=== design 1 ===
<file path="src/rtl/param_lifo_if.sv">
// Bus bundle for param_lifo: request/data inputs from the user side and the
// registered pop result, peek and status flags from the stack side.
interface param_lifo_if #(
  parameter int WIDTH = 32,
  parameter int DEPTH = 16,
  parameter int CW    = $clog2(DEPTH + 1)
);

  logic             push;
  logic             pop;
  logic [WIDTH-1:0] data_in;
  logic             clear_err;
  logic [WIDTH-1:0] data_out;
  logic             out_valid;
  logic [WIDTH-1:0] top;
  logic [CW-1:0]    count;
  logic             empty;
  logic             full;
  logic             overflow;
  logic             underflow;

  modport master (
    output push, pop, data_in, clear_err,
    input  data_out, out_valid, top, count, empty, full, overflow, underflow
  );

  modport slave (
    input  push, pop, data_in, clear_err,
    output data_out, out_valid, top, count, empty, full, overflow, underflow
  );

endinterface

</file>
<file path="src/rtl/param_lifo.sv">
// Parameterized register-based LIFO stack. Entries 0..count-1 are live, the
// top of stack lives at index count-1. Pops return data one cycle later on
// data_out/out_valid; top is a zero-latency peek. Simultaneous push+pop swaps
// the top entry (or bypasses data_in straight through when empty). Overflow
// and underflow are sticky until clear_err.
module param_lifo #(
  parameter int WIDTH = 32,
  parameter int DEPTH = 16,
  parameter int CW    = $clog2(DEPTH + 1)
) (
  input  logic           clk,
  input  logic           reset,
  param_lifo_if.slave    bus
);

  localparam int AW = (DEPTH > 1) ? $clog2(DEPTH) : 1;

  // Saturating occupancy increment: never exceeds DEPTH.
  function automatic logic [CW-1:0] sat_inc(input logic [CW-1:0] c);
    if (c >= CW'(DEPTH)) return c;
    return c + CW'(1);
  endfunction

  // Saturating occupancy decrement: never goes below zero.
  function automatic logic [CW-1:0] sat_dec(input logic [CW-1:0] c);
    if (c == '0) return c;
    return c - CW'(1);
  endfunction

  // Narrow an occupancy value down to a storage index.
  function automatic logic [AW-1:0] to_idx(input logic [CW-1:0] c);
    return AW'(c);
  endfunction

  logic [WIDTH-1:0] mem [DEPTH];

  logic [CW-1:0]    count_q;
  logic [CW-1:0]    count_nxt;
  logic [WIDTH-1:0] data_out_p1;
  logic             vld_p1;
  logic             ovf_q;
  logic             udf_q;

  logic             is_empty;
  logic             is_full;
  logic [AW-1:0]    top_idx;
  logic [AW-1:0]    wr_idx;
  logic             push_only;
  logic             pop_only;
  logic             swap;
  logic             bypass;
  logic             ovf_evt;
  logic             udf_evt;
  logic             wr_en;
  logic             rd_en;
  logic [WIDTH-1:0] rd_data;

  assign is_empty = (count_q == '0);
  assign is_full  = (count_q == CW'(DEPTH));
  // Wraps when empty; every consumer is gated by is_empty so that is harmless.
  assign top_idx  = to_idx(count_q - CW'(1));

  // Decode the request mix into mutually exclusive operations.
  always_comb begin
    push_only = 1'b0;
    pop_only  = 1'b0;
    swap      = 1'b0;
    bypass    = 1'b0;
    ovf_evt   = 1'b0;
    udf_evt   = 1'b0;
    if (bus.push && bus.pop) begin
      swap   = !is_empty;
      bypass = is_empty;
    end else if (bus.push) begin
      push_only = !is_full;
      ovf_evt   = is_full;
    end else if (bus.pop) begin
      pop_only = !is_empty;
      udf_evt  = is_empty;
    end
  end

  // Write port, read data selection and next occupancy.
  always_comb begin
    wr_en     = push_only || swap;
    wr_idx    = swap ? top_idx : to_idx(count_q);
    rd_en     = pop_only || swap || bypass;
    rd_data   = bypass ? bus.data_in : mem[top_idx];
    count_nxt = count_q;
    if (push_only)     count_nxt = sat_inc(count_q);
    else if (pop_only) count_nxt = sat_dec(count_q);
  end

  // Storage array: not reset; writes are suppressed while reset is asserted.
  always_ff @(posedge clk) begin
    if (!reset && wr_en) mem[wr_idx] <= bus.data_in;
  end

  // Occupancy, registered pop result and sticky error flags.
  always_ff @(posedge clk) begin
    if (reset) begin
      count_q     <= '0;
      data_out_p1 <= '0;
      vld_p1      <= 1'b0;
      ovf_q       <= 1'b0;
      udf_q       <= 1'b0;
    end else begin
      count_q <= count_nxt;
      if (rd_en) data_out_p1 <= rd_data;
      vld_p1  <= rd_en;
      // A fresh error in the same cycle as clear_err keeps the flag set.
      ovf_q   <= ovf_evt || (ovf_q && !bus.clear_err);
      udf_q   <= udf_evt || (udf_q && !bus.clear_err);
    end
  end

  assign bus.data_out  = data_out_p1;
  assign bus.out_valid = vld_p1;
  assign bus.top       = is_empty ? '0 : mem[top_idx];
  assign bus.count     = count_q;
  assign bus.empty     = is_empty;
  assign bus.full      = is_full;
  assign bus.overflow  = ovf_q;
  assign bus.underflow = udf_q;

endmodule

</file>
<file path="src/flat_wrapper.sv">
// flat-port wrapper written by rule: the top's interface ports become plain ports
module param_lifo_flat 
#(
  parameter int WIDTH = 32,
  parameter int DEPTH = 16,
  parameter int CW    = $clog2(DEPTH + 1)
)
  (clk, reset, bus_push, bus_pop, bus_data_in, bus_clear_err, bus_data_out, bus_out_valid, bus_top, bus_count, bus_empty, bus_full, bus_overflow, bus_underflow);
  param_lifo_if #(.WIDTH(WIDTH), .DEPTH(DEPTH), .CW(CW)) bus_i ();
  input  logic clk;
  input  logic reset;
  input wire logic [$bits(bus_i.push)-1:0] bus_push;
  input wire logic [$bits(bus_i.pop)-1:0] bus_pop;
  input wire logic [$bits(bus_i.data_in)-1:0] bus_data_in;
  input wire logic [$bits(bus_i.clear_err)-1:0] bus_clear_err;
  output wire logic [$bits(bus_i.data_out)-1:0] bus_data_out;
  output wire logic [$bits(bus_i.out_valid)-1:0] bus_out_valid;
  output wire logic [$bits(bus_i.top)-1:0] bus_top;
  output wire logic [$bits(bus_i.count)-1:0] bus_count;
  output wire logic [$bits(bus_i.empty)-1:0] bus_empty;
  output wire logic [$bits(bus_i.full)-1:0] bus_full;
  output wire logic [$bits(bus_i.overflow)-1:0] bus_overflow;
  output wire logic [$bits(bus_i.underflow)-1:0] bus_underflow;
  assign bus_i.push = bus_push;
  assign bus_i.pop = bus_pop;
  assign bus_i.data_in = bus_data_in;
  assign bus_i.clear_err = bus_clear_err;
  assign bus_data_out = bus_i.data_out;
  assign bus_out_valid = bus_i.out_valid;
  assign bus_top = bus_i.top;
  assign bus_count = bus_i.count;
  assign bus_empty = bus_i.empty;
  assign bus_full = bus_i.full;
  assign bus_overflow = bus_i.overflow;
  assign bus_underflow = bus_i.underflow;
  param_lifo #(.WIDTH(WIDTH), .DEPTH(DEPTH), .CW(CW)) u_core (.clk(clk), .reset(reset), .bus(bus_i));
endmodule
</file>
<file path="config.mk">
export PLATFORM = sky130hd
export DESIGN_NAME = param_lifo_flat
export DESIGN_NICKNAME = d
export VERILOG_FILES = /design/src/rtl/param_lifo_if.sv /design/src/rtl/param_lifo.sv /design/src/flat_wrapper.sv
export SDC_FILE = /design/constraint.sdc
export NUM_CORES = 1
export LEC_CHECK = 0
export CAP_MARGIN = 20
export CORE_MARGIN = 2
export CORE_UTILIZATION = 45
export CTS_CLUSTER_SIZE = 24
export DETAILED_ROUTE_END_ITERATION = 8
export GPL_TIMING_DRIVEN = 0
export MAX_ROUTING_LAYER = met4
export SLEW_MARGIN = 30
export SYNTH_ARGS = -nofsm -noshare
export SYNTH_HDL_FRONTEND = slang
export SYNTH_SLANG_ARGS = --single-unit
</file>
<file path="constraint.sdc">
create_clock -name clk -period 5.2 [get_ports clk]
set_clock_uncertainty 0.1 [all_clocks]
set_input_delay 0.52 -clock clk [delete_from_list [all_inputs] [get_ports clk]]
set_output_delay 0.52 -clock clk [all_outputs]
set_load 0.02 [all_outputs]
</file>
=== design 2 ===
File: config.mk
export PLATFORM = sky130hd
export DESIGN_NAME = rr_arbiter_8
export DESIGN_NICKNAME = d
export VERILOG_FILES = /design/src/rtl/rr_arbiter_8_pkg.sv /design/src/rtl/rr_pick_8.sv /design/src/rtl/rr_arbiter_8.sv
export SDC_FILE = /design/constraint.sdc
export NUM_CORES = 1
export LEC_CHECK = 0
export CORE_ASPECT_RATIO = 0.6
export CORE_MARGIN = 2
export CORE_UTILIZATION = 50
export DETAILED_ROUTE_END_ITERATION = 16
export GPL_ROUTABILITY_DRIVEN = 0
export GPL_TIMING_DRIVEN = 0
export PLACE_DENSITY = 0.76
export SETUP_SLACK_MARGIN = 0.05
export SYNTH_ARGS = -nofsm -noshare
export SYNTH_HDL_FRONTEND = slang
export SYNTH_SLANG_ARGS = --single-unit
File: constraint.sdc
create_clock -name clk -period 3.7 [get_ports clk]
set_input_delay 0.74 -clock clk [delete_from_list [all_inputs] [get_ports clk]]
set_output_delay 0.74 -clock clk [all_outputs]
set_load 0.01 [all_outputs]
File: src/rtl/rr_arbiter_8_pkg.sv
// Shared types and constants for the 8-way round-robin arbiter.
package rr_arbiter_8_pkg;

  localparam int unsigned NumReq = 8;
  localparam int unsigned IdxW   = 3;

  typedef enum logic [0:0] {
    StIdle,
    StBusy
  } arb_state_e;

  function automatic logic [NumReq-1:0] idx_to_onehot(input logic [IdxW-1:0] idx);
    return NumReq'(1) << idx;
  endfunction

endpackage

File: src/rtl/rr_pick_8.sv
// Round-robin winner select: rotated 8-to-3 priority encoder starting at ptr.
module rr_pick_8
  import rr_arbiter_8_pkg::*;
(
  input  logic [NumReq-1:0] req,
  input  logic [IdxW-1:0]   ptr,
  output logic [IdxW-1:0]   winner,
  output logic              valid
);

  logic [NumReq-1:0] rot;
  logic [IdxW-1:0]   off;

  // rot[i] is requester (ptr + i) mod 8, so the lowest set bit is the winner
  always_comb begin
    for (int i = 0; i < NumReq; i++) begin
      rot[i] = req[IdxW'(i) + ptr];
    end
  end

  always_comb begin
    off = '0;
    for (int i = NumReq - 1; i >= 0; i--) begin
      if (rot[i]) off = IdxW'(i);
    end
  end

  assign winner = off + ptr;
  assign valid  = |req;

endmodule

File: src/rtl/rr_arbiter_8.sv
// 8-requester round-robin arbiter with done/drop release and a MAX_HOLD forced release.
module rr_arbiter_8
  import rr_arbiter_8_pkg::*;
#(
  parameter int unsigned MAX_HOLD = 16
) (
  input  logic              clk,
  input  logic              rst_n,
  input  logic [NumReq-1:0] req,
  input  logic              done,
  output logic [NumReq-1:0] grant,
  output logic [IdxW-1:0]   grant_id,
  output logic              busy,
  output logic              idle,
  output logic              timeout
);

  localparam logic [7:0] HoldLast = 8'(MAX_HOLD - 1);

  arb_state_e        state_q, state_d;
  logic [IdxW-1:0]   ptr_q, ptr_d;
  logic [IdxW-1:0]   id_q, id_d;
  logic [NumReq-1:0] grant_q, grant_d;
  logic [7:0]        hold_q, hold_d;
  logic              busy_q, busy_d;
  logic              timeout_q, timeout_d;

  logic [IdxW-1:0] winner;
  logic            any_req;
  logic            rel_done, rel_drop, rel_hold, release_now;

  rr_pick_8 u_pick (
    .req    (req),
    .ptr    (ptr_q),
    .winner (winner),
    .valid  (any_req)
  );

  assign rel_done    = done;
  assign rel_drop    = ~req[id_q];
  assign rel_hold    = (hold_q == HoldLast);
  assign release_now = rel_done | rel_drop | rel_hold;

  always_ff @(posedge clk or negedge rst_n) begin
    if (!rst_n) begin
      state_q <= StIdle;
    end else begin
      state_q <= state_d;
    end
  end

  always_comb begin
    state_d = state_q;
    unique case (state_q)
      StIdle: if (any_req) state_d = StBusy;
      StBusy: if (release_now) state_d = StIdle;
    endcase
  end

  always_comb begin
    ptr_d     = ptr_q;
    id_d      = id_q;
    grant_d   = grant_q;
    busy_d    = busy_q;
    hold_d    = hold_q;
    timeout_d = 1'b0;
    unique case (state_q)
      StIdle: begin
        if (any_req) begin
          id_d    = winner;
          grant_d = idx_to_onehot(winner);
          busy_d  = 1'b1;
          hold_d  = '0;
          ptr_d   = winner + IdxW'(1);
        end else begin
          id_d    = '0;
          grant_d = '0;
          busy_d  = 1'b0;
        end
      end
      StBusy: begin
        if (release_now) begin
          id_d      = '0;
          grant_d   = '0;
          busy_d    = 1'b0;
          hold_d    = '0;
          // done wins over a coincident hold expiry, so no timeout then
          timeout_d = rel_hold & ~rel_done;
        end else begin
          hold_d = hold_q + 8'd1;
        end
      end
    endcase
  end

  always_ff @(posedge clk or negedge rst_n) begin
    if (!rst_n) begin
      ptr_q     <= '0;
      id_q      <= '0;
      grant_q   <= '0;
      busy_q    <= 1'b0;
      hold_q    <= '0;
      timeout_q <= 1'b0;
    end else begin
      ptr_q     <= ptr_d;
      id_q      <= id_d;
      grant_q   <= grant_d;
      busy_q    <= busy_d;
      hold_q    <= hold_d;
      timeout_q <= timeout_d;
    end
  end

  assign grant    = grant_q;
  assign grant_id = id_q;
  assign busy     = busy_q;
  assign timeout  = timeout_q;
  assign idle     = ~|req;

endmodule

=== design 3 ===
$ cat src/rtl/spi_txn_sequencer.sv
// SPI transaction sequencer: START, CMD, 10-bit word, optional read turnaround and RX byte.
// Optional SPI_SEQ_AUTOREAD_EN: an op 10 frame is followed by an automatic op 11 frame.
module spi_txn_sequencer #(
  parameter int RD_LAT = 2,
  parameter int GAP    = 1
) (
  input  logic       clk,
  input  logic       rst_n,
  input  logic       req_valid,
  output logic       req_ready,
  input  logic [1:0] req_op,
  input  logic [7:0] req_data,
  output logic       rsp_valid,
  output logic [7:0] rsp_data,
  output logic       busy,
  output logic       SS_n,
  output logic       MOSI,
  input  logic       MISO
);

  typedef enum logic [2:0] {
    S_IDLE,
    S_START,
    S_CMD,
    S_SHIFT,
    S_WAIT,
    S_RX,
    S_GAP
  } state_t;

  localparam logic [4:0] GAP_LAST = 5'(GAP - 1);
  localparam logic [4:0] RD_LAST  = 5'(RD_LAT - 1);

  state_t     state_q, state_d;
  logic [4:0] cnt_q, cnt_d;
  logic [1:0] op_q, op_d;
  logic [7:0] data_q, data_d;
  logic [7:0] shift_q, shift_d;
  logic       rsp_valid_q, rsp_valid_d;
  logic [7:0] rsp_data_q, rsp_data_d;
  logic       ss_n_q, ss_n_d;
  logic       mosi_q, mosi_d;
  logic [9:0] word_d;

  assign req_ready = (state_q == S_IDLE) && rst_n;
  assign busy      = (state_q != S_IDLE);
  assign rsp_valid = rsp_valid_q;
  assign rsp_data  = rsp_data_q;
  assign SS_n      = ss_n_q;
  assign MOSI      = mosi_q;

  always_comb begin
    state_d     = state_q;
    op_d        = op_q;
    data_d      = data_q;
    shift_d     = shift_q;
    rsp_valid_d = 1'b0;
    rsp_data_d  = rsp_data_q;
    unique case (state_q)
      S_IDLE: begin
        if (req_valid && req_ready) begin
          state_d = S_START;
          op_d    = req_op;
          data_d  = req_data;
        end
      end
      S_START: state_d = S_CMD;
      S_CMD:   state_d = S_SHIFT;
      S_SHIFT: begin
        if (cnt_q == 5'd9) begin
          if (op_q != 2'b11)
            state_d = S_GAP;
          else if (RD_LAT > 0)
            state_d = S_WAIT;
          else
            state_d = S_RX;
        end
      end
      S_WAIT: begin
        if (cnt_q == RD_LAST)
          state_d = S_RX;
      end
      S_RX: begin
        shift_d = {shift_q[6:0], MISO};
        if (cnt_q == 5'd7) begin
          state_d     = S_GAP;
          rsp_valid_d = 1'b1;
          rsp_data_d  = {shift_q[6:0], MISO};
        end
      end
      S_GAP: begin
        if (cnt_q == GAP_LAST) begin
`ifdef SPI_SEQ_AUTOREAD_EN
          // op rewritten to 11 here, so the chained read cannot chain again
          if (op_q == 2'b10) begin
            state_d = S_START;
            op_d    = 2'b11;
            data_d  = 8'h00;
          end else begin
            state_d = S_IDLE;
          end
`else
          state_d = S_IDLE;
`endif
        end
      end
      default: state_d = S_IDLE;
    endcase

    if (state_d == S_IDLE || state_d != state_q)
      cnt_d = 5'd0;
    else
      cnt_d = 5'(cnt_q + 5'd1);

    // outputs registered from next state so they line up with state_q
    word_d = {op_d, data_d};
    ss_n_d = (state_d == S_IDLE) || (state_d == S_GAP);
    mosi_d = 1'b0;
    if (state_d == S_CMD)
      mosi_d = op_d[1];
    else if (state_d == S_SHIFT)
      mosi_d = word_d[4'd9 - cnt_d[3:0]];
  end

  always_ff @(posedge clk) begin
    if (!rst_n) begin
      state_q     <= S_IDLE;
      cnt_q       <= 5'd0;
      op_q        <= 2'b00;
      data_q      <= 8'h00;
      shift_q     <= 8'h00;
      rsp_valid_q <= 1'b0;
      rsp_data_q  <= 8'h00;
      ss_n_q      <= 1'b1;
      mosi_q      <= 1'b0;
    end else begin
      state_q     <= state_d;
      cnt_q       <= cnt_d;
      op_q        <= op_d;
      data_q      <= data_d;
      shift_q     <= shift_d;
      rsp_valid_q <= rsp_valid_d;
      rsp_data_q  <= rsp_data_d;
      ss_n_q      <= ss_n_d;
      mosi_q      <= mosi_d;
    end
  end

endmodule

$ cat config.mk
export PLATFORM = sky130hd
export DESIGN_NAME = spi_txn_sequencer
export DESIGN_NICKNAME = d
export VERILOG_FILES = /design/src/rtl/spi_txn_sequencer.sv
export SDC_FILE = /design/constraint.sdc
export NUM_CORES = 1
export LEC_CHECK = 0
export CAP_MARGIN = 20
export CORE_AREA = 2 2 61 85
export CTS_BUF_LIST = sky130_fd_sc_hd__clkbuf_2 sky130_fd_sc_hd__clkbuf_4 sky130_fd_sc_hd__clkbuf_8
export DETAILED_ROUTE_END_ITERATION = 10
export DIE_AREA = 0 0 63 87
export HOLD_SLACK_MARGIN = 0.08
export PLACE_DENSITY = 0.64
export SLEW_MARGIN = 20
export SYNTH_ARGS = -nofsm -noshare
export SYNTH_HDL_FRONTEND = slang
export SYNTH_SLANG_ARGS = --single-unit
$ cat constraint.sdc
create_clock -name clk -period 3.7 [get_ports clk]
set_input_delay 0.555 -clock clk [delete_from_list [all_inputs] [get_ports clk]]
set_output_delay 0.555 -clock clk [all_outputs]
set_load 0.05 [all_outputs]
**Design 2: routing congestion**

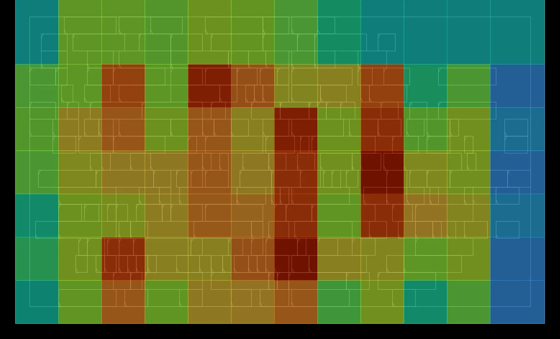
grt met2 use: 36.88%
WL/cell: 17.85 um
busiest grt layer: met2

==> impl_metrics.ini, design 2 <==
; generated from flow reports
[flow_run]
warnings = 31

[sta]
fin_crit_ns = 3.705
tightest_slew_ns = 1.099
finalClockPeriodUsage_pct = 100.1
setup_slack_ns = -0.004736
setup_violations = 1
max_slew_margin_pct = 26.51

[cts]
hold_buffers = 0
htreeDepth = 1

[min_path]
min_path_type = reg -> reg

[final_layout]
final_layout_size_suffix_gt1_share_pct = 34.86
postLayoutCoreUtil_pct = 67.85

[synth]
ys_sh_mux_pct = 23.76
synth_cells = 181
yosysTopAreaCell = dfrtp_1
ys_top_cells_by_area = dfrtp_1 32%, mux2i_1 6.7%, ha_1 5.8%, mux4_2 5.8%, mux4_1 5.4%
ys_cells = 181

[setup_path]
crit_family = adder cells
max_stage_delay_ns = 0.48
cp_common_cell = mux2i_2
critPathSlowestCell = fa_2

[placed_design]
numPortBuffers = 24

[grt]
grt_pass1_wl_um = 7928

[status]
violations = setup timing
status = finished with violations

[routing]
vias_per_cell = 6.158
## design 2: path summary, 6_finish.rpt
| path | slack (ns) | start | to | cells after the start |
|---|---|---|---|---|
| min reg2reg | 0.49 | hold_q[7] | hold_q[7] | 1 |
| max in group asynchronous | 2.00 | rst_n | ptr_q[0] | 1 |
| max reg2reg | -0.005 | ptr_q[0] | grant[6] | 16 |
| max | -0.005 | ptr_q[0] | grant[6] | 16 |
| min in group asynchronous | 1.05 | rst_n | hold_q[2] | 1 |
| min | 0.49 | hold_q[7] | hold_q[7] | 1 |
## design 2: layer usage
metal	vias up	global-route usage (%)	part of all wire [%]
li1	765	-	-
met1	810	31.92	50
met2	53	36.88	45
met3	4	4.724	4.6
met4	0	7.143	0.93
met5	-	0	0
## design 2: area by class of cell
type / count / area, sq um
clock buffer: 3 / 41.29
multi-input combinational: 142 / 1393
fill: 262 / 1190
sequential: 25 / 625.6
tap: 47 / 58.81
buffer: 4 / 33.78
clock inverter: 1 / 5.005
timing repair buffer: 34 / 310.3
inverter: 9 / 43.79
## design 2: registers in the layout, indices dropped and copies added, names as in the netlist
name,count
busy,1
grant,8
grant_id,3
hold_q,8
ptr_q,3
state_q,1
timeout,1
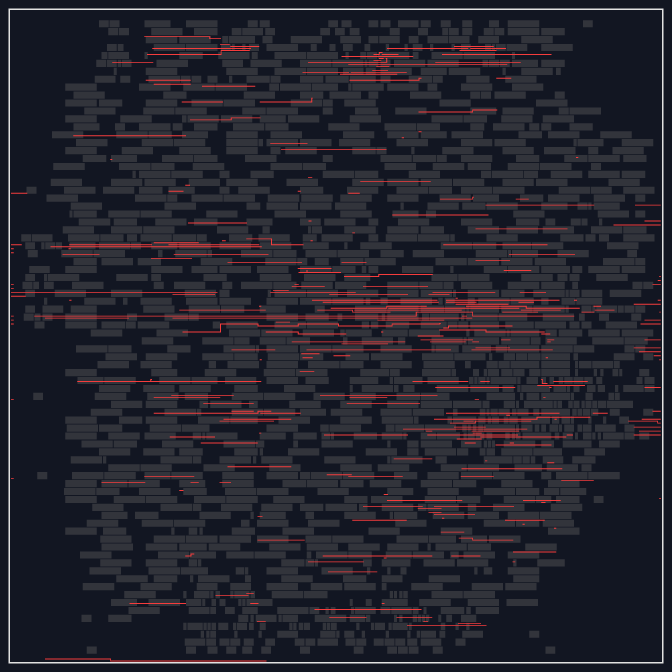
**Above:** design 1 (met3 routing).
Cells faint in the background.
nets with wire on the layer: 148
wire length on this layer: 4190 um
WL final: 55100 um
GR Util met3: 4.381%

==> impl_metrics.ini, design 1 <==
; generated from flow reports
[status]
status = finished, final reports clean

[synth]
synth_cells = 1070
netlist_area_sq_um = 21720
async_flop_share_pct = 0
edf_count = 512

[floorplan]
core_util_floorplan_pct = 45.58
dieWidth_um = 223.7

[cts]
clock_latency_ns = 0.61
htreeDepth = 2

[setup_path]
endpoint_kind = output port
path_class = reg -> out
path_depth = 12
crit_family = buffers and inverters

[final_layout]
buf_share_pct = 8.911
antenna_cells = 1
syn_to_final_growth_pct = 21.81
num-nonclk-inverters = 5

[placed_design]
dp_hpwl_um = 35730

[min_path]
hold_start = u_core.bus.data_out[0]

[sta]
setup_violations = 0

[grt]
grt-ovfl-total = 0
grt_pass1_vias = 11540
[design 1: cells by family after synthesis]
kind of cell	count (synthesis)	synth area share (%)
adders and majority gates	3	0.1729
buffers and inverters	68	1.590
DFF	552	74.48
and+or+nand+nor	160	3.382
xor gates and xnor gates	7	0.3687
muxes	191	16.34
AOI/OAI and AO/OA	89	3.659
[design 1: synth_stat cells (3+ instances only)]
library cell / count
a2111oi_2: 11
a21oi_1: 4
a222oi_1: 19
a22o_1: 22
a31oi_1: 4
and2_1: 22
buf_2: 14
buf_4: 4
buf_6: 4
clkbuf_1: 39
dfxtp_1: 40
edfxtp_1: 512
ha_1: 3
inv_1: 3
mux2i_1: 61
mux4_1: 8
mux4_2: 120
nand2_1: 10
nor2_1: 97
nor2b_1: 15
nor3_1: 7
o21a_1: 4
o21ai_0: 16
xnor2_1: 6
[design 1: worst reg2reg max path: cells and delay by family, from the launching register on]
kind / cells / cell delay [ns]
fa+ha+maj: 1 / 0.26
buf+inv: 7 / 1.82
flops: 1 / 0.36
simple gates: 4 / 1.49
compound gates: 1 / 0.23
[design 1: timing repair]
action / 4_1_cts / 5_1_grt
endpoints found under the setup margin: 20 / 31
gates resized: 10 / 32
setup buffers: 0 / 1
pin swaps: 0 / 1
**Design 3: M4 wires**

Scale bar: 20 um. Cells faint in the background.
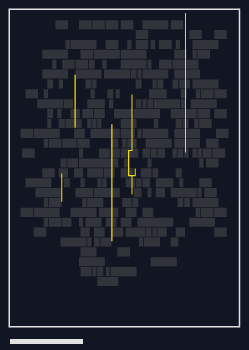
nets with wire on the layer: 5
wire length on this layer: 124 um
main direction: vertical
WL final: 3739 um
via count: 1444

==> impl_metrics.ini, design 3 <==
; generated from flow reports
[status]
status = finished, final reports clean

[synth]
flop_cell = dfxtp_1
yosys_area_sq_um = 1778
edf_count = 0
synth.most_common_cell = dfxtp_1
yosysTopAreaCell = dfxtp_1

[grt]
busiest_layer = met2
grt_antenna_before_repair = 0
grt_max_degree = 32

[final_layout]
lay_top_count = dfxtp_1
fin_area_sq_um = 2185

[setup_path]
required_ns = 3.87
endpoint_kind = flip-flop

[sta]
hold_viol_final = 0
finalClockPeriodUsage_pct = 82.33

[floorplan]
die_area_sq_um = 5481

[cts]
clock_latency_ns = 0.29
clkTransAtPathRegs_ns = 0.07
-- design 3: flip-flops by register name (all words and copies together), names as in the netlist --
name and count:
rsp_valid 1, SS_n 1, cnt_q 5, MOSI 1, data_q 8, rsp_data 8, shift_q 7, op_q 2
state_q 3
-- design 3: final cells by class --
type / count / area, sq um
Fill cell: 488 / 2582
Timing Repair Buffer: 31 / 297.8
Clock inverter: 3 / 42.54
Tap cell: 64 / 80.08
Inverter: 6 / 22.52
Sequential cell: 36 / 720.7
Multi-Input combinational cell: 140 / 952.2
Clock buffer: 5 / 68.82
-- design 3: through the flow --
step | worst slack [ns]
2_1_floorplan | 0.8812
3_3_place_gp | 0.6316
3_5_place_dp | 0.5508
4_1_cts | 0.6852
5_1_grt | 0.3984
6_report | 0.6537
-- design 3: cell families after synthesis --
| group | Yosys count | synth area share, % |
|---|---|---|
| adder cells (fa/ha/maj) | 4 | 2.815 |
| AND/OR/NAND/NOR | 79 | 22.73 |
| flip-flops | 36 | 40.53 |
| AND-OR/OR-AND | 36 | 15.83 |
| multiplexers | 16 | 9.711 |
| XOR/XNOR | 5 | 2.463 |
| buffers and inverters | 17 | 5.911 |

==> notes/layouts.md <==
Pictures saved along the way, in no particular order.

The metal 1 layer.
Cells faint in the background.
panel A
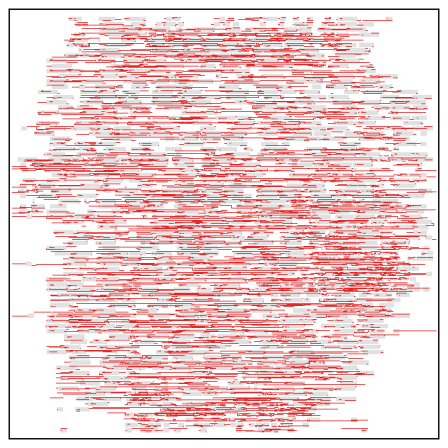
panel B
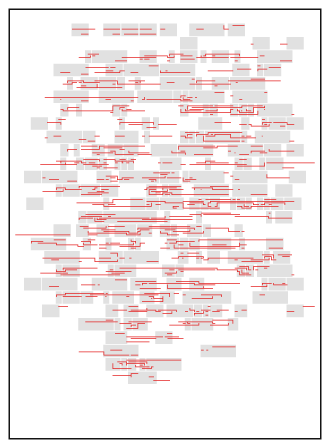
panel C
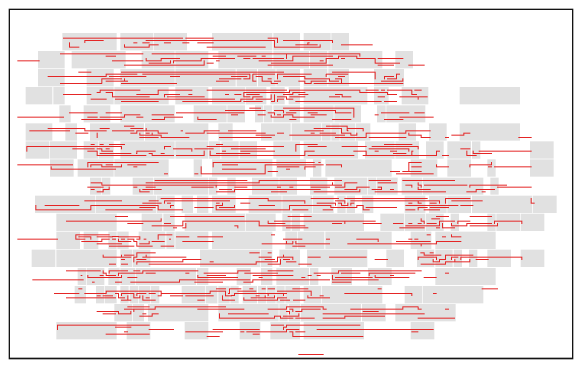
- design 3 = panel B
- design 1 = panel A
- design 2 = panel C


=== design 4 ===
### src/rtl/demux_2_select_buf.sv
// demux_2_select_buf
// Routes one valid/ready input stream to one of four output channels picked by
// a 2-bit select. Each channel owns a one-entry holding register, so a stalled
// consumer only blocks words headed for its own channel. Enable is active-low.
// A free-running counter records how many input words were accepted.

module demux_2_select_buf #(
    parameter int DATA_WIDTH = 32,
    parameter int CNT_WIDTH  = 16
) (
    input  logic                  clk,
    input  logic                  rst_n,
    input  logic [DATA_WIDTH-1:0] in_data,
    input  logic [1:0]            in_select,
    input  logic                  in_valid,
    output logic                  in_ready,
    input  logic                  enable,
    output logic [DATA_WIDTH-1:0] out_data0,
    output logic [DATA_WIDTH-1:0] out_data1,
    output logic [DATA_WIDTH-1:0] out_data2,
    output logic [DATA_WIDTH-1:0] out_data3,
    output logic [3:0]            out_valid,
    input  logic [3:0]            out_ready,
    output logic [CNT_WIDTH-1:0]  xfer_count
);

    // Per-channel holding registers and their full flags
    logic [3:0]            valid_q;
    logic [DATA_WIDTH-1:0] data_q [4];
    logic [CNT_WIDTH-1:0]  count_q;

    // Handshake decode
    logic       sel_free;
    logic       accept;
    logic [3:0] push;
    logic [3:0] pop;

    // Accept only when the selected channel is empty or being drained this
    // cycle; the fullness of unselected channels never gates the input
    always_comb begin
        sel_free = 1'b0;
        in_ready = 1'b0;
        accept   = 1'b0;
        push     = 4'b0000;
        pop      = valid_q & out_ready;

        sel_free = ~valid_q[in_select] | out_ready[in_select];
        in_ready = rst_n & ~enable & sel_free;
        accept   = in_valid & in_ready;
        if (accept) begin
            push[in_select] = 1'b1;
        end
    end

    // Channel full flags: a push wins over a pop so a simultaneous pop and
    // push leaves the channel full with the new word
    always_ff @(posedge clk or negedge rst_n) begin
        if (!rst_n) begin
            valid_q <= 4'b0000;
        end else begin
            for (int i = 0; i < 4; i++) begin
                if (push[i]) begin
                    valid_q[i] <= 1'b1;
                end else if (pop[i]) begin
                    valid_q[i] <= 1'b0;
                end
            end
        end
    end

    // Channel data: loaded only on a push, otherwise keeps its last value
    always_ff @(posedge clk or negedge rst_n) begin
        if (!rst_n) begin
            for (int i = 0; i < 4; i++) begin
                data_q[i] <= '0;
            end
        end else begin
            for (int i = 0; i < 4; i++) begin
                if (push[i]) begin
                    data_q[i] <= in_data;
                end
            end
        end
    end

    // Accepted-transfer counter, wraps silently
    always_ff @(posedge clk or negedge rst_n) begin
        if (!rst_n) begin
            count_q <= '0;
        end else if (accept) begin
            count_q <= count_q + CNT_WIDTH'(1);
        end
    end

    assign out_valid  = valid_q;
    assign out_data0  = data_q[0];
    assign out_data1  = data_q[1];
    assign out_data2  = data_q[2];
    assign out_data3  = data_q[3];
    assign xfer_count = count_q;

endmodule

### config.mk
export PLATFORM = sky130hd
export DESIGN_NAME = demux_2_select_buf
export DESIGN_NICKNAME = d
export VERILOG_FILES = /design/src/rtl/demux_2_select_buf.sv
export SDC_FILE = /design/constraint.sdc
export NUM_CORES = 1
export LEC_CHECK = 0
export ABC_AREA = 0
export ABC_CLOCK_PERIOD_IN_PS = 3200
export CAP_MARGIN = 20
export CORE_MARGIN = 1
export CORE_UTILIZATION = 44
export DETAILED_ROUTE_END_ITERATION = 6
export PLACE_DENSITY = 0.75
export SKIP_CTS_REPAIR_TIMING = 1
export SYNTH_ARGS = -nofsm -noshare
export SYNTH_HDL_FRONTEND = slang
export SYNTH_SLANG_ARGS = --single-unit
### constraint.sdc
create_clock -name clk -period 3.2 [get_ports clk]
set_input_delay 0.8 -clock clk [delete_from_list [all_inputs] [get_ports clk]]
set_output_delay 0.8 -clock clk [all_outputs]
set_load 0.1 [all_outputs]
=== design 5 ===
## src/rtl/rlc_decoder.sv

```systemverilog
// Run/level word stream decoder: expands 16-bit RLC pairs back into a dense frame of LENGTH elements.
// Optional macro RLC_DECODER_STATS_EN adds NZ_COUNT, the nonzero-element count of the last frame.
module rlc_decoder #(
   parameter int unsigned LENGTH = 1594,
   parameter int unsigned CNT_W  = 11,
   parameter int unsigned RUN_W  = 5
) (
   input  logic              CLK,
   input  logic              RESET,
   input  logic [15:0]       IN_DATA,
   input  logic              IN_VALID,
   output logic              IN_READY,
   output logic [15:0]       OUT_DATA,
   output logic              OUT_VALID,
   output logic              OUT_LAST,
   output logic              DONE,
`ifdef RLC_DECODER_STATS_EN
   output logic [CNT_W-1:0]  NZ_COUNT,
`endif
   output logic              ERR
);

   localparam int unsigned DATA_W = 16;
   localparam int unsigned VAL_W  = 15;
   localparam logic [CNT_W-1:0] LAST_IDX = CNT_W'(LENGTH - 1);

   typedef enum logic [2:0] {
      S_RUN   = 3'd0,
      S_LEVEL = 3'd1,
      S_ZERO  = 3'd2,
      S_EMIT  = 3'd3,
      S_PAD   = 3'd4,
      S_DONE  = 3'd5
   } state_t;

   state_t             state, state_d;
   logic [CNT_W-1:0]   cnt, cnt_d;
   logic [RUN_W-1:0]   run, run_d;
   logic [VAL_W-1:0]   value, value_d;
   logic               last, last_d;

   logic [DATA_W-1:0]  out_data_c;
   logic               out_valid_c;
   logic               out_last_c;
   logic               done_c;
   logic               err_c;
   logic               at_end_c;

   // Where a pair goes once its zero run (if any) is exhausted.
   function automatic state_t tail_state(input logic [VAL_W-1:0] v, input logic l);
      state_t s;
      if (v != '0)
         s = S_EMIT;
      else if (l)
         s = S_PAD;
      else
         s = S_RUN;
      return s;
   endfunction

   assign IN_READY = (state == S_RUN) || (state == S_LEVEL);

   always_ff @(posedge CLK) begin
      if (!RESET)
         state <= S_RUN;
      else
         state <= state_d;
   end

   always_comb begin
      state_d     = state;
      cnt_d       = cnt;
      run_d       = run;
      value_d     = value;
      last_d      = last;
      out_data_c  = '0;
      out_valid_c = 1'b0;
      out_last_c  = 1'b0;
      done_c      = 1'b0;
      err_c       = 1'b0;
      at_end_c    = (cnt == LAST_IDX);

      case (state)
         S_RUN: begin
            if (IN_VALID) begin
               run_d   = IN_DATA[RUN_W-1:0];
               err_c   = |IN_DATA[DATA_W-1:RUN_W];
               state_d = S_LEVEL;
            end
         end
         S_LEVEL: begin
            if (IN_VALID) begin
               value_d = IN_DATA[VAL_W-1:0];
               last_d  = IN_DATA[DATA_W-1];
               if (run != '0)
                  state_d = S_ZERO;
               else
                  state_d = tail_state(IN_DATA[VAL_W-1:0], IN_DATA[DATA_W-1]);
            end
         end
         S_ZERO: begin
            out_valid_c = 1'b1;
            run_d       = run - RUN_W'(1);
            // Frame full with zeros or a level still owed: drop the rest of the pair.
            if (at_end_c) begin
               state_d = S_DONE;
               err_c   = (run != RUN_W'(1)) || (value != '0);
            end else if (run == RUN_W'(1)) begin
               state_d = tail_state(value, last);
            end
         end
         S_EMIT: begin
            out_valid_c = 1'b1;
            out_data_c  = {1'b0, value};
            if (at_end_c)
               state_d = S_DONE;
            else if (last)
               state_d = S_PAD;
            else
               state_d = S_RUN;
         end
         S_PAD: begin
            out_valid_c = 1'b1;
            if (at_end_c)
               state_d = S_DONE;
         end
         S_DONE: begin
            done_c  = 1'b1;
            cnt_d   = '0;
            state_d = S_RUN;
         end
         default: begin
            state_d = S_RUN;
         end
      endcase

      if (out_valid_c) begin
         out_last_c = at_end_c;
         cnt_d      = cnt + CNT_W'(1);
      end
   end

   always_ff @(posedge CLK) begin
      if (!RESET) begin
         cnt       <= '0;
         run       <= '0;
         value     <= '0;
         last      <= 1'b0;
         OUT_DATA  <= '0;
         OUT_VALID <= 1'b0;
         OUT_LAST  <= 1'b0;
         DONE      <= 1'b0;
         ERR       <= 1'b0;
      end else begin
         cnt       <= cnt_d;
         run       <= run_d;
         value     <= value_d;
         last      <= last_d;
         OUT_DATA  <= out_data_c;
         OUT_VALID <= out_valid_c;
         OUT_LAST  <= out_last_c;
         DONE      <= done_c;
         ERR       <= ERR | err_c;
      end
   end

`ifdef RLC_DECODER_STATS_EN
   logic [CNT_W-1:0] nz_frame;

   // Every S_EMIT cycle carries a nonzero value; publish the total alongside DONE.
   always_ff @(posedge CLK) begin
      if (!RESET) begin
         nz_frame <= '0;
         NZ_COUNT <= '0;
      end else if (state == S_DONE) begin
         NZ_COUNT <= nz_frame;
         nz_frame <= '0;
      end else if (state == S_EMIT) begin
         nz_frame <= nz_frame + CNT_W'(1);
      end
   end
`endif

endmodule

```

## config.mk

```make
export PLATFORM = sky130hd
export DESIGN_NAME = rlc_decoder
export DESIGN_NICKNAME = d
export VERILOG_FILES = /design/src/rtl/rlc_decoder.sv
export SDC_FILE = /design/constraint.sdc
export NUM_CORES = 1
export LEC_CHECK = 0
export ABC_AREA = 1
export CORE_MARGIN = 3
export CORE_UTILIZATION = 40
export CTS_CLUSTER_DIAMETER = 200
export DETAILED_ROUTE_END_ITERATION = 6
export PLACE_DENSITY = 0.69
export SLEW_MARGIN = 20
export SYNTH_ARGS = -nofsm -noshare
export SYNTH_HDL_FRONTEND = slang
export SYNTH_SLANG_ARGS = --single-unit
```

## constraint.sdc

```tcl
create_clock -name CLK -period 3.6 [get_ports CLK]
set_clock_uncertainty 0.15 [all_clocks]
set_input_delay 0.36 -clock CLK [delete_from_list [all_inputs] [get_ports CLK]]
set_output_delay 0.36 -clock CLK [all_outputs]
set_load 0.01 [all_outputs]
```


==> gallery <==
Met3 routing.
Cells faint in the background.
shot_01.png
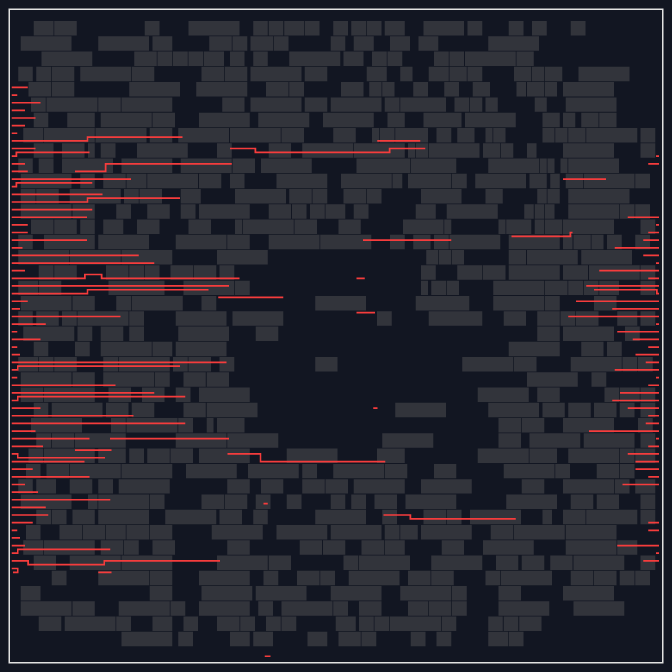
shot_02.png
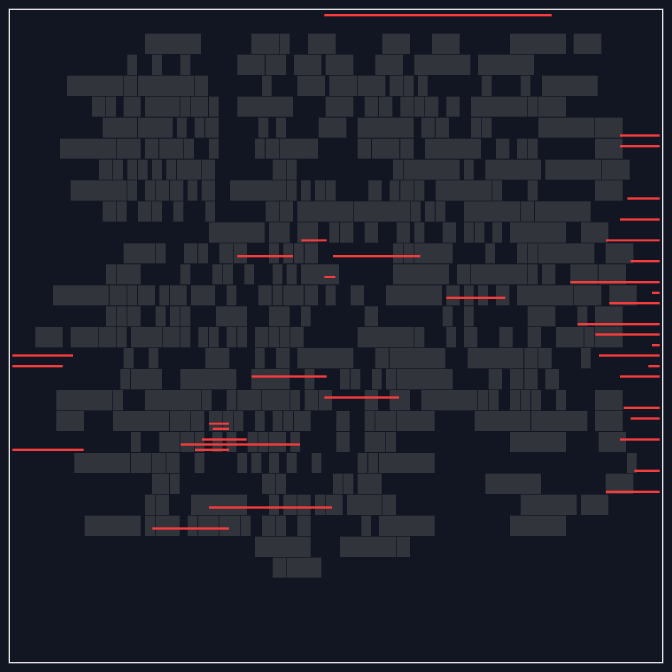
shot_02.png -> design 5
shot_01.png -> design 4

Key to shot_01.png:
wire length on this layer: 1170 um
main direction: horizontal

**Design 5: the metal 1 layer**

Cells faint in the background.
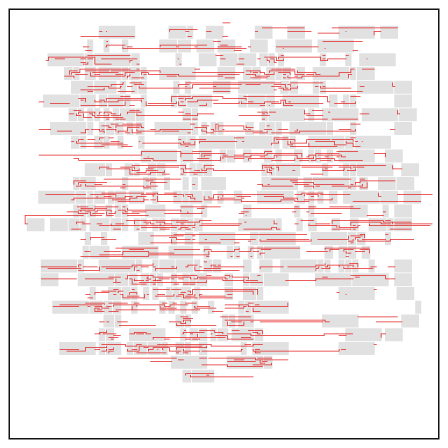
longest straight run: 26.2 um
share of all routed wire: 53%

==> impl_metrics.ini, design 5 <==
; generated from flow reports
[status]
status = finished, final reports clean

[power_and_ir_drop]
powerComb_mw = 0.289
pwr-share-clk_pct = 26.6
p_leak_nw = 1.131

[cts]
cts-root-buf = clkbuf_8
clkTransAtPathRegs_ns = 0.10
clkSinkCount = 54

[final_layout]
nNonClkBuffers = 39
ff_latch_area_sq_um = 1081
fin_area_sq_um = 2968

[grt]
grt_pass1_vias = 1903
met3_usage_pct = 3.337

[floorplan]
die_area_sq_um = 7164

[routing]
top_layer_used = met4

[sta]
tightest_slew_ns = 0.5764
hold_ws_ns = 0.3103

[synth]
ys_seq_share_pct = 43.70
syn_nets = 362
design 5: synthesized netlist by cell type, drive strengths merged:
cell / n / area (sq um)
o32ai: 1 / 8.760
conb: 1 / 3.750
a221oi: 1 / 8.760
a21oi: 34 / 181.4
nand2: 57 / 231.5
ha: 5 / 62.56
o211ai: 2 / 15.01
o21ai: 30 / 153.9
nor3: 1 / 5.000
buf: 8 / 72.56
o22ai: 1 / 6.260
clkbuf: 2 / 7.510
nand3: 19 / 100.1
a22oi: 2 / 15.01
nand4: 1 / 6.260
nor2: 54 / 232.7
nand3b: 2 / 15.01
dfxtp: 54 / 1081
o311ai: 1 / 8.760
xor2: 1 / 8.760
inv: 55 / 206.5
nor4: 1 / 6.260
a211oi: 4 / 30.03
a31oi: 1 / 6.260
design 5: logic make-up after synthesis:
group,share of synthesized area [%]
fa+ha+maj,2.529
xor+xnor,0.3541
other cells,0.1516
compound gates,17.55
buf+inv,11.58
flops,43.70
simple gates,24.13
design 5: worst paths after layout:
check	startpoint	end	slack [ns]	cells after the start
worst max-delay path	state[1]	IN_READY	1.64	2
worst min-delay path	value[5]	OUT_DATA[5]	0.31	2
worst max register to register	cnt[0]	ERR	1.85	7
worst min register to register	value[5]	OUT_DATA[5]	0.31	2
**Design 4: M4 wires**

Scale bar: 20 um. Cells faint in the background.
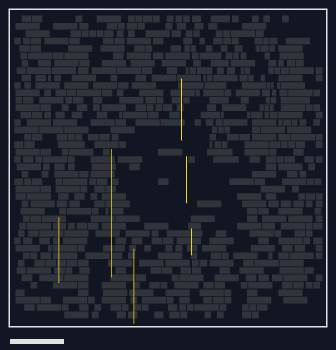
main direction: vertical
share of all routed wire: 1.1%
wire length on this layer: 147 um

**Design 4: the metal 1 layer**

Cells faint in the background.
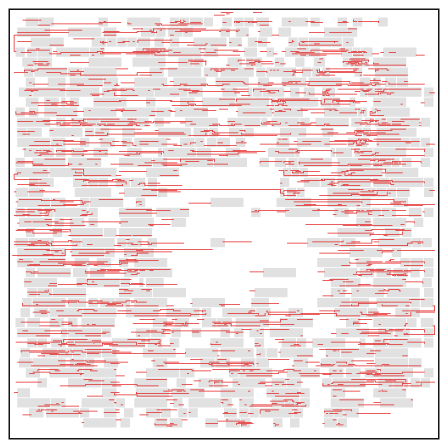
longest straight run: 40.0 um
wire length on this layer: 5500 um
via count: 3761
WL final: 13220 um
met1 usage: 24.43%

==> impl_metrics.ini, design 4 <==
; generated from flow reports
[sta]
setup_violations = 0
tightest_slew_ns = 0.6672

[power_and_ir_drop]
p_leak_nw = 3.860
powerComb_mw = 4.39
p_int_mw = 4.344

[placed_design]
dp_hpwl_um = 8861
routabilityCongestion = 0.7825
place_ws_ns = 0.002682

[grt]
busiest_layer = met2
gr-usage-met2_pct = 34.01
grt-ovfl-total = 0
grt_usage_pct = 21.00

[synth]
synth_top_area_share_pct = 64.61
ys_seq_share_pct = 64.61

[status]
status = finished, final reports clean

[flow_run]
max-cap-violations = 0

[setup_path]
cp.arrival_ns = 2.33
crit_family = buffers and inverters

[floorplan]
die_h_um = 116.1
==> design 4: worst paths after layout <==
kind,end,from,cells past startpoint
max,in_ready,out_ready[1],5
max reg2reg,xfer_count[5],out_valid[1],5
max in group asynchronous,out_valid[2],rst_n,4
min reg2reg,out_data0[27],out_data0[27],1
min in group clk,out_data0[27],out_data0[27],1
min,xfer_count[8],rst_n,1
==> design 4: per-stage QoR <==
stage / hold WS (ns) / area, sq um
5_1_grt: 0.1628 / 8150
3_5_place_dp: 0.4782 / 7540
3_3_place_gp: 0.4631 / 7540
6_report: 0.1881 / 8150
2_1_floorplan: 0.5044 / 5747
4_1_cts: 0.1649 / 8115
==> design 4: cell type report <==
class                           instances  area (sq um)  area share (%)
Sequential cell                       148          3707           45.49
Multi-Input combinational cell        195          1962           24.07
Timing Repair Buffer                  203          1690           20.74
Clock buffer                           25         505.5           6.202
Tap cell                              172         215.2           2.640
Clock inverter                          7         70.07          0.8597
==> design 4: state kept, by name, indices dropped and copies added (netlist names) <==
name	cells
out_data3	32
out_data2	32
out_data0	32
xfer_count	16
out_data1	32
out_valid	4

=== design 6 ===
**Design 6: the metal 2 layer**

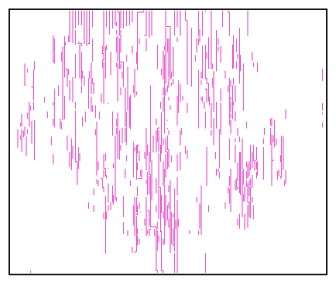

$ cat src/rtl/sepia_bmp_writer.sv
// sepia_bmp_writer: serialises sepia-filtered RGB pixels into a BMP pixel-array byte stream.
// Each accepted pixel is saturated to 8 bits per channel and sent as B, G, R. After the last
// pixel of every row, PAD_N zero bytes are added so that each row is a multiple of 4 bytes long.
// Rows are sent in the order they arrive.
//
// Ports:
//   clk, rst              clock; synchronous active-high reset
//   pix_valid/pix_ready   pixel handshake; pix_r/g/b are unclamped colour values
//   byte_valid/byte_ready byte handshake; out_byte is the stream byte
//   row_end               marks the last byte of a row, padding included
//   frame_done            high once the whole frame has been sent, until rst
module sepia_bmp_writer #(
  parameter int unsigned IMG_W = 500,
  parameter int unsigned IMG_H = 333,
  parameter int unsigned IN_W  = 16
) (
  input  logic            clk,
  input  logic            rst,
  input  logic            pix_valid,
  output logic            pix_ready,
  input  logic [IN_W-1:0] pix_r,
  input  logic [IN_W-1:0] pix_g,
  input  logic [IN_W-1:0] pix_b,
  output logic            byte_valid,
  input  logic            byte_ready,
  output logic [7:0]      out_byte,
  output logic            row_end,
  output logic            frame_done
);

  localparam int unsigned PadN = (4 - ((3 * IMG_W) % 4)) % 4;
  localparam int unsigned ColW = (IMG_W > 1) ? $clog2(IMG_W) : 1;
  localparam int unsigned RowW = (IMG_H > 1) ? $clog2(IMG_H) : 1;
  localparam logic [ColW-1:0] ColLast = ColW'(IMG_W - 1);
  localparam logic [RowW-1:0] RowLast = RowW'(IMG_H - 1);
  // Index of the final padding byte; unreachable when PadN is 0.
  localparam logic [1:0] PadLast = 2'((PadN + 3) % 4);

  localparam logic [2:0] StIdle  = 3'd0;
  localparam logic [2:0] StSendB = 3'd1;
  localparam logic [2:0] StSendG = 3'd2;
  localparam logic [2:0] StSendR = 3'd3;
  localparam logic [2:0] StPad   = 3'd4;
  localparam logic [2:0] StDone  = 3'd5;

  logic [2:0]      state_q, state_d;
  logic [ColW-1:0] col_q, col_d;
  logic [RowW-1:0] row_q, row_d;
  logic [1:0]      pad_q, pad_d;
  logic [7:0]      r_q, r_d, g_q, g_d, b_q, b_d;

  logic last_col, last_row, byte_xfer;

  function automatic logic [7:0] sat8(input logic [IN_W-1:0] v);
    return (v > IN_W'(255)) ? 8'hFF : v[7:0];
  endfunction

  assign last_col  = (col_q == ColLast);
  assign last_row  = (row_q == RowLast);
  assign byte_xfer = byte_valid && byte_ready;

  always_comb begin
    state_d = state_q;
    col_d   = col_q;
    row_d   = row_q;
    pad_d   = pad_q;
    r_d     = r_q;
    g_d     = g_q;
    b_d     = b_q;
    unique case (state_q)
      StIdle: begin
        if (pix_valid) begin
          r_d     = sat8(pix_r);
          g_d     = sat8(pix_g);
          b_d     = sat8(pix_b);
          state_d = StSendB;
        end
      end
      StSendB: if (byte_xfer) state_d = StSendG;
      StSendG: if (byte_xfer) state_d = StSendR;
      StSendR: begin
        if (byte_xfer) begin
          if (!last_col) begin
            col_d   = col_q + ColW'(1);
            state_d = StIdle;
          end else if (PadN != 0) begin
            // Column/row advance is deferred to the end of padding so that the
            // last-row decision below still sees the current row.
            pad_d   = 2'd0;
            state_d = StPad;
          end else begin
            col_d = '0;
            if (last_row) begin
              state_d = StDone;
            end else begin
              row_d   = row_q + RowW'(1);
              state_d = StIdle;
            end
          end
        end
      end
      StPad: begin
        if (byte_xfer) begin
          if (pad_q == PadLast) begin
            col_d = '0;
            if (last_row) begin
              state_d = StDone;
            end else begin
              row_d   = row_q + RowW'(1);
              state_d = StIdle;
            end
          end else begin
            pad_d = pad_q + 2'd1;
          end
        end
      end
      StDone:  state_d = StDone;
      default: state_d = StIdle;
    endcase
  end

  always_ff @(posedge clk) begin
    if (rst) begin
      state_q <= StIdle;
      col_q   <= '0;
      row_q   <= '0;
      pad_q   <= '0;
      r_q     <= '0;
      g_q     <= '0;
      b_q     <= '0;
    end else begin
      state_q <= state_d;
      col_q   <= col_d;
      row_q   <= row_d;
      pad_q   <= pad_d;
      r_q     <= r_d;
      g_q     <= g_d;
      b_q     <= b_d;
    end
  end

  // All outputs decode the registered state only, so byte_ready never reaches pix_ready.
  always_comb begin
    pix_ready  = (state_q == StIdle);
    byte_valid = 1'b0;
    out_byte   = 8'h00;
    row_end    = 1'b0;
    frame_done = (state_q == StDone);
    unique case (state_q)
      StSendB: begin
        byte_valid = 1'b1;
        out_byte   = b_q;
      end
      StSendG: begin
        byte_valid = 1'b1;
        out_byte   = g_q;
      end
      StSendR: begin
        byte_valid = 1'b1;
        out_byte   = r_q;
        row_end    = last_col && (PadN == 0);
      end
      StPad: begin
        byte_valid = 1'b1;
        row_end    = (pad_q == PadLast);
      end
      default: ;
    endcase
  end

endmodule

$ cat config.mk
export PLATFORM = sky130hd
export DESIGN_NAME = sepia_bmp_writer
export DESIGN_NICKNAME = d
export VERILOG_FILES = /design/src/rtl/sepia_bmp_writer.sv
export SDC_FILE = /design/constraint.sdc
export NUM_CORES = 1
export LEC_CHECK = 0
export ABC_CLOCK_PERIOD_IN_PS = 2500
export CORE_AREA = 2 2 101 84
export DETAILED_ROUTE_END_ITERATION = 10
export DIE_AREA = 0 0 103 86
export DONT_BUFFER_PORTS = 1
export HOLD_SLACK_MARGIN = 0.03
export PLACE_DENSITY = 0.47
export SLEW_MARGIN = 20
export SYNTH_ARGS = -nofsm -noshare
export SYNTH_HDL_FRONTEND = slang
export SYNTH_SLANG_ARGS = --single-unit
$ cat constraint.sdc
create_clock -name clk -period 2.5 [get_ports clk]
set_clock_uncertainty 0.1 [all_clocks]
set_input_delay 0.625 -clock clk [delete_from_list [all_inputs] [get_ports clk]]
set_output_delay 0.625 -clock clk [all_outputs]
set_load 0.05 [all_outputs]
=== design 7 ===
===== config.mk =====
export PLATFORM = sky130hd
export DESIGN_NAME = cajero_controlador
export DESIGN_NICKNAME = d
export VERILOG_FILES = /design/src/rtl/cajero_controlador_pkg.sv /design/src/rtl/cajero_controlador_pin_captura.sv /design/src/rtl/cajero_controlador.sv
export SDC_FILE = /design/constraint.sdc
export NUM_CORES = 1
export LEC_CHECK = 0
export CORE_MARGIN = 10
export CORE_UTILIZATION = 55
export DETAILED_ROUTE_END_ITERATION = 6
export PLACE_DENSITY = 0.86
export SYNTH_ARGS = -nofsm -noshare
export SYNTH_HDL_FRONTEND = slang
export SYNTH_SLANG_ARGS = --single-unit

===== constraint.sdc =====
create_clock -name clock -period 5.25 [get_ports clock]
set_input_delay 1.05 -clock clock [delete_from_list [all_inputs] [get_ports clock]]
set_output_delay 1.05 -clock clock [all_outputs]
set_load 0.03 [all_outputs]

===== src/rtl/cajero_controlador_pkg.sv =====
// Shared definitions for the cashier controller: FSM states, transaction
// type codes and default widths.
package cajero_defs;

    localparam int unsigned PIN_DIGITOS_DEF   = 4;
    localparam int unsigned MAX_INTENTOS_DEF  = 3;
    localparam int unsigned ANCHO_BALANCE_DEF = 64;
    localparam int unsigned ANCHO_MONTO_DEF   = 32;

    localparam logic TRANS_DEPOSITO = 1'b0;
    localparam logic TRANS_RETIRO   = 1'b1;

    typedef enum logic [2:0] {
        ESPERA_TARJETA,
        RECIBIR_PIN,
        VERIFICAR_PIN,
        ESPERA_MONTO,
        PROCESAR,
        BLOQUEO
    } estado_t;

endpackage


===== src/rtl/cajero_controlador_pin_captura.sv =====
// PIN capture: nibble shift register, digit counter and comparison against
// the stored PIN.
module cajero_pin_captura
    import cajero_defs::*;
#(
    parameter int unsigned PIN_DIGITOS = PIN_DIGITOS_DEF
) (
    input  logic                     clock_i,
    input  logic                     reset_i,
    input  logic                     captura_i,
    input  logic [3:0]               digito_i,
    input  logic [4*PIN_DIGITOS-1:0] pin_i,
    output logic                     pin_completo_o,
    output logic                     pin_coincide_o
);

    localparam int unsigned PW = 4 * PIN_DIGITOS;
    localparam int unsigned CW = (PIN_DIGITOS > 1) ? $clog2(PIN_DIGITOS) : 1;

    logic [PW-1:0] shift_q;
    logic [CW-1:0] cnt_q;

    // The last digit of an attempt wraps the counter, so each retry starts fresh.
    always_comb begin
        pin_completo_o = captura_i && (cnt_q == CW'(PIN_DIGITOS - 1));
        pin_coincide_o = (shift_q == pin_i);
    end

    always_ff @(posedge clock_i) begin
        if (reset_i) begin
            shift_q <= '0;
            cnt_q   <= '0;
        end else if (captura_i) begin
            shift_q <= (shift_q << 4) | PW'(digito_i);
            cnt_q   <= pin_completo_o ? '0 : cnt_q + CW'(1);
        end
    end

endmodule


===== src/rtl/cajero_controlador.sv =====
// Cashier sequencing FSM: card acceptance, PIN verification with lockout,
// and a single deposit or withdrawal against the latched balance.
module cajero_controlador
    import cajero_defs::*;
#(
    parameter int unsigned PIN_DIGITOS   = PIN_DIGITOS_DEF,
    parameter int unsigned MAX_INTENTOS  = MAX_INTENTOS_DEF,
    parameter int unsigned ANCHO_BALANCE = ANCHO_BALANCE_DEF,
    parameter int unsigned ANCHO_MONTO   = ANCHO_MONTO_DEF
) (
    input  logic                     clock,
    input  logic                     reset,
    input  logic                     tarjeta_recibida,
    input  logic                     tipo_trans,
    input  logic                     digito_stb,
    input  logic [3:0]               digito,
    input  logic [4*PIN_DIGITOS-1:0] pin,
    input  logic [ANCHO_BALANCE-1:0] balance_inicial,
    input  logic [ANCHO_MONTO-1:0]   monto,
    input  logic                     monto_stb,
    output logic [ANCHO_BALANCE-1:0] balance,
    output logic                     balance_actualizado,
    output logic                     entregar_dinero,
    output logic                     pin_incorrecto,
    output logic                     advertencia,
    output logic                     bloqueo,
    output logic                     fondos_insuficientes
);

    localparam int unsigned AW = $clog2(MAX_INTENTOS + 1);

    estado_t                  estado_q;
    logic [ANCHO_BALANCE-1:0] balance_q;
    logic [ANCHO_MONTO-1:0]   monto_q;
    logic                     tipo_q;
    logic [AW-1:0]            intentos_q;
    logic                     act_q, ent_q, inc_q, adv_q, blo_q, fi_q;

    logic                     captura;
    logic                     pin_completo, pin_coincide;
    logic [AW-1:0]            intentos_d;
    logic [ANCHO_BALANCE-1:0] monto_ext_d, suma_d, resta_d;
    logic                     fondos_ok_d;

    always_comb begin
        captura     = (estado_q == RECIBIR_PIN) && digito_stb;
        intentos_d  = intentos_q + AW'(1);
        monto_ext_d = ANCHO_BALANCE'(monto_q);
        suma_d      = balance_q + monto_ext_d;
        resta_d     = balance_q - monto_ext_d;
        fondos_ok_d = (monto_ext_d <= balance_q);
    end

    cajero_pin_captura #(
        .PIN_DIGITOS (PIN_DIGITOS)
    ) u_pin_captura (
        .clock_i        (clock),
        .reset_i        (reset),
        .captura_i      (captura),
        .digito_i       (digito),
        .pin_i          (pin),
        .pin_completo_o (pin_completo),
        .pin_coincide_o (pin_coincide)
    );

    always_ff @(posedge clock) begin
        if (reset) begin
            estado_q   <= ESPERA_TARJETA;
            balance_q  <= '0;
            monto_q    <= '0;
            tipo_q     <= 1'b0;
            intentos_q <= '0;
            act_q      <= 1'b0;
            ent_q      <= 1'b0;
            inc_q      <= 1'b0;
            adv_q      <= 1'b0;
            blo_q      <= 1'b0;
            fi_q       <= 1'b0;
        end else begin
            act_q <= 1'b0;
            ent_q <= 1'b0;
            inc_q <= 1'b0;
            fi_q  <= 1'b0;
            case (estado_q)
                ESPERA_TARJETA: begin
                    if (tarjeta_recibida) begin
                        balance_q <= balance_inicial;
                        tipo_q    <= tipo_trans;
                        estado_q  <= RECIBIR_PIN;
                    end
                end
                RECIBIR_PIN: begin
                    if (pin_completo) estado_q <= VERIFICAR_PIN;
                end
                VERIFICAR_PIN: begin
                    if (pin_coincide) begin
                        intentos_q <= '0;
                        adv_q      <= 1'b0;
                        estado_q   <= ESPERA_MONTO;
                    end else begin
                        intentos_q <= intentos_d;
                        inc_q      <= 1'b1;
                        if (intentos_d == AW'(MAX_INTENTOS)) begin
                            blo_q    <= 1'b1;
                            adv_q    <= 1'b1;
                            estado_q <= BLOQUEO;
                        end else begin
                            if (intentos_d == AW'(MAX_INTENTOS - 1)) adv_q <= 1'b1;
                            estado_q <= RECIBIR_PIN;
                        end
                    end
                end
                ESPERA_MONTO: begin
                    if (monto_stb) begin
                        monto_q  <= monto;
                        estado_q <= PROCESAR;
                    end
                end
                PROCESAR: begin
                    if (tipo_q == TRANS_DEPOSITO) begin
                        balance_q <= suma_d;
                        act_q     <= 1'b1;
                    end else if (fondos_ok_d) begin
                        balance_q <= resta_d;
                        act_q     <= 1'b1;
                        ent_q     <= 1'b1;
                    end else begin
                        fi_q <= 1'b1;
                    end
                    estado_q <= ESPERA_TARJETA;
                end
                BLOQUEO: begin
                    blo_q <= 1'b1;
                    adv_q <= 1'b1;
                end
                default: estado_q <= ESPERA_TARJETA;
            endcase
        end
    end

    assign balance              = balance_q;
    assign balance_actualizado  = act_q;
    assign entregar_dinero      = ent_q;
    assign pin_incorrecto       = inc_q;
    assign advertencia          = adv_q;
    assign bloqueo              = blo_q;
    assign fondos_insuficientes = fi_q;

endmodule


=== design 8 ===
==> src/rtl/proc_pkg.sv <==
// rtl/proc_pkg.sv - opcode constants, sequencer state encoding and opcode classification
package proc_pkg;

    localparam logic [3:0] OP_LOAD  = 4'b0100;
    localparam logic [3:0] OP_STORE = 4'b0110;
    localparam logic [3:0] OP_HALT  = 4'b1111;

    localparam int OPC_HI = 18;
    localparam int OPC_LO = 15;

    typedef enum logic [2:0] {
        IDLE,
        FETCH,
        DECODE,
        EXEC,
        MEM,
        WB,
        HALT
    } seq_state_t;

    typedef enum logic [1:0] {
        CLS_ALU,
        CLS_LOAD,
        CLS_STORE,
        CLS_HALT
    } op_class_t;

    // Anything that is not a memory op or HALT is treated as an ALU op.
    function automatic op_class_t classify(input logic [31:0] instr);
        logic [3:0] opc;
        opc = instr[OPC_HI:OPC_LO];
        case (opc)
            OP_LOAD:  return CLS_LOAD;
            OP_STORE: return CLS_STORE;
            OP_HALT:  return CLS_HALT;
            default:  return CLS_ALU;
        endcase
    endfunction

endpackage

==> src/rtl/multicycle_sequencer.sv <==
// rtl/multicycle_sequencer.sv - multi-cycle FETCH/DECODE/EXEC/MEM/WB control FSM with PC, IR and retire counter
module multicycle_sequencer
    import proc_pkg::*;
#(
    parameter int              PC_W     = 32,
    parameter logic [PC_W-1:0] RESET_PC = '0,
    parameter int              CNT_W    = 32
) (
    input  logic             clk,
    input  logic             rst_n,
    input  logic             start,
    output logic             imem_req,
    output logic [PC_W-1:0]  imem_addr,
    input  logic             imem_ack,
    input  logic [31:0]      imem_rdata,
    output logic [31:0]      ir,
    output logic             alu_en,
    output logic             dmem_req,
    output logic             dmem_we,
    input  logic             dmem_ack,
    output logic             rf_we,
    output logic             wb_sel,
    output logic [PC_W-1:0]  pc,
    output logic             busy,
    output logic             halted,
    output logic [CNT_W-1:0] retired
);

    localparam logic [PC_W-1:0]  PC_ONE  = 1;
    localparam logic [CNT_W-1:0] CNT_ONE = 1;

    seq_state_t       r_state;
    seq_state_t       w_next;
    logic [PC_W-1:0]  r_pc;
    logic [31:0]      r_ir;
    logic [CNT_W-1:0] r_retired;
    op_class_t        w_cls;
    logic             w_fetch_done;
    logic             w_retire;

    assign w_cls        = classify(r_ir);
    assign w_fetch_done = (r_state == FETCH) && imem_ack;
    // A STORE retires on its data ack; everything else retires in WB.
    assign w_retire     = (r_state == WB) ||
                          ((r_state == MEM) && dmem_ack && (w_cls == CLS_STORE));

    always_ff @(posedge clk or negedge rst_n) begin
        if (!rst_n) begin
            r_state <= IDLE;
        end else begin
            r_state <= w_next;
        end
    end

    always_comb begin
        w_next   = r_state;
        imem_req = 1'b0;
        alu_en   = 1'b0;
        dmem_req = 1'b0;
        dmem_we  = 1'b0;
        rf_we    = 1'b0;
        wb_sel   = 1'b0;
        busy     = 1'b1;
        halted   = 1'b0;
        case (r_state)
            IDLE: begin
                busy = 1'b0;
                if (start) w_next = FETCH;
            end
            FETCH: begin
                imem_req = 1'b1;
                if (imem_ack) w_next = DECODE;
            end
            DECODE: begin
                w_next = (w_cls == CLS_HALT) ? HALT : EXEC;
            end
            EXEC: begin
                alu_en = 1'b1;
                w_next = ((w_cls == CLS_LOAD) || (w_cls == CLS_STORE)) ? MEM : WB;
            end
            MEM: begin
                dmem_req = 1'b1;
                dmem_we  = (w_cls == CLS_STORE);
                if (dmem_ack) w_next = (w_cls == CLS_STORE) ? FETCH : WB;
            end
            WB: begin
                rf_we  = 1'b1;
                wb_sel = (w_cls == CLS_LOAD);
                w_next = FETCH;
            end
            HALT: begin
                busy   = 1'b0;
                halted = 1'b1;
            end
            default: begin
                busy   = 1'b0;
                w_next = IDLE;
            end
        endcase
    end

    always_ff @(posedge clk or negedge rst_n) begin
        if (!rst_n) begin
            r_pc      <= RESET_PC;
            r_ir      <= '0;
            r_retired <= '0;
        end else begin
            if (w_fetch_done) begin
                r_ir <= imem_rdata;
                r_pc <= r_pc + PC_ONE;
            end
            if (w_retire) begin
                r_retired <= r_retired + CNT_ONE;
            end
        end
    end

    assign pc        = r_pc;
    assign imem_addr = r_pc;
    assign ir        = r_ir;
    assign retired   = r_retired;

endmodule
==> config.mk <==
export PLATFORM = sky130hd
export DESIGN_NAME = multicycle_sequencer
export DESIGN_NICKNAME = d
export VERILOG_FILES = /design/src/rtl/proc_pkg.sv /design/src/rtl/multicycle_sequencer.sv
export SDC_FILE = /design/constraint.sdc
export NUM_CORES = 1
export LEC_CHECK = 0
export ABC_AREA = 1
export ABC_CLOCK_PERIOD_IN_PS = 1800
export CORE_MARGIN = 2
export CORE_UTILIZATION = 30
export CTS_BUF_LIST = sky130_fd_sc_hd__clkbuf_8
export DETAILED_ROUTE_END_ITERATION = 8
export GPL_TIMING_DRIVEN = 0
export SYNTH_ARGS = -nofsm -noshare
export SYNTH_HDL_FRONTEND = slang
export SYNTH_SLANG_ARGS = --single-unit
==> constraint.sdc <==
create_clock -name clk -period 1.8 [get_ports clk]
set_clock_uncertainty 0.05 [all_clocks]
set_input_delay 0.36 -clock clk [delete_from_list [all_inputs] [get_ports clk]]
set_output_delay 0.36 -clock clk [all_outputs]
set_load 0.02 [all_outputs]
=== design 9 ===
`src/rtl/flm_alloc_if.sv`:
```
// Allocation / free handshake bundle for flm_alloc.
// master = ID consumer/retire side, slave = the free-list manager.
interface flm_alloc_if #(
  parameter int N   = 16,
  parameter int F_N = 2
);
  localparam int W = $clog2(N);

  logic               alloc_req;
  logic               alloc_gnt;
  logic [W-1:0]       alloc_id;
  logic [F_N-1:0]     free_vld;
  logic [F_N*W-1:0]   free_id;
  logic               clear;

  modport master (output alloc_req, free_vld, free_id, clear,
                  input  alloc_gnt, alloc_id);
  modport slave  (input  alloc_req, free_vld, free_id, clear,
                  output alloc_gnt, alloc_id);
endinterface

```
`src/rtl/flm_alloc.sv`:
```
// Free-list manager: lowest-free-ID allocator with F_N free ports and clear.
// Optional FLM_ALLOC_ERR_CHECK_EN builds the sticky protocol-error flag.
module flm_alloc #(
  parameter  int N   = 16,
  parameter  int F_N = 2,
  localparam int W   = $clog2(N)
) (
  input  logic         clk,
  input  logic         rst_n,
  flm_alloc_if.slave   bus,
  output logic [N-1:0] state_r,
  output logic [W:0]   cnt_r,
  output logic         idle_r,
  output logic         busy_r,
  output logic         err_r
);
  logic [W-1:0] low_id;
  logic [N-1:0] gnt_mask;
  logic [N-1:0] free_or;
  logic [N-1:0] state_w;
  logic [W:0]   cnt_w;

  // Priority encode from the top down so the last hit is the lowest free index.
  always_comb begin
    low_id = '0;
    for (int i = N-1; i >= 0; i--)
      if (!state_r[i]) low_id = W'(i);
  end

  assign bus.alloc_gnt = bus.alloc_req & ~busy_r & ~bus.clear & rst_n;
  assign bus.alloc_id  = busy_r ? '0 : low_id;

  // Out-of-range free IDs decode to nothing; duplicate frees collapse in the OR.
  always_comb begin
    free_or = '0;
    for (int p = 0; p < F_N; p++)
      if (bus.free_vld[p] && int'(bus.free_id[p*W +: W]) < N)
        free_or[bus.free_id[p*W +: W]] = 1'b1;
  end

  always_comb begin
    gnt_mask = '0;
    if (bus.alloc_gnt) gnt_mask[bus.alloc_id] = 1'b1;
    state_w = bus.clear ? '0 : ((state_r | gnt_mask) & ~free_or);
    cnt_w = '0;
    for (int i = 0; i < N; i++) cnt_w = cnt_w + (W+1)'(state_w[i]);
  end

  // Status is recomputed from the next vector each cycle, so it can never drift.
  always_ff @(posedge clk or negedge rst_n) begin
    if (!rst_n) begin
      state_r <= '0;
      cnt_r   <= '0;
      idle_r  <= 1'b1;
      busy_r  <= 1'b0;
    end else begin
      state_r <= state_w;
      cnt_r   <= cnt_w;
      idle_r  <= (cnt_w == '0);
      busy_r  <= (cnt_w == (W+1)'(N));
    end
  end

`ifdef FLM_ALLOC_ERR_CHECK_EN
  logic err_w;

  always_comb begin
    err_w = 1'b0;
    for (int p = 0; p < F_N; p++) begin
      if (bus.free_vld[p]) begin
        if (int'(bus.free_id[p*W +: W]) >= N)        err_w = 1'b1;
        else if (!state_r[bus.free_id[p*W +: W]])    err_w = 1'b1;
        for (int q = p + 1; q < F_N; q++)
          if (bus.free_vld[q] && bus.free_id[q*W +: W] == bus.free_id[p*W +: W])
            err_w = 1'b1;
      end
    end
  end

  always_ff @(posedge clk or negedge rst_n) begin
    if (!rst_n)         err_r <= 1'b0;
    else if (bus.clear) err_r <= 1'b0;
    else                err_r <= err_r | err_w;
  end
`else
  assign err_r = 1'b0;
`endif

endmodule
```
`src/flat_wrapper.sv`:
```
// flat-port wrapper written by rule: the top's interface ports become plain ports
module flm_alloc_flat 
#(
  parameter  int N   = 16,
  parameter  int F_N = 2,
  localparam int W   = $clog2(N)
)
  (clk, rst_n, state_r, cnt_r, idle_r, busy_r, err_r, bus_alloc_req, bus_free_vld, bus_free_id, bus_clear, bus_alloc_gnt, bus_alloc_id);
  flm_alloc_if #(.N(N), .F_N(F_N)) bus_i ();
  input  logic clk;
  input  logic rst_n;
  output logic [N-1:0] state_r;
  output logic [W:0] cnt_r;
  output logic idle_r;
  output logic busy_r;
  output logic err_r;
  input wire logic [$bits(bus_i.alloc_req)-1:0] bus_alloc_req;
  input wire logic [$bits(bus_i.free_vld)-1:0] bus_free_vld;
  input wire logic [$bits(bus_i.free_id)-1:0] bus_free_id;
  input wire logic [$bits(bus_i.clear)-1:0] bus_clear;
  output wire logic [$bits(bus_i.alloc_gnt)-1:0] bus_alloc_gnt;
  output wire logic [$bits(bus_i.alloc_id)-1:0] bus_alloc_id;
  assign bus_i.alloc_req = bus_alloc_req;
  assign bus_i.free_vld = bus_free_vld;
  assign bus_i.free_id = bus_free_id;
  assign bus_i.clear = bus_clear;
  assign bus_alloc_gnt = bus_i.alloc_gnt;
  assign bus_alloc_id = bus_i.alloc_id;
  flm_alloc #(.N(N), .F_N(F_N)) u_core (.clk(clk), .rst_n(rst_n), .bus(bus_i), .state_r(state_r), .cnt_r(cnt_r), .idle_r(idle_r), .busy_r(busy_r), .err_r(err_r));
endmodule
```
`config.mk`:
```
export PLATFORM = sky130hd
export DESIGN_NAME = flm_alloc_flat
export DESIGN_NICKNAME = d
export VERILOG_FILES = /design/src/rtl/flm_alloc_if.sv /design/src/rtl/flm_alloc.sv /design/src/flat_wrapper.sv
export SDC_FILE = /design/constraint.sdc
export NUM_CORES = 1
export LEC_CHECK = 0
export ABC_AREA = 1
export CAP_MARGIN = 0
export CORE_UTILIZATION = 35
export CTS_CLUSTER_DIAMETER = 120
export DETAILED_ROUTE_END_ITERATION = 16
export SETUP_SLACK_MARGIN = 0.5
export SLEW_MARGIN = 40
export SYNTH_ARGS = -nofsm -noshare
export SYNTH_HDL_FRONTEND = slang
export SYNTH_SLANG_ARGS = --single-unit
```
`constraint.sdc`:
```
create_clock -name clk -period 6.7 [get_ports clk]
set_input_delay 0.67 -clock clk [delete_from_list [all_inputs] [get_ports clk]]
set_output_delay 0.67 -clock clk [all_outputs]
set_load 0.005 [all_outputs]
```
**Design 7: routing congestion**

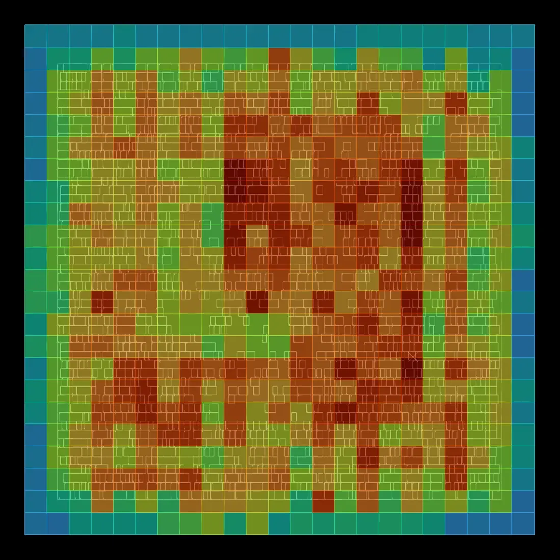
fin util: 69.83%
GR Util met3: 7.462%

==> impl_metrics.ini, design 7 <==
; generated from flow reports
[routing]
drc = 1

[status]
violations = DRC
status = finished with violations

[final_layout]
lay_top_count = nand2_1
lay_top_cells = 205 x nand2_1, 190 x clkdlybuf4s50_1, 171 x a21oi_1
largest_class = combinational gates
logic_area_sq_um = 7355
buf_share_pct = 15.38

[min_path]
holdPathStages = 2

[setup_path]
path_class = reg -> reg
crit_chain = inv_1 > ha_1 > inv_1 > fa_1 > a21o_1 > a221o_1 > a211oi_4 > o221a_2 > o2111a_2 > nor2_4 > nor2_4 > buf_4 > a21oi_1 > a21boi_1 > o32ai_1
required_ns = 5.60
critPathSlowestCell = a211oi_4

[grt]
gr-usage-met2_pct = 48.27
grt-ovfl-total = 0

[cts]
clock_latency_ns = 0.45
htreeDepth = 4

[power_and_ir_drop]
p_seq_mw = 1.07

[sta]
slew_violations = 0

[synth]
common_cells = 206 x nand2_1, 171 x a21oi_1, 137 x nor2_1
[design 7: stage by stage]
stage          utilization (%)  cells  cell area, sq um  hold WS, ns  total power [mW]
2_1_floorplan                -   1504             10620       0.4400             1.595
3_3_place_gp             66.56   1864             12530       0.4466             1.914
3_5_place_dp             66.56   1864             12530       0.4648             1.917
4_1_cts                  69.83   1896             13150       0.4750             3.181
5_1_grt                  69.83   1896             13150       0.5029             3.317
6_report                 69.83   1896             13150       0.4723             3.203
[design 7: flip-flops by register name (all words and copies together), names as in the netlist]
signal	count
balance_actualizado	1
fondos_insuficientes	1
bloqueo	1
pin_incorrecto	1
advertencia	1
u_pin_captura.cnt_q	2
balance	64
monto_q	32
u_pin_captura.shift_q	16
entregar_dinero	1
tipo_q	1
estado_q	3
intentos_q	2
[design 7: cell families after synthesis]
logic type | Yosys count | share of synthesized area (%)
AND/OR/NAND/NOR | 609 | 27.73
AND-OR/OR-AND | 456 | 28.25
buffers and inverters | 188 | 7.244
flip-flops | 126 | 23.75
adder cells (fa/ha/maj) | 69 | 8.269
XOR/XNOR | 45 | 3.710
multiplexers | 11 | 1.060
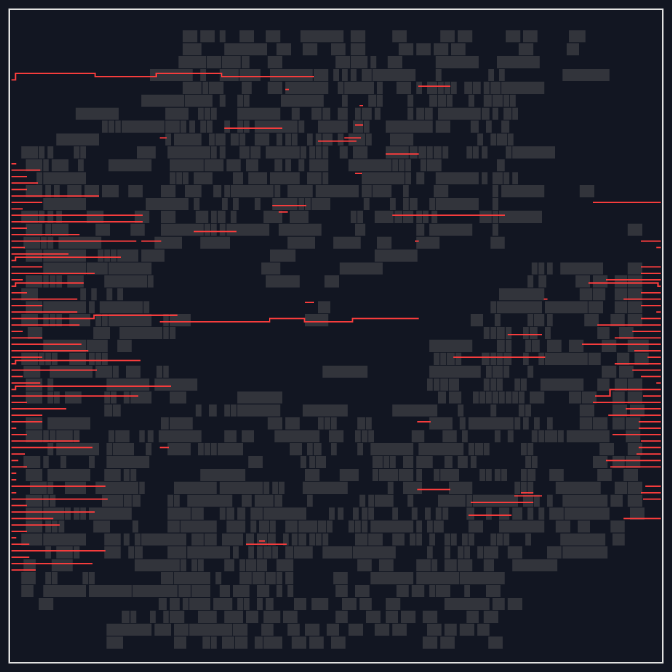
**Above:** design 8 (met3 routing).
Cells faint in the background.
share of all routed wire: 7.9%
main direction: horizontal
nets with wire on the layer: 123
wire length on this layer: 1220 um
longest straight run: 32.7 um

==> impl_metrics.ini, design 8 <==
; generated from flow reports
[sta]
hold_viol_final = 0
setup_violations = 34
setup_slack_ns = -0.2691

[status]
status = finished with violations
violations = setup timing

[synth]
async_flop_share_pct = 100.0
fa_ha_area_share_pct = 1.171
synth_top_area_share_pct = 46.36
yosysTopAreaCell = dfrtp_1

[routing]
vias_per_cell = 4.438
routedWlPerCell_um = 13.49

[power_and_ir_drop]
ir_drop_mv = 0.6970
p_seq_mw = 3.08

[cts]
post_cts_buffers = 23
post_cts_resize_count = 222

[setup_path]
r2r_end = retired[6]

[final_layout]
stdcell_count = 1138
final_layout_size_suffix_gt1_share_pct = 22.23
clockBufferCount = 11

[placed_design]
dp.cells = 1092
-- design 8: worst max-delay path, stage by stage (launching register included) --
cell and delay (ns):
dfrtp_2 0.45, nand4_1 0.10, inv_2 0.07, a31oi_4 0.21, inv_2 0.09, ha_4 0.17, inv_2 0.05, nor2_2 0.03
buf_6 0.12
-- design 8: sequential cells by signal, indices dropped and copies added (netlist names) --
name and cells:
imem_addr 32, ir 32, r_state 3, retired 32
-- design 8: per-stage QoR --
stage	TNS (ns)	power [mW]	utilization, %
final	-3.715	8.416	47.20
after global routing	-8.341	8.955	47.20
after CTS	-3.461	8.173	45.24
after detailed placement	-8.691	6.460	42.50
after global placement	-379.86	6.438	42.36
after floorplan	0	4.872	-
-- design 8: logic make-up (layout without fill, tap and decap cells) --
family,Yosys count,count (layout)
DFF,99,99
AOI/OAI and AO/OA,15,15
adders and majority gates,5,5
xor gates and xnor gates,40,40
buffers and inverters,128,347
and+or+nand+nor,407,407
-- design 8: per-layer routing --
layer  routed length (um)  vias to the layer above
met5                    0                        -
li1                     -                     2538
met4                  235                        0
met1                 6842                     2345
met2                 7053                      150
met3                 1217                       17
**Design 6: sequential cells grouped by signal name**

Scale bar: 20 um. Other sequential cells in the stronger grey, the rest of the logic in the fainter grey.
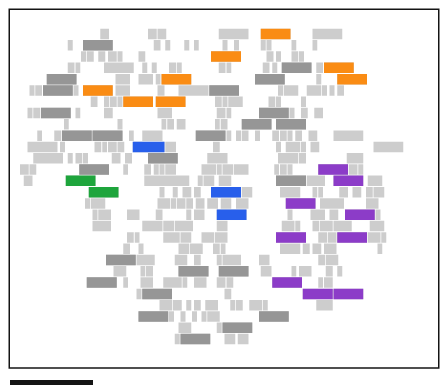
[purple] `row_q` | sequential cells: 9
[green] `pad_q` | sequential cells: 2
[orange] `r_q` | sequential cells: 8
[blue] `state_q` | sequential cells: 3
not coloured: 25

About 'the metal 2 layer' of design 6:
main direction: vertical
wire length on this layer: 2500 um
longest straight run: 25.5 um
nets with wire on the layer: 282

==> impl_metrics.ini, design 6 <==
; generated from flow reports
[synth]
simple_gate_share_pct = 34.52
edf_count = 0
ys_ff = 47
synth_cells = 287

[floorplan]
rows = 29

[final_layout]
comb_area_share_pct = 46.88
antenna_cells = 0
buf_share_pct = 8.830
lay_top_cells = 76 x nor2_1, 46 x dfxtp_1, 31 x nor3_1
reg_top3 = col_q (9), row_q (9)

[setup_path]
start_kind = flip-flop

[status]
status = finished, final reports clean

[power_and_ir_drop]
p_leak_nw = 0.9863
finalPower_mw = 2.723

[sta]
rsz0062_at_grt = no
finalClockPeriodUsage_pct = 93.84

[placed_design]
numPortBuffers = 0

[cts]
clkTransAtPathRegs_ns = 0.09

[routing]
top_layer_used = met4
design 6: report_power, final:
group          switching (mW)  leakage [nW]  total [mW]  internal (mW)
logic                   0.690         0.539        1.13          0.443
clock network           0.252        0.0612       0.576          0.324
registers               0.118         0.386        1.01          0.896
design 6: through the flow:
| step | hold WS, ns | area (sq um) | std cells |
|---|---|---|---|
| floorplan | 0.3492 | 2316 | 287 |
| global placement | 0.3595 | 2630 | 401 |
| detailed placement | 0.3647 | 2630 | 401 |
| CTS | 0.2832 | 2748 | 409 |
| global route | 0.2743 | 2749 | 409 |
| finish | 0.2953 | 2749 | 409 |
design 6: Yosys cell counts, types with 2 or more instances:
master,number,area share [%]
nor2b_1,3,0.82
nand3b_1,2,0.66
nor3_1,33,7.2
a21oi_1,12,2.6
clkbuf_1,6,0.98
and4_1,3,1.1
inv_1,6,0.98
nor2_1,84,14
xnor2_1,11,4.2
nand4_1,4,1.1
o21ai_0,3,0.66
nand3_1,6,1.3
xor2_1,3,1.1
nand2_1,11,1.8
nor4_1,7,1.9
buf_2,4,0.87
buf_4,2,0.66
a211oi_1,2,0.66
ha_1,4,2.2
dfxtp_1,47,41
mux2i_1,10,4.4
**Design 9: routing congestion**

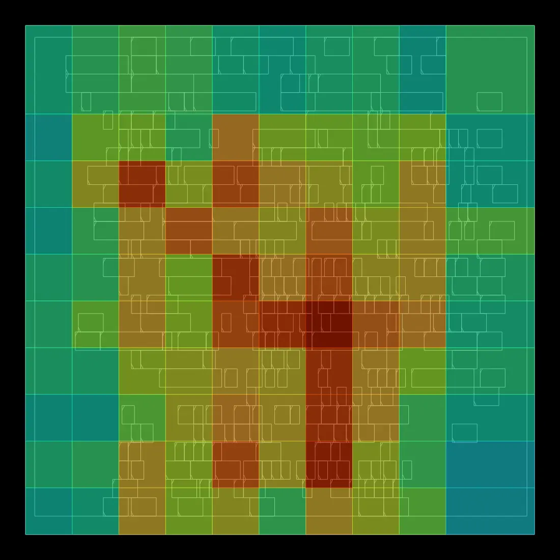
GRT Resource Usage Total: 19.23%
busiest grt layer: met2
WL/cell: 13.18 um
fin util: 46.71%

==> impl_metrics.ini, design 9 <==
; generated from flow reports
[status]
status = finished, final reports clean

[grt]
met3_usage_pct = 3.347

[setup_path]
worst-path-max-fanout = 9
reg2reg_setup_slack_ns = 1.24
rr_worst_depth = 32
critPathSlowestCell = clkdlybuf4s50_1
path_class = in -> reg

[synth]
simple_gate_share_pct = 29.71
xor_share_pct = 0.9346
fa_ha_area_share_pct = 14.02
synth_top_area_share_pct = 29.37
synth_cells = 257

[final_layout]
fin_area_sq_um = 2401
comb_area_share_pct = 43.04
nFillCells = 555

[routing]
wl_um = 4863
dr.pass1.iters = 5

[power_and_ir_drop]
pwr-share-seq_pct = 52.5
switchingPower_mw = 0.06791

[placed_design]
dp_hpwl_um = 4171
post_dp_cell_area_sq_um = 2356

[floorplan]
dieWidth_um = 75.18
core_util_floorplan_pct = 36.47

[min_path]
holdPathStages = 2

[sta]
finalClockPeriodUsage_pct = 83.43
setup_violations = 0
design 9: critical path: cells and delay by family:
kind                     cells  cell delay [ns]
AND-OR/OR-AND                1             0.21
adder cells (fa/ha/maj)      7             2.78
buffers and inverters        7             1.02
AND/OR/NAND/NOR              5             1.11
design 9: kinds of logic (layout without fill, tap and decap cells):
logic type | Yosys count | in the layout
AND-OR/OR-AND | 30 | 30
XOR/XNOR | 2 | 2
adder cells (fa/ha/maj) | 15 | 15
buffers and inverters | 68 | 110
flip-flops | 23 | 23
other | 1 | 1
AND/OR/NAND/NOR | 118 | 118
design 9: placed cells by master, fill, tap and decap left out, drive strengths merged, types with 2 or more instances in the layout:
cell           instances
o21ai                  5
dfrtp                 22
nor3                   9
nor2                  25
o22ai                  6
nor4                   2
nand2                 54
clkdlybuf4s50         41
nand4                  8
clkbuf                 4
ha                     5
a31oi                  6
fa                    10
inv                   64
nand3                 19
a21oi                  9
o211ai                 2
design 9: sequential cells by signal, summed over array words and instances (netlist names):
signal and cells:
u_core.busy_r 1, u_core.state_r 16, u_core.idle_r 1, u_core.cnt_r 5

==> notes/layouts.md <==
Pictures saved along the way, in no particular order.

M4 wires.
Plate I
Scale bar: 20 um. Cells faint in the background.
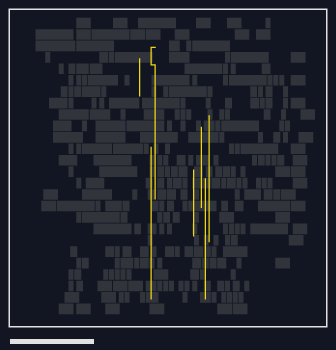
Plate II
Scale bar: 50 um. Cells faint in the background.
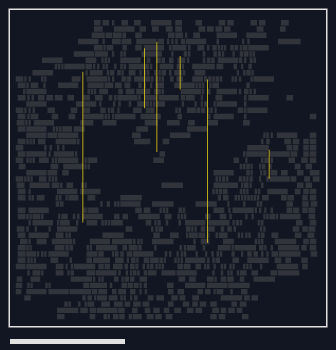
Plate III
Scale bar: 50 um. Cells faint in the background.
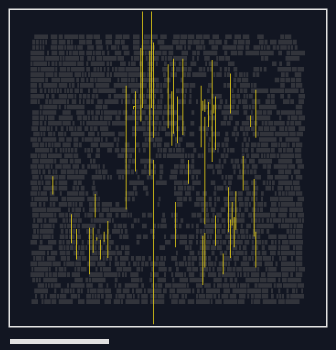
The one with the largest die is Plate III.
- design 9 = Plate I
- design 8 = Plate II
- design 7 = Plate III

Key to Plate III:
longest straight run: 82.3 um
wire length on this layer: 1200 um
main direction: vertical
nets with wire on the layer: 42


=== design 10 ===
<file path="src/rtl/code_lock_ctrl.sv">
// Combination-lock sequencer: collects keypad digits, checks them against the stored code,
// and drives the display digits, tries count and the unlocked/alarm/setting flags.
module code_lock_ctrl #(
  parameter logic [11:0] DEFAULT_CODE = 12'h123,
  parameter int unsigned MAX_TRIES    = 3,
  parameter int unsigned UNLOCK_CYC   = 500_000_000,
  parameter int unsigned LOCKOUT_CYC  = 250_000_000
) (
  input  logic        clk,
  input  logic        RST,
  input  logic        key_valid,
  input  logic [3:0]  key_code,
  output logic [11:0] data,
  output logic [1:0]  tries,
  output logic        unlocked,
  output logic        alarm,
  output logic        setting
);

  typedef enum logic [2:0] {
    S_ENTRY    = 3'd0,
    S_CHECK    = 3'd1,
    S_UNLOCKED = 3'd2,
    S_SET      = 3'd3,
    S_LOCKOUT  = 3'd4
  } state_t;

  localparam logic [3:0]  KEY_ENTER    = 4'hA;
  localparam logic [3:0]  KEY_CLEAR    = 4'hB;
  localparam logic [3:0]  KEY_SET      = 4'hC;
  localparam logic [3:0]  KEY_LOCK     = 4'hD;
  localparam logic [31:0] UNLOCK_LOAD  = 32'(UNLOCK_CYC - 1);
  localparam logic [31:0] LOCKOUT_LOAD = 32'(LOCKOUT_CYC - 1);
  localparam logic [1:0]  TRIES_LIMIT  = 2'(MAX_TRIES);

  state_t      state, state_n;
  logic [11:0] entry_buf, buf_n;
  logic [1:0]  cnt, cnt_n;
  logic [11:0] code, code_n;
  logic [31:0] timer, timer_n;
  logic [1:0]  tries_n;
  logic [11:0] data_n;

  logic is_digit, is_enter, is_clear, is_set, is_lock, buf_full, last_try;

  assign is_digit = key_valid && (key_code <= 4'd9);
  assign is_enter = key_valid && (key_code == KEY_ENTER);
  assign is_clear = key_valid && (key_code == KEY_CLEAR);
  assign is_set   = key_valid && (key_code == KEY_SET);
  assign is_lock  = key_valid && (key_code == KEY_LOCK);
  assign buf_full = (cnt == 2'd3);
  assign last_try = (({1'b0, tries} + 3'd1) == {1'b0, TRIES_LIMIT});

  // NOTE: every variable driven here gets a default first, so no path leaves it
  // unassigned and no latch is inferred.
  always_comb begin
    state_n = state;
    buf_n   = entry_buf;
    cnt_n   = cnt;
    code_n  = code;
    timer_n = timer;
    tries_n = tries;

    case (state)
      S_ENTRY, S_SET: begin
        timer_n = '0;
        if (is_digit) begin
          if (!buf_full) begin
            buf_n = {entry_buf[7:0], key_code};
            cnt_n = cnt + 2'd1;
          end
        end else if (is_clear) begin
          buf_n = '0;
          cnt_n = '0;
        end else if (is_enter && buf_full) begin
          if (state == S_ENTRY) begin
            state_n = S_CHECK;
          end else begin
            code_n  = entry_buf;
            buf_n   = '0;
            cnt_n   = '0;
            state_n = S_ENTRY;
          end
        end else if (is_lock && state == S_SET) begin
          buf_n   = '0;
          cnt_n   = '0;
          state_n = S_ENTRY;
        end
      end

      // Single evaluation cycle; keys arriving now are deliberately dropped.
      S_CHECK: begin
        buf_n = '0;
        cnt_n = '0;
        if (entry_buf == code) begin
          state_n = S_UNLOCKED;
          tries_n = '0;
          timer_n = UNLOCK_LOAD;
        end else if (last_try) begin
          state_n = S_LOCKOUT;
          tries_n = TRIES_LIMIT;
          timer_n = LOCKOUT_LOAD;
        end else begin
          state_n = S_ENTRY;
          tries_n = tries + 2'd1;
          timer_n = '0;
        end
      end

      // Expiry wins over keys; D at expiry lands in ENTRY either way.
      S_UNLOCKED: begin
        if (timer == '0) begin
          state_n = S_ENTRY;
        end else if (is_lock) begin
          state_n = S_ENTRY;
          timer_n = '0;
        end else if (is_set) begin
          state_n = S_SET;
          buf_n   = '0;
          cnt_n   = '0;
          timer_n = '0;
        end else begin
          timer_n = timer - 32'd1;
        end
      end

      S_LOCKOUT: begin
        if (timer == '0) begin
          state_n = S_ENTRY;
          tries_n = '0;
        end else begin
          timer_n = timer - 32'd1;
        end
      end

      default: begin
        state_n = S_ENTRY;
        buf_n   = '0;
        cnt_n   = '0;
        timer_n = '0;
      end
    endcase

    case (state_n)
      S_UNLOCKED: data_n = code_n;
      S_LOCKOUT:  data_n = '0;
      default:    data_n = buf_n;
    endcase
  end

  // Outputs are registered from the next-state values so a key shows up one cycle later.
  // NOTE: sequential state uses non-blocking assignments so all registers update together.
  always_ff @(posedge clk or posedge RST) begin
    if (RST) begin
      state     <= S_ENTRY;
      entry_buf <= '0;
      cnt       <= '0;
      code      <= DEFAULT_CODE;
      timer     <= '0;
      data      <= '0;
      tries     <= '0;
      unlocked  <= 1'b0;
      alarm     <= 1'b0;
      setting   <= 1'b0;
    end else begin
      state     <= state_n;
      entry_buf <= buf_n;
      cnt       <= cnt_n;
      code      <= code_n;
      timer     <= timer_n;
      data      <= data_n;
      tries     <= tries_n;
      unlocked  <= (state_n == S_UNLOCKED);
      alarm     <= (state_n == S_LOCKOUT);
      setting   <= (state_n == S_SET);
    end
  end

endmodule

</file>
<file path="config.mk">
export PLATFORM = sky130hd
export DESIGN_NAME = code_lock_ctrl
export DESIGN_NICKNAME = d
export VERILOG_FILES = /design/src/rtl/code_lock_ctrl.sv
export SDC_FILE = /design/constraint.sdc
export NUM_CORES = 1
export LEC_CHECK = 0
export CAP_MARGIN = 20
export CORE_MARGIN = 2
export CORE_UTILIZATION = 45
export CTS_CLUSTER_SIZE = 28
export DETAILED_ROUTE_END_ITERATION = 7
export PLACE_DENSITY = 0.63
export SLEW_MARGIN = 5
export SYNTH_ARGS = -nofsm -noshare
export SYNTH_HDL_FRONTEND = slang
export SYNTH_SLANG_ARGS = --single-unit
</file>
<file path="constraint.sdc">
create_clock -name clk -period 6.5 [get_ports clk]
set_input_delay 1.3 -clock clk [delete_from_list [all_inputs] [get_ports clk]]
set_output_delay 1.3 -clock clk [all_outputs]
set_load 0.1 [all_outputs]
</file>
=== design 11 ===
==> config.mk <==
export PLATFORM = sky130hd
export DESIGN_NAME = floo_edge_err_responder
export DESIGN_NICKNAME = d
export VERILOG_FILES = /design/src/rtl/floo_edge_err_responder.sv
export SDC_FILE = /design/constraint.sdc
export NUM_CORES = 1
export LEC_CHECK = 0
export ABC_CLOCK_PERIOD_IN_PS = 2400
export CORE_MARGIN = 1.5
export CORE_UTILIZATION = 35
export DETAILED_ROUTE_END_ITERATION = 10
export PLACE_DENSITY = 0.82
export RECOVER_POWER = 25
export SKIP_CTS_REPAIR_TIMING = 1
export SLEW_MARGIN = 10
export SYNTH_ARGS = -nofsm -noshare
export SYNTH_HDL_FRONTEND = slang
export SYNTH_SLANG_ARGS = --single-unit
==> constraint.sdc <==
create_clock -name clk_i -period 2.4 [get_ports clk_i]
set_input_delay 0.48 -clock clk_i [delete_from_list [all_inputs] [get_ports clk_i]]
set_output_delay 0.48 -clock clk_i [all_outputs]
set_load 0.1 [all_outputs]
==> src/rtl/floo_edge_err_responder.sv <==
// Mesh-edge terminator: swallows misrouted narrow AXI requests and answers each with DECERR.
// Optional error counter / first-source capture is built only when FLOO_EDGE_ERR_CNT_EN is defined.
//
// state   | meaning
// IDLE    | waiting for a request; AW/AR are captured, stray W and reserved are dropped
// W_DRAIN | discarding W beats of a captured AW until the last beat
// B_SEND  | presenting one B DECERR response
// R_SEND  | presenting R DECERR beats, counter holds beats remaining after this one

module floo_edge_err_responder #(
    parameter int unsigned IdW    = 6,
    parameter int unsigned TxnIdW = 4,
    parameter int unsigned DataW  = 64,
    parameter int unsigned CntW   = 16
) (
    input  logic              clk_i,
    input  logic              rst_i,
    input  logic              req_valid_i,
    output logic              req_ready_o,
    input  logic [1:0]        req_ch_i,
    input  logic [IdW-1:0]    req_src_id_i,
    input  logic [TxnIdW-1:0] req_txn_id_i,
    input  logic [7:0]        req_len_i,
    input  logic              req_last_i,
    output logic              rsp_valid_o,
    input  logic              rsp_ready_i,
    output logic              rsp_ch_o,
    output logic [IdW-1:0]    rsp_dst_id_o,
    output logic [TxnIdW-1:0] rsp_txn_id_o,
    output logic [1:0]        rsp_resp_o,
    output logic              rsp_last_o,
    output logic [DataW-1:0]  rsp_data_o,
    output logic [CntW-1:0]   err_cnt_o,
    output logic [IdW-1:0]    err_src_o
);

    localparam logic [1:0] CH_AW = 2'd0;
    localparam logic [1:0] CH_W  = 2'd1;
    localparam logic [1:0] CH_AR = 2'd2;

    typedef enum logic [1:0] {
        IDLE    = 2'd0,
        W_DRAIN = 2'd1,
        B_SEND  = 2'd2,
        R_SEND  = 2'd3
    } state_e;

    state_e              state_q, state_d;
    logic [IdW-1:0]      src_q, src_d;
    logic [TxnIdW-1:0]   txn_q, txn_d;
    logic [7:0]          cnt_q, cnt_d;
    logic                req_hs, rsp_hs;

    // All response outputs decode flops only, so there is no path from req_* to rsp_*.
    assign req_ready_o  = (state_q == IDLE) || (state_q == W_DRAIN);
    assign rsp_valid_o  = (state_q == B_SEND) || (state_q == R_SEND);
    assign rsp_ch_o     = (state_q == R_SEND);
    assign rsp_last_o   = (state_q == B_SEND) || ((state_q == R_SEND) && (cnt_q == 8'd0));
    assign rsp_resp_o   = rsp_valid_o ? 2'b11 : 2'b00;
    assign rsp_dst_id_o = src_q;
    assign rsp_txn_id_o = txn_q;
    assign rsp_data_o   = '0;

    assign req_hs = req_valid_i && req_ready_o;
    assign rsp_hs = rsp_valid_o && rsp_ready_i;

    always_ff @(posedge clk_i) begin
        if (rst_i) begin
            state_q <= IDLE;
            src_q   <= '0;
            txn_q   <= '0;
            cnt_q   <= '0;
        end else begin
            state_q <= state_d;
            src_q   <= src_d;
            txn_q   <= txn_d;
            cnt_q   <= cnt_d;
        end
    end

    always_comb begin
        state_d = state_q;
        src_d   = src_q;
        txn_d   = txn_q;
        cnt_d   = cnt_q;
        case (state_q)
            IDLE: begin
                if (req_hs) begin
                    if (req_ch_i == CH_AW) begin
                        src_d   = req_src_id_i;
                        txn_d   = req_txn_id_i;
                        state_d = W_DRAIN;
                    end else if (req_ch_i == CH_AR) begin
                        src_d   = req_src_id_i;
                        txn_d   = req_txn_id_i;
                        cnt_d   = req_len_i;
                        state_d = R_SEND;
                    end
                end
            end
            W_DRAIN: begin
                // Extra AW/AR here are accepted but never overwrite the capture.
                if (req_hs && (req_ch_i == CH_W) && req_last_i) begin
                    state_d = B_SEND;
                end
            end
            B_SEND: begin
                if (rsp_hs) begin
                    state_d = IDLE;
                end
            end
            R_SEND: begin
                if (rsp_hs) begin
                    if (cnt_q == 8'd0) begin
                        state_d = IDLE;
                    end else begin
                        cnt_d = cnt_q - 8'd1;
                    end
                end
            end
            default: state_d = IDLE;
        endcase
    end

`ifdef FLOO_EDGE_ERR_CNT_EN
    logic [CntW-1:0] err_cnt_q;
    logic [IdW-1:0]  err_src_q;

    // A zero count can only mean no error has completed yet, since the counter saturates.
    always_ff @(posedge clk_i) begin
        if (rst_i) begin
            err_cnt_q <= '0;
            err_src_q <= '0;
        end else if (rsp_hs && rsp_last_o) begin
            if (err_cnt_q == '0) begin
                err_src_q <= src_q;
            end
            if (err_cnt_q != '1) begin
                err_cnt_q <= err_cnt_q + CntW'(1);
            end
        end
    end

    assign err_cnt_o = err_cnt_q;
    assign err_src_o = err_src_q;
`else
    assign err_cnt_o = '0;
    assign err_src_o = '0;
`endif

endmodule
**Design 10: sequential cells grouped by signal name**

Scale bar: 20 um. Other sequential cells in the stronger grey, the rest of the logic in the fainter grey.
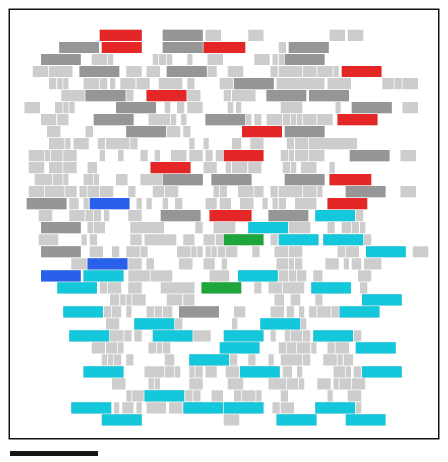
[green] `tries` | sequential cells: 2
[red] `code` | sequential cells: 12
[blue] `state` | sequential cells: 3
[cyan] `timer` | sequential cells: 32

**Design 10: the metal 1 layer**

Cells faint in the background.
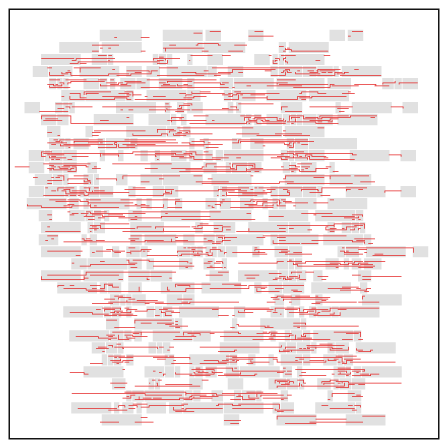
main direction: horizontal
share of all routed wire: 49%
nets with wire on the layer: 381
longest straight run: 23.9 um
wire length on this layer: 3950 um
met1 usage: 27.06%
via count: 2922
WL final: 8108 um

==> impl_metrics.ini, design 10 <==
; generated from flow reports
[status]
status = finished, final reports clean

[synth]
synth.most_common_cell = dfrtp_1
synth_top_area_share_pct = 47.70
ys_top_logic_family = simple AND/OR/NAND/NOR gates
yosysTopAreaCell = dfrtp_1

[sta]
hold_ws_ns = 0.5210
max_slew_margin_pct = 34.41
fmax_ghz = 0.2815
setup_slack_ns = 2.948
clock_skew_ns = 0.01042

[power_and_ir_drop]
pwr-share-seq_pct = 37.9

[final_layout]
final_layout_size_suffix_gt1_share_pct = 11.92

[grt]
grt-ovfl-total = 0
grt_usage_pct = 18.33
grt_pass1_wl_um = 14140

[setup_path]
required_ns = 6.73
max_stage_delay_ns = 0.57

[min_path]
whs_endpoint = cnt[1]
min_path_type = reg -> reg

[routing]
drc = 0

[placed_design]
post_dp_cell_area_sq_um = 4254

[cts]
cts_buffers = 9
clock_latency_ns = 0.35

[floorplan]
dieWidth_um = 96.89
## design 10: cells by family after synthesis
kind of cell / count (synthesis)
AND-OR/OR-AND: 94
XOR/XNOR: 37
adder cells (fa/ha/maj): 4
buffers and inverters: 35
flip-flops: 78
multiplexers: 13
AND/OR/NAND/NOR: 120
## design 10: registers in the layout (all words and copies together), names as in the netlist
| register | cells |
|---|---|
| alarm | 1 |
| unlocked | 1 |
| state | 3 |
| entry_buf | 12 |
| code | 12 |
| cnt | 2 |
| tries | 2 |
| data | 12 |
| setting | 1 |
| timer | 32 |
## design 10: cell type report
type	instances	area, sq um
Inverter	19	72.57
Clock buffer	10	127.6
Multi-Input combinational cell	268	1810
Tap cell	105	131.4
Clock inverter	6	86.33
Sequential cell	78	1957
Fill cell	728	3831
Timing Repair Buffer	30	282.8
## design 10: worst max-delay path, delay by kind of cell
family | cells | cell delay, ns
muxes | 1 | 0.26
AOI/OAI and AO/OA | 2 | 0.70
and+or+nand+nor | 2 | 0.87
buffers and inverters | 2 | 0.65
**Design 11: the metal 2 layer**

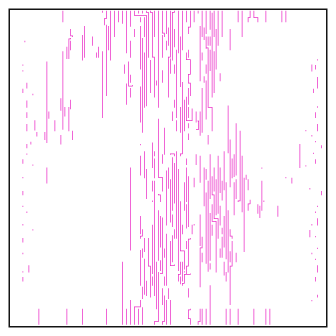
longest straight run: 26.5 um
main direction: vertical
grt met2 use: 20.81%
via count: 1338
WL final: 3295 um

==> impl_metrics.ini, design 11 <==
; generated from flow reports
[setup_path]
critPathBufInv = 1
regToRegStartpoint = cnt_q[2]
critPathSlowestCell = or4_1
path_class = reg -> out
crit_chain = or4_1 > o21ai_2 > and2_2 > buf_12

[floorplan]
die_area_sq_um = 5326

[final_layout]
fin_area_sq_um = 1883
syn_to_final_growth_pct = 9.854

[status]
status = finished, final reports clean

[synth]
ys_top_cells_by_area = buf_4 39%, dfxtp_1 23%, nand2_1 6.6%, a21oi_1 5.8%, o32ai_1 3.6%
xor_share_pct = 0
syn_area_per_cell_sq_um = 7.756
yosys_area_sq_um = 1714
synth_top_area_share_pct = 38.54
netlist_area_sq_um = 1714
edf_count = 0
yosys_warnings = 0

[cts]
clkSinkCount = 20

[power_and_ir_drop]
ir_drop_mv = 0.2649
finalPower_mw = 1.486

[grt]
grt_pass1_vias = 1074
busiest_layer = met2

[placed_design]
dp_hpwl_um = 2556

[sta]
hold_viol_final = 0

[min_path]
whs_endpoint = rsp_txn_id_o[3]

[routing]
drtIter0Drc = 78
==> design 11: worst max path at each step <==
stage                     from            end  slack, ns  depth (start not counted)
floorplan           state_q[1]  rsp_resp_o[0]       0.19                          2
finish                cnt_q[2]     rsp_last_o       0.16                          4
CTS                   cnt_q[0]     rsp_last_o      -0.07                          6
global placement      cnt_q[0]     rsp_last_o       0.26                          6
detailed placement    cnt_q[0]     rsp_last_o       0.24                          6
global route          cnt_q[2]     rsp_last_o       0.09                          4
==> design 11: flip-flops by register name, summed over array words and instances (netlist names) <==
signal and count:
rsp_txn_id_o 4, state_q 2, rsp_dst_id_o 6, cnt_q 8
==> design 11: layout make-up <==
| class | count | area share, % |
|---|---|---|
| multi-input combinational | 185 | 49.70 |
| clock buffer | 4 | 2.924 |
| sequential | 20 | 21.26 |
| timing repair buffer | 45 | 20.66 |
| tap | 67 | 4.452 |
| inverter | 5 | 0.9967 |
==> design 11: power groups by stage <==
stage | clock, mW | combinational, mW | sequential (mW)
floorplan | 0 | 0.823 | 0.428
global placement | 0 | 0.857 | 0.371
detailed placement | 0 | 0.861 | 0.371
CTS | 0.271 | 0.861 | 0.364
global route | 0.283 | 0.887 | 0.367
finish | 0.261 | 0.860 | 0.364

==> screenshots <==
Met3 routing.
Cells faint in the background.
image #1
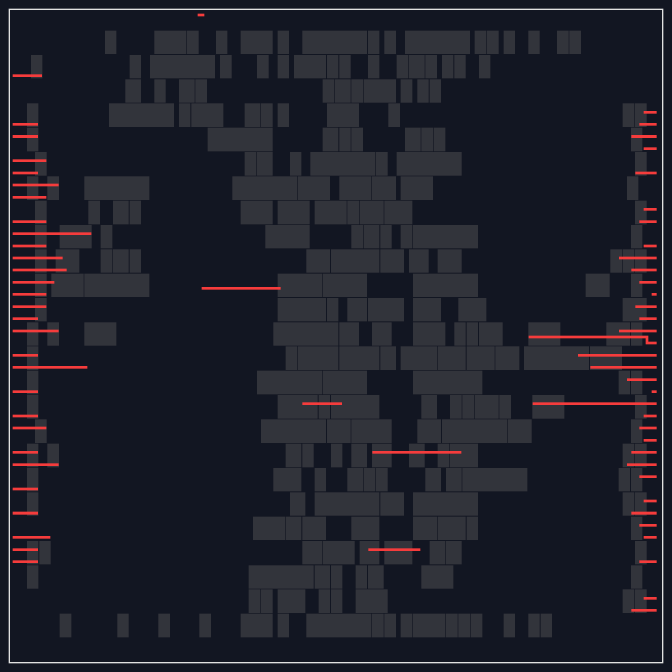
image #2
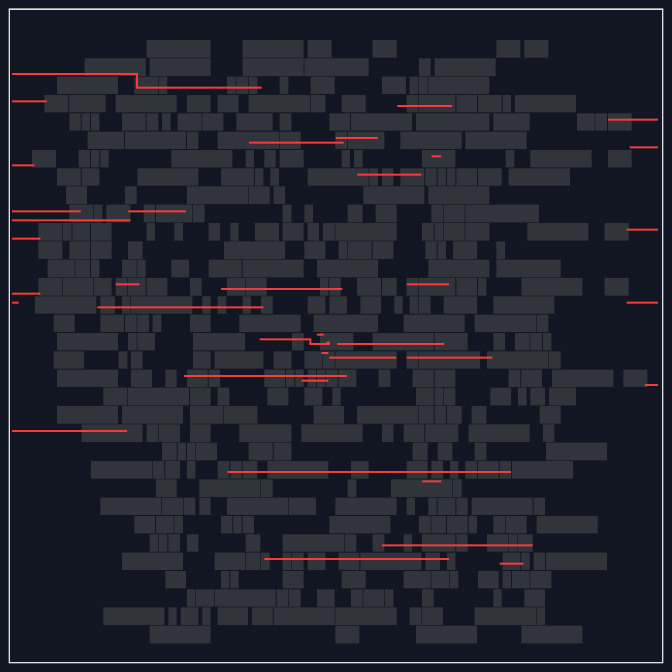
Image #1 comes from design 11.
Image #2 comes from design 10.


=== design 12 ===
**Design 12: the metal 1 layer**

Cells faint in the background.
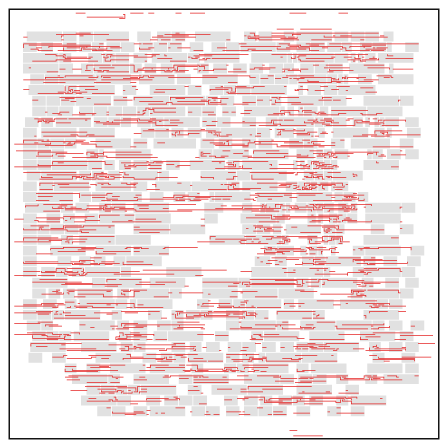

### src/rtl/mem_arb_pkg.sv
// mem_arb_pkg: shared FSM state encoding and grant identifiers for the memory arbiter
package mem_arb_pkg;
  typedef enum logic [1:0] {IDLE, WAIT_I, WAIT_D} state_t;
  localparam logic GNT_I = 1'b0;
  localparam logic GNT_D = 1'b1;
endpackage

### src/rtl/mem_arbiter_rr_arb2.sv
// rr_arb2: two-way round-robin picker, one-hot grant {data, fetch}
import mem_arb_pkg::*;
module rr_arb2 (
  input  logic       req_i,
  input  logic       req_d,
  input  logic       last,
  output logic [1:0] gnt
);
  // on a tie the port not granted last wins
  always_comb begin
    gnt[0] = req_i & (~req_d | (last == GNT_D));
    gnt[1] = req_d & (~req_i | (last == GNT_I));
  end
endmodule

### src/rtl/mem_arbiter.sv
// mem_arbiter: shares one RAM port between fetch and data requesters, one access outstanding
import mem_arb_pkg::*;
module mem_arbiter #(
  parameter int ADDR_W  = 8,
  parameter int DATA_W  = 32,
  parameter int TIMEOUT = 16
) (
  input  logic                clk,
  input  logic                rst,
  input  logic                if_req,
  input  logic [ADDR_W-1:0]   if_addr,
  output logic [DATA_W-1:0]   if_rdata,
  output logic                if_valid,
  output logic                if_err,
  input  logic                d_req,
  input  logic                d_we,
  input  logic [ADDR_W-1:0]   d_addr,
  input  logic [DATA_W-1:0]   d_wdata,
  input  logic [DATA_W/8-1:0] d_mask,
  output logic [DATA_W-1:0]   d_rdata,
  output logic                d_valid,
  output logic                d_err,
  output logic                mem_request,
  output logic [ADDR_W-1:0]   mem_address,
  output logic                mem_w_en,
  output logic [DATA_W-1:0]   mem_write_data,
  output logic [DATA_W/8-1:0] mem_masking,
  input  logic [DATA_W-1:0]   mem_read_data,
  input  logic                mem_valid
);
  localparam int MW = DATA_W / 8;
  localparam logic [7:0] LAST = 8'(TIMEOUT - 1);
  state_t     state;
  logic       last;
  logic [7:0] cnt;
  logic [1:0] gnt;
  logic       done;
  // a port whose completion pulse is high this cycle is not eligible, so a held req is not reissued
  rr_arb2 u_arb (
    .req_i (if_req & ~if_valid),
    .req_d (d_req & ~d_valid),
    .last  (last),
    .gnt   (gnt)
  );
  // wait ends on a RAM response or when the timeout count is reached; the response wins a tie
  always_comb done = mem_valid | (cnt == LAST);
  // arbitration FSM with registered RAM and completion outputs
  always_ff @(posedge clk or negedge rst)
    if (!rst) begin
      state          <= IDLE;
      last           <= GNT_D;
      cnt            <= '0;
      mem_request    <= 1'b0;
      mem_address    <= '0;
      mem_w_en       <= 1'b0;
      mem_write_data <= '0;
      mem_masking    <= '0;
      if_rdata       <= '0;
      if_valid       <= 1'b0;
      if_err         <= 1'b0;
      d_rdata        <= '0;
      d_valid        <= 1'b0;
      d_err          <= 1'b0;
    end else begin
      mem_request <= 1'b0;
      if_valid    <= 1'b0;
      if_err      <= 1'b0;
      d_valid     <= 1'b0;
      d_err       <= 1'b0;
      case (state)
        IDLE:
          if (gnt[0]) begin
            mem_request    <= 1'b1;
            mem_address    <= if_addr;
            mem_w_en       <= 1'b0;
            mem_write_data <= '0;
            mem_masking    <= '0;
            last           <= GNT_I;
            cnt            <= '0;
            state          <= WAIT_I;
          end else if (gnt[1]) begin
            mem_request    <= 1'b1;
            mem_address    <= d_addr;
            mem_w_en       <= d_we;
            mem_write_data <= d_wdata;
            mem_masking    <= d_mask & {MW{d_we}};
            last           <= GNT_D;
            cnt            <= '0;
            state          <= WAIT_D;
          end
        WAIT_I, WAIT_D:
          if (done) begin
            if (state == WAIT_I) begin
              if_valid <= 1'b1;
              if_err   <= ~mem_valid;
              if_rdata <= mem_valid ? mem_read_data : '0;
            end else begin
              d_valid <= 1'b1;
              d_err   <= ~mem_valid;
              d_rdata <= mem_valid ? mem_read_data : '0;
            end
            state <= IDLE;
          end else
            cnt <= cnt + 8'd1;
        default: state <= IDLE;
      endcase
    end
endmodule

### config.mk
export PLATFORM = sky130hd
export DESIGN_NAME = mem_arbiter
export DESIGN_NICKNAME = d
export VERILOG_FILES = /design/src/rtl/mem_arb_pkg.sv /design/src/rtl/mem_arbiter_rr_arb2.sv /design/src/rtl/mem_arbiter.sv
export SDC_FILE = /design/constraint.sdc
export NUM_CORES = 1
export LEC_CHECK = 0
export CAP_MARGIN = 15
export CORE_MARGIN = 3
export CORE_UTILIZATION = 45
export DETAILED_ROUTE_END_ITERATION = 12
export GPL_TIMING_DRIVEN = 1
export PLACE_DENSITY = 0.86
export SLEW_MARGIN = 20
export SYNTH_ARGS = -nofsm -noshare
export SYNTH_HDL_FRONTEND = slang
export SYNTH_SLANG_ARGS = --single-unit
export TNS_END_PERCENT = 5
### constraint.sdc
create_clock -name clk -period 5.3 [get_ports clk]
set_input_delay 1.06 -clock clk [delete_from_list [all_inputs] [get_ports clk]]
set_output_delay 1.06 -clock clk [all_outputs]
set_load 0.01 [all_outputs]
=== design 13 ===
**src/rtl/shift_scheduler.sv**
```systemverilog
// shift_scheduler: round-robin owner selection for one shared parallel-load,
// LSB-first serializer. The winner's word is loaded in a single LOAD cycle,
// then streamed out beat by beat over a valid/ready port. A one-cycle done
// pulse marks the acceptance of the owner's last beat.
module shift_scheduler #(
    parameter int requesters = 4,
    parameter int depth      = 4,
    parameter int width      = 8
) (
    input  logic                               clock,
    input  logic                               reset_n,
    input  logic [requesters-1:0]              request,
    input  logic [requesters*depth*width-1:0]  word_in,
    output logic [requesters-1:0]              grant,
    output logic [requesters-1:0]              done,
    output logic                               busy,
    output logic                               shift_enable,
    output logic                               shift_load,
    output logic [depth*width-1:0]             shift_parallel_in,
    input  logic [width-1:0]                   shift_serial_out,
    output logic [width-1:0]                   out_data,
    output logic                               out_valid,
    input  logic                               out_ready,
    output logic                               out_last
);

    localparam int IDX_W  = (requesters > 1) ? $clog2(requesters) : 1;
    localparam int CNT_W  = (depth > 1) ? $clog2(depth) : 1;
    localparam int WORD_W = depth * width;

    typedef enum logic [1:0] {
        IDLE,
        LOAD,
        SHIFT
    } state_e;

    state_e                 state_q, state_d;
    logic [requesters-1:0]  grant_q, grant_d;
    logic [IDX_W-1:0]       last_q, last_d;   // index of the previous winner
    logic [CNT_W-1:0]       count_q, count_d; // beat index within the word

    logic                   req_found;
    logic [IDX_W-1:0]       winner;
    logic [WORD_W-1:0]      words [requesters];

    // Split the flat client bus into one word per client.
    for (genvar k = 0; k < requesters; k++) begin : g_words
        assign words[k] = word_in[k*WORD_W +: WORD_W];
    end

    // Round-robin search: the client right after the previous winner has
    // highest priority, the previous winner itself has lowest.
    always_comb begin
        logic [IDX_W-1:0] cand;
        req_found = 1'b0;
        winner    = last_q;
        cand      = '0;
        for (int i = 1; i <= requesters; i++) begin
            cand = IDX_W'((int'(last_q) + i) % requesters);
            if (!req_found && request[cand]) begin
                req_found = 1'b1;
                winner    = cand;
            end
        end
    end

    // Next-state and output decode for the IDLE/LOAD/SHIFT sequence.
    always_comb begin
        // NOTE: every output and next-state signal gets a default before the
        // case statement, so no path through the block can infer a latch.
        state_d           = state_q;
        grant_d           = grant_q;
        last_d            = last_q;
        count_d           = count_q;
        busy              = 1'b0;
        shift_enable      = 1'b0;
        shift_load        = 1'b0;
        shift_parallel_in = '0;
        out_valid         = 1'b0;
        out_last          = 1'b0;
        done              = '0;

        case (state_q)
            IDLE: begin
                if (req_found) begin
                    grant_d = {{(requesters-1){1'b0}}, 1'b1} << winner;
                    last_d  = winner;
                    state_d = LOAD;
                end
            end
            LOAD: begin
                // last_q already holds the owner; its word is sampled here only.
                busy              = 1'b1;
                shift_enable      = 1'b1;
                shift_load        = 1'b1;
                shift_parallel_in = words[last_q];
                count_d           = '0;
                state_d           = SHIFT;
            end
            SHIFT: begin
                busy      = 1'b1;
                out_valid = 1'b1;
                out_last  = (count_q == CNT_W'(depth - 1));
                // Without out_ready everything holds and the shifter stays put.
                if (out_ready) begin
                    shift_enable = 1'b1;
                    if (out_last) begin
                        done    = grant_q;
                        grant_d = '0;
                        state_d = IDLE;
                    end else begin
                        count_d = count_q + 1'b1;
                    end
                end
            end
            default: state_d = IDLE;
        endcase
    end

    // State registers; reset leaves the pointer on the last client so that
    // client 0 wins the first arbitration.
    always_ff @(posedge clock or negedge reset_n) begin
        if (!reset_n) begin
            state_q <= IDLE;
            grant_q <= '0;
            last_q  <= IDX_W'(requesters - 1);
            count_q <= '0;
        end else begin
            // NOTE: non-blocking assignments so all registers update together
            // from values sampled at the same edge.
            state_q <= state_d;
            grant_q <= grant_d;
            last_q  <= last_d;
            count_q <= count_d;
        end
    end

    assign grant    = grant_q;
    assign out_data = shift_serial_out;

endmodule

```
**config.mk**
```make
export PLATFORM = sky130hd
export DESIGN_NAME = shift_scheduler
export DESIGN_NICKNAME = d
export VERILOG_FILES = /design/src/rtl/shift_scheduler.sv
export SDC_FILE = /design/constraint.sdc
export NUM_CORES = 1
export LEC_CHECK = 0
export ABC_AREA = 1
export ABC_CLOCK_PERIOD_IN_PS = 2300
export CORE_ASPECT_RATIO = 1.5
export CORE_UTILIZATION = 29
export CTS_CLUSTER_SIZE = 20
export DETAILED_ROUTE_END_ITERATION = 8
export PLACE_DENSITY = 0.93
export SYNTH_ARGS = -nofsm -noshare
export SYNTH_HDL_FRONTEND = slang
export SYNTH_SLANG_ARGS = --single-unit
```
**constraint.sdc**
```tcl
create_clock -name clock -period 2.3 [get_ports clock]
set_clock_uncertainty 0.2 [all_clocks]
set_input_delay 0.46 -clock clock [delete_from_list [all_inputs] [get_ports clock]]
set_output_delay 0.46 -clock clock [all_outputs]
set_load 0.005 [all_outputs]
```
**Design 13: met3 routing**

Cells faint in the background.
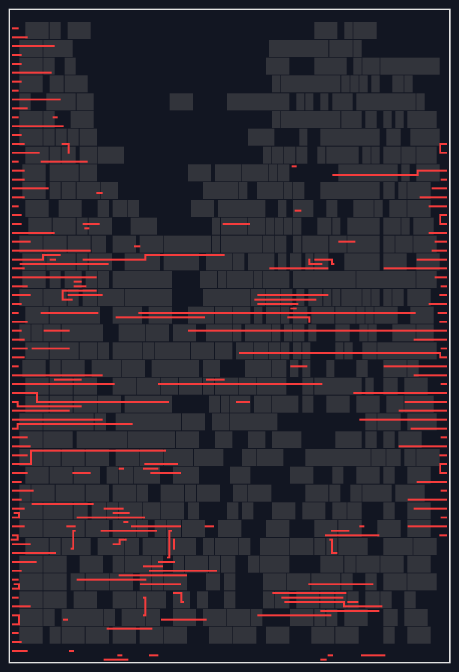
main direction: horizontal
wire length on this layer: 974 um
nets with wire on the layer: 166
share of all routed wire: 8.7%
WL final: 11250 um
via count: 3281
GR Util met3: 5.390%

==> impl_metrics.ini, design 13 <==
; generated from flow reports
[cts]
cts_tree = yes

[sta]
fin_setup_tns_ns = -1.087
hold_viol_final = 0
setup_violations = 24
setup_slack_ns = -0.1149
tightest_slew_ns = 0.4633

[status]
status = finished with violations
violations = setup timing

[power_and_ir_drop]
ir_drop_mv = 0.7395
power_per_cell_area_nw_per_um2 = 1199
power_frac_comb_pct = 89.5

[flow_run]
warnings = 30

[routing]
met1_length_um = 3917

[setup_path]
cp_common_cell = buf_8
path_class = reg -> out

[final_layout]
clockBufferCount = 4
nNonClkBuffers = 235
flop-count = 10

[synth]
synth_cells = 293

[floorplan]
n_tap_cell = 74

[placed_design]
routabilityCongestion = 0.8789
numPortBuffers = 179

[grt]
gr-usage-met2_pct = 60.00
design 13: final timing paths:
kind,to,slack (ns),cells after the start,startpoint
setup / recovery,shift_parallel_in[16],-0.11,7,last_q[1]
hold / removal,count_q[1],0.28,2,count_q[1]
setup reg to reg,grant[1],0.10,12,last_q[0]
hold reg to reg,count_q[1],0.28,2,count_q[1]
max in group asynchronous,last_q[1],1.22,1,reset_n
min in group asynchronous,state_q[1],0.34,1,reset_n
design 13: logic make-up (layout without fill, tap and decap cells):
kind of cell / after synthesis / count (layout) / share of synthesized area (%)
and+or+nand+nor: 157 / 157 / 43.80
DFF: 10 / 10 / 13.69
adders and majority gates: 4 / 4 / 2.712
buffers and inverters: 51 / 256 / 13.42
AOI/OAI and AO/OA: 71 / 71 / 26.37
design 13: metrics by stage:
step | total power, mW | std cells | cell area (sq um)
after CTS | 4.928 | 563 | 4267
after global placement | 3.750 | 535 | 3770
after detailed placement | 3.854 | 535 | 3770
final | 5.356 | 572 | 4467
after global routing | 5.658 | 572 | 4467
after floorplan | 2.287 | 293 | 1846
design 13: registers in the layout, indices dropped and copies added, names as in the netlist:
| name | cells |
|---|---|
| last_q | 2 |
| count_q | 2 |
| state_q | 2 |
| grant | 4 |
**Design 12: met3 routing**

Cells faint in the background.
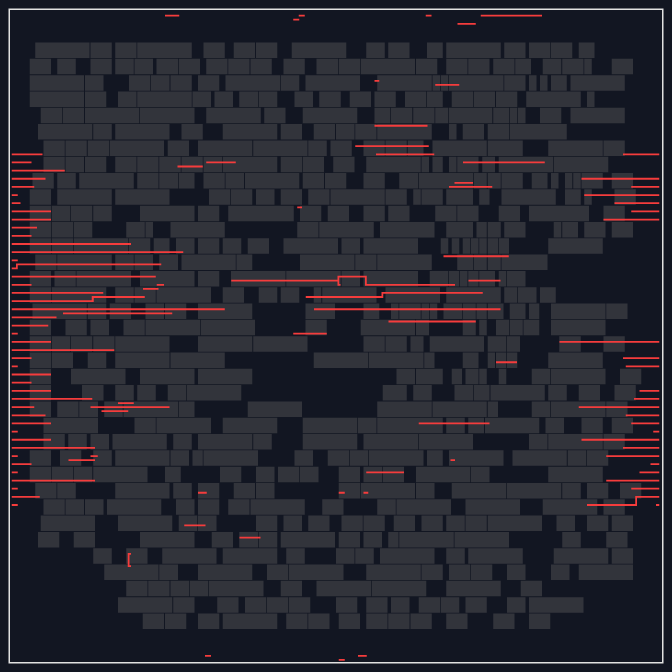
main direction: horizontal
share of all routed wire: 5.8%
wire length on this layer: 816 um
longest straight run: 35.2 um
nets with wire on the layer: 99

About 'the metal 1 layer' of design 12:
nets with wire on the layer: 556
longest straight run: 27.1 um
met1 usage: 29.83%
via count: 3907
WL final: 14000 um

==> impl_metrics.ini, design 12 <==
; generated from flow reports
[sta]
finalClockPeriodUsage_pct = 51.56
clock_skew_ns = 0.006529

[floorplan]
core_util_floorplan_pct = 47.48
n_tap_cell = 133
die_area_sq_um = 11820

[synth]
common_cells = 124 x dfrtp_1, 100 x a22o_1, 21 x nand2_1
xor_share_pct = 0
synth_top_area_share_pct = 65.35

[cts]
hold_buffers = 0
post_cts_buffers = 0
clock_latency_ns = 0.50

[min_path]
min_path_type = reg -> reg

[setup_path]
cp.arrival_ns = 3.17

[final_layout]
largest_class = registers
flop-count = 125
clockBufferCount = 18
lay_top_cells = 202 x clkdlybuf4s50_1, 124 x dfrtp_1, 100 x a22o_1

[status]
status = finished, final reports clean

[power_and_ir_drop]
p_leak_nw = 3.316
==> design 12: layer usage <==
layer  wire (um)  track usage (%)
met1        5473            29.83
met2        7388            39.89
met3         815            6.335
met4         319            9.107
met5           0                0
==> design 12: power by group <==
| group | switching, mW | internal, mW |
|---|---|---|
| logic | 0.837 | 1.09 |
| registers | 0.250 | 1.36 |
| clock network | 0.428 | 0.668 |
| total | 1.51 | 3.12 |
==> design 12: worst paths after layout <==
path,to,cells after the start
max,mem_address[2],6
min,mem_address[6],2
max reg2reg,d_rdata[14],5
min reg2reg,mem_address[6],2
max in group asynchronous,if_rdata[29],2
min in group asynchronous,mem_address[3],1
==> design 12: registers in the layout, indices dropped and copies added (netlist names) <==
name	count
mem_request	1
if_valid	1
cnt	8
mem_write_data	32
mem_masking	4
mem_w_en	1
d_rdata	32
last	1
d_valid	1
if_err	1
mem_address	8
state	2
if_rdata	32
d_err	1
==> design 12: worst reg2reg max path, cell delays in order, from the launching register on <==
cell and delay (ns):
dfrtp_1 0.38, inv_1 0.06, ha_1 0.44, inv_1 0.17, or3_2 0.84, a22o_1 0.36

==> screenshots <==
M4 wires.
Scale bar: 20 um. Cells faint in the background.
(a)
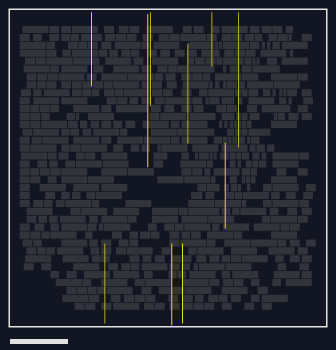
(b)
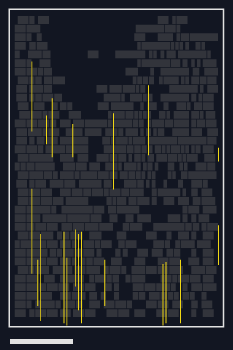
- largest die: (a)
(a) comes from design 12.
(b) comes from design 13.



==> notes/layouts.md <==
Pictures saved along the way, in no particular order.

The metal 2 layer.
picture 1
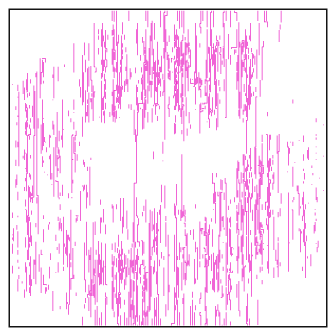
picture 2
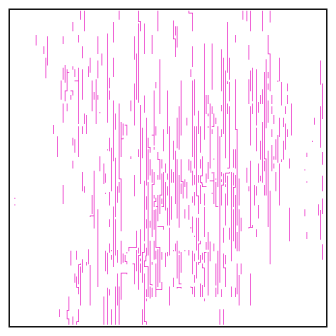
picture 3
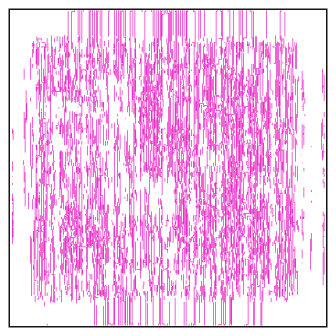
picture 4
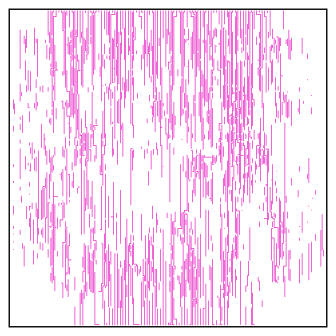
picture 5
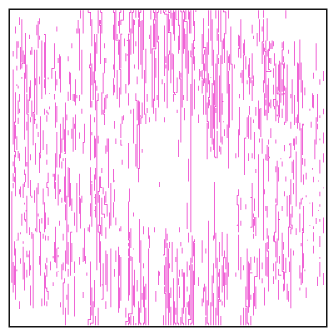
picture 6
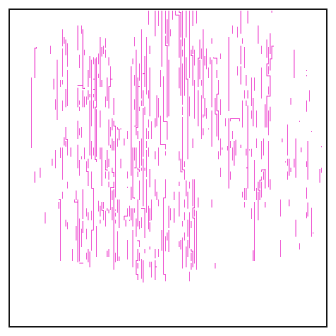
Picture 1 is design 8.
Picture 3 is design 7.
Picture 5 is design 4.
Picture 6 is design 5.
Picture 2 is design 9.
Picture 4 is design 12.

Key to picture 6:
longest straight run: 29.2 um
share of all routed wire: 42%


## Gallery

Sequential cells grouped by signal name.
picture 1
Scale bar: 20 um. Other sequential cells in the stronger grey, the rest of the logic in the fainter grey.
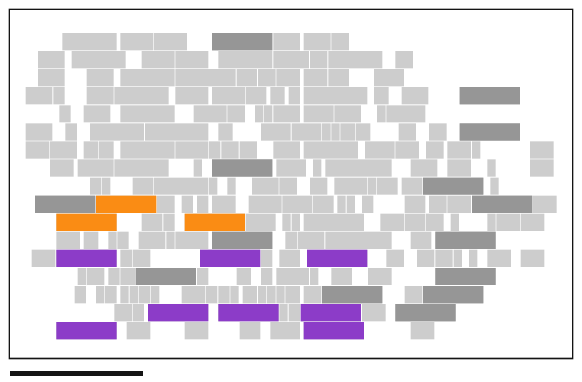
picture 2
Scale bar: 20 um. Other cells in grey.
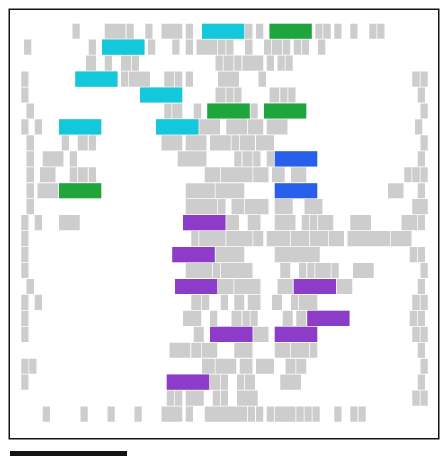
picture 3
Scale bar: 20 um. Other sequential cells in the stronger grey, the rest of the logic in the fainter grey.
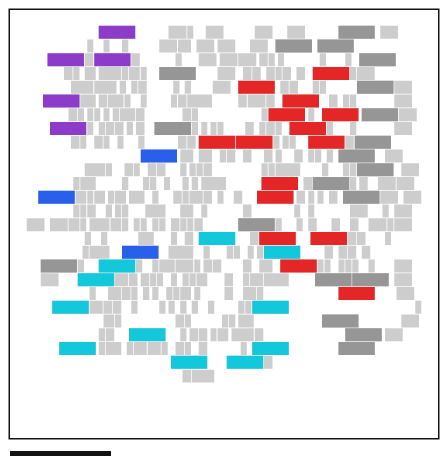
picture 3 -> design 5
picture 2 -> design 11
picture 1 -> design 2

Key to picture 1:
[purple] `hold_q` | sequential cells: 8
[orange] `grant_id` | sequential cells: 3
not coloured: 14

No activity file was given, so power comes from the tool's default toggle rates.
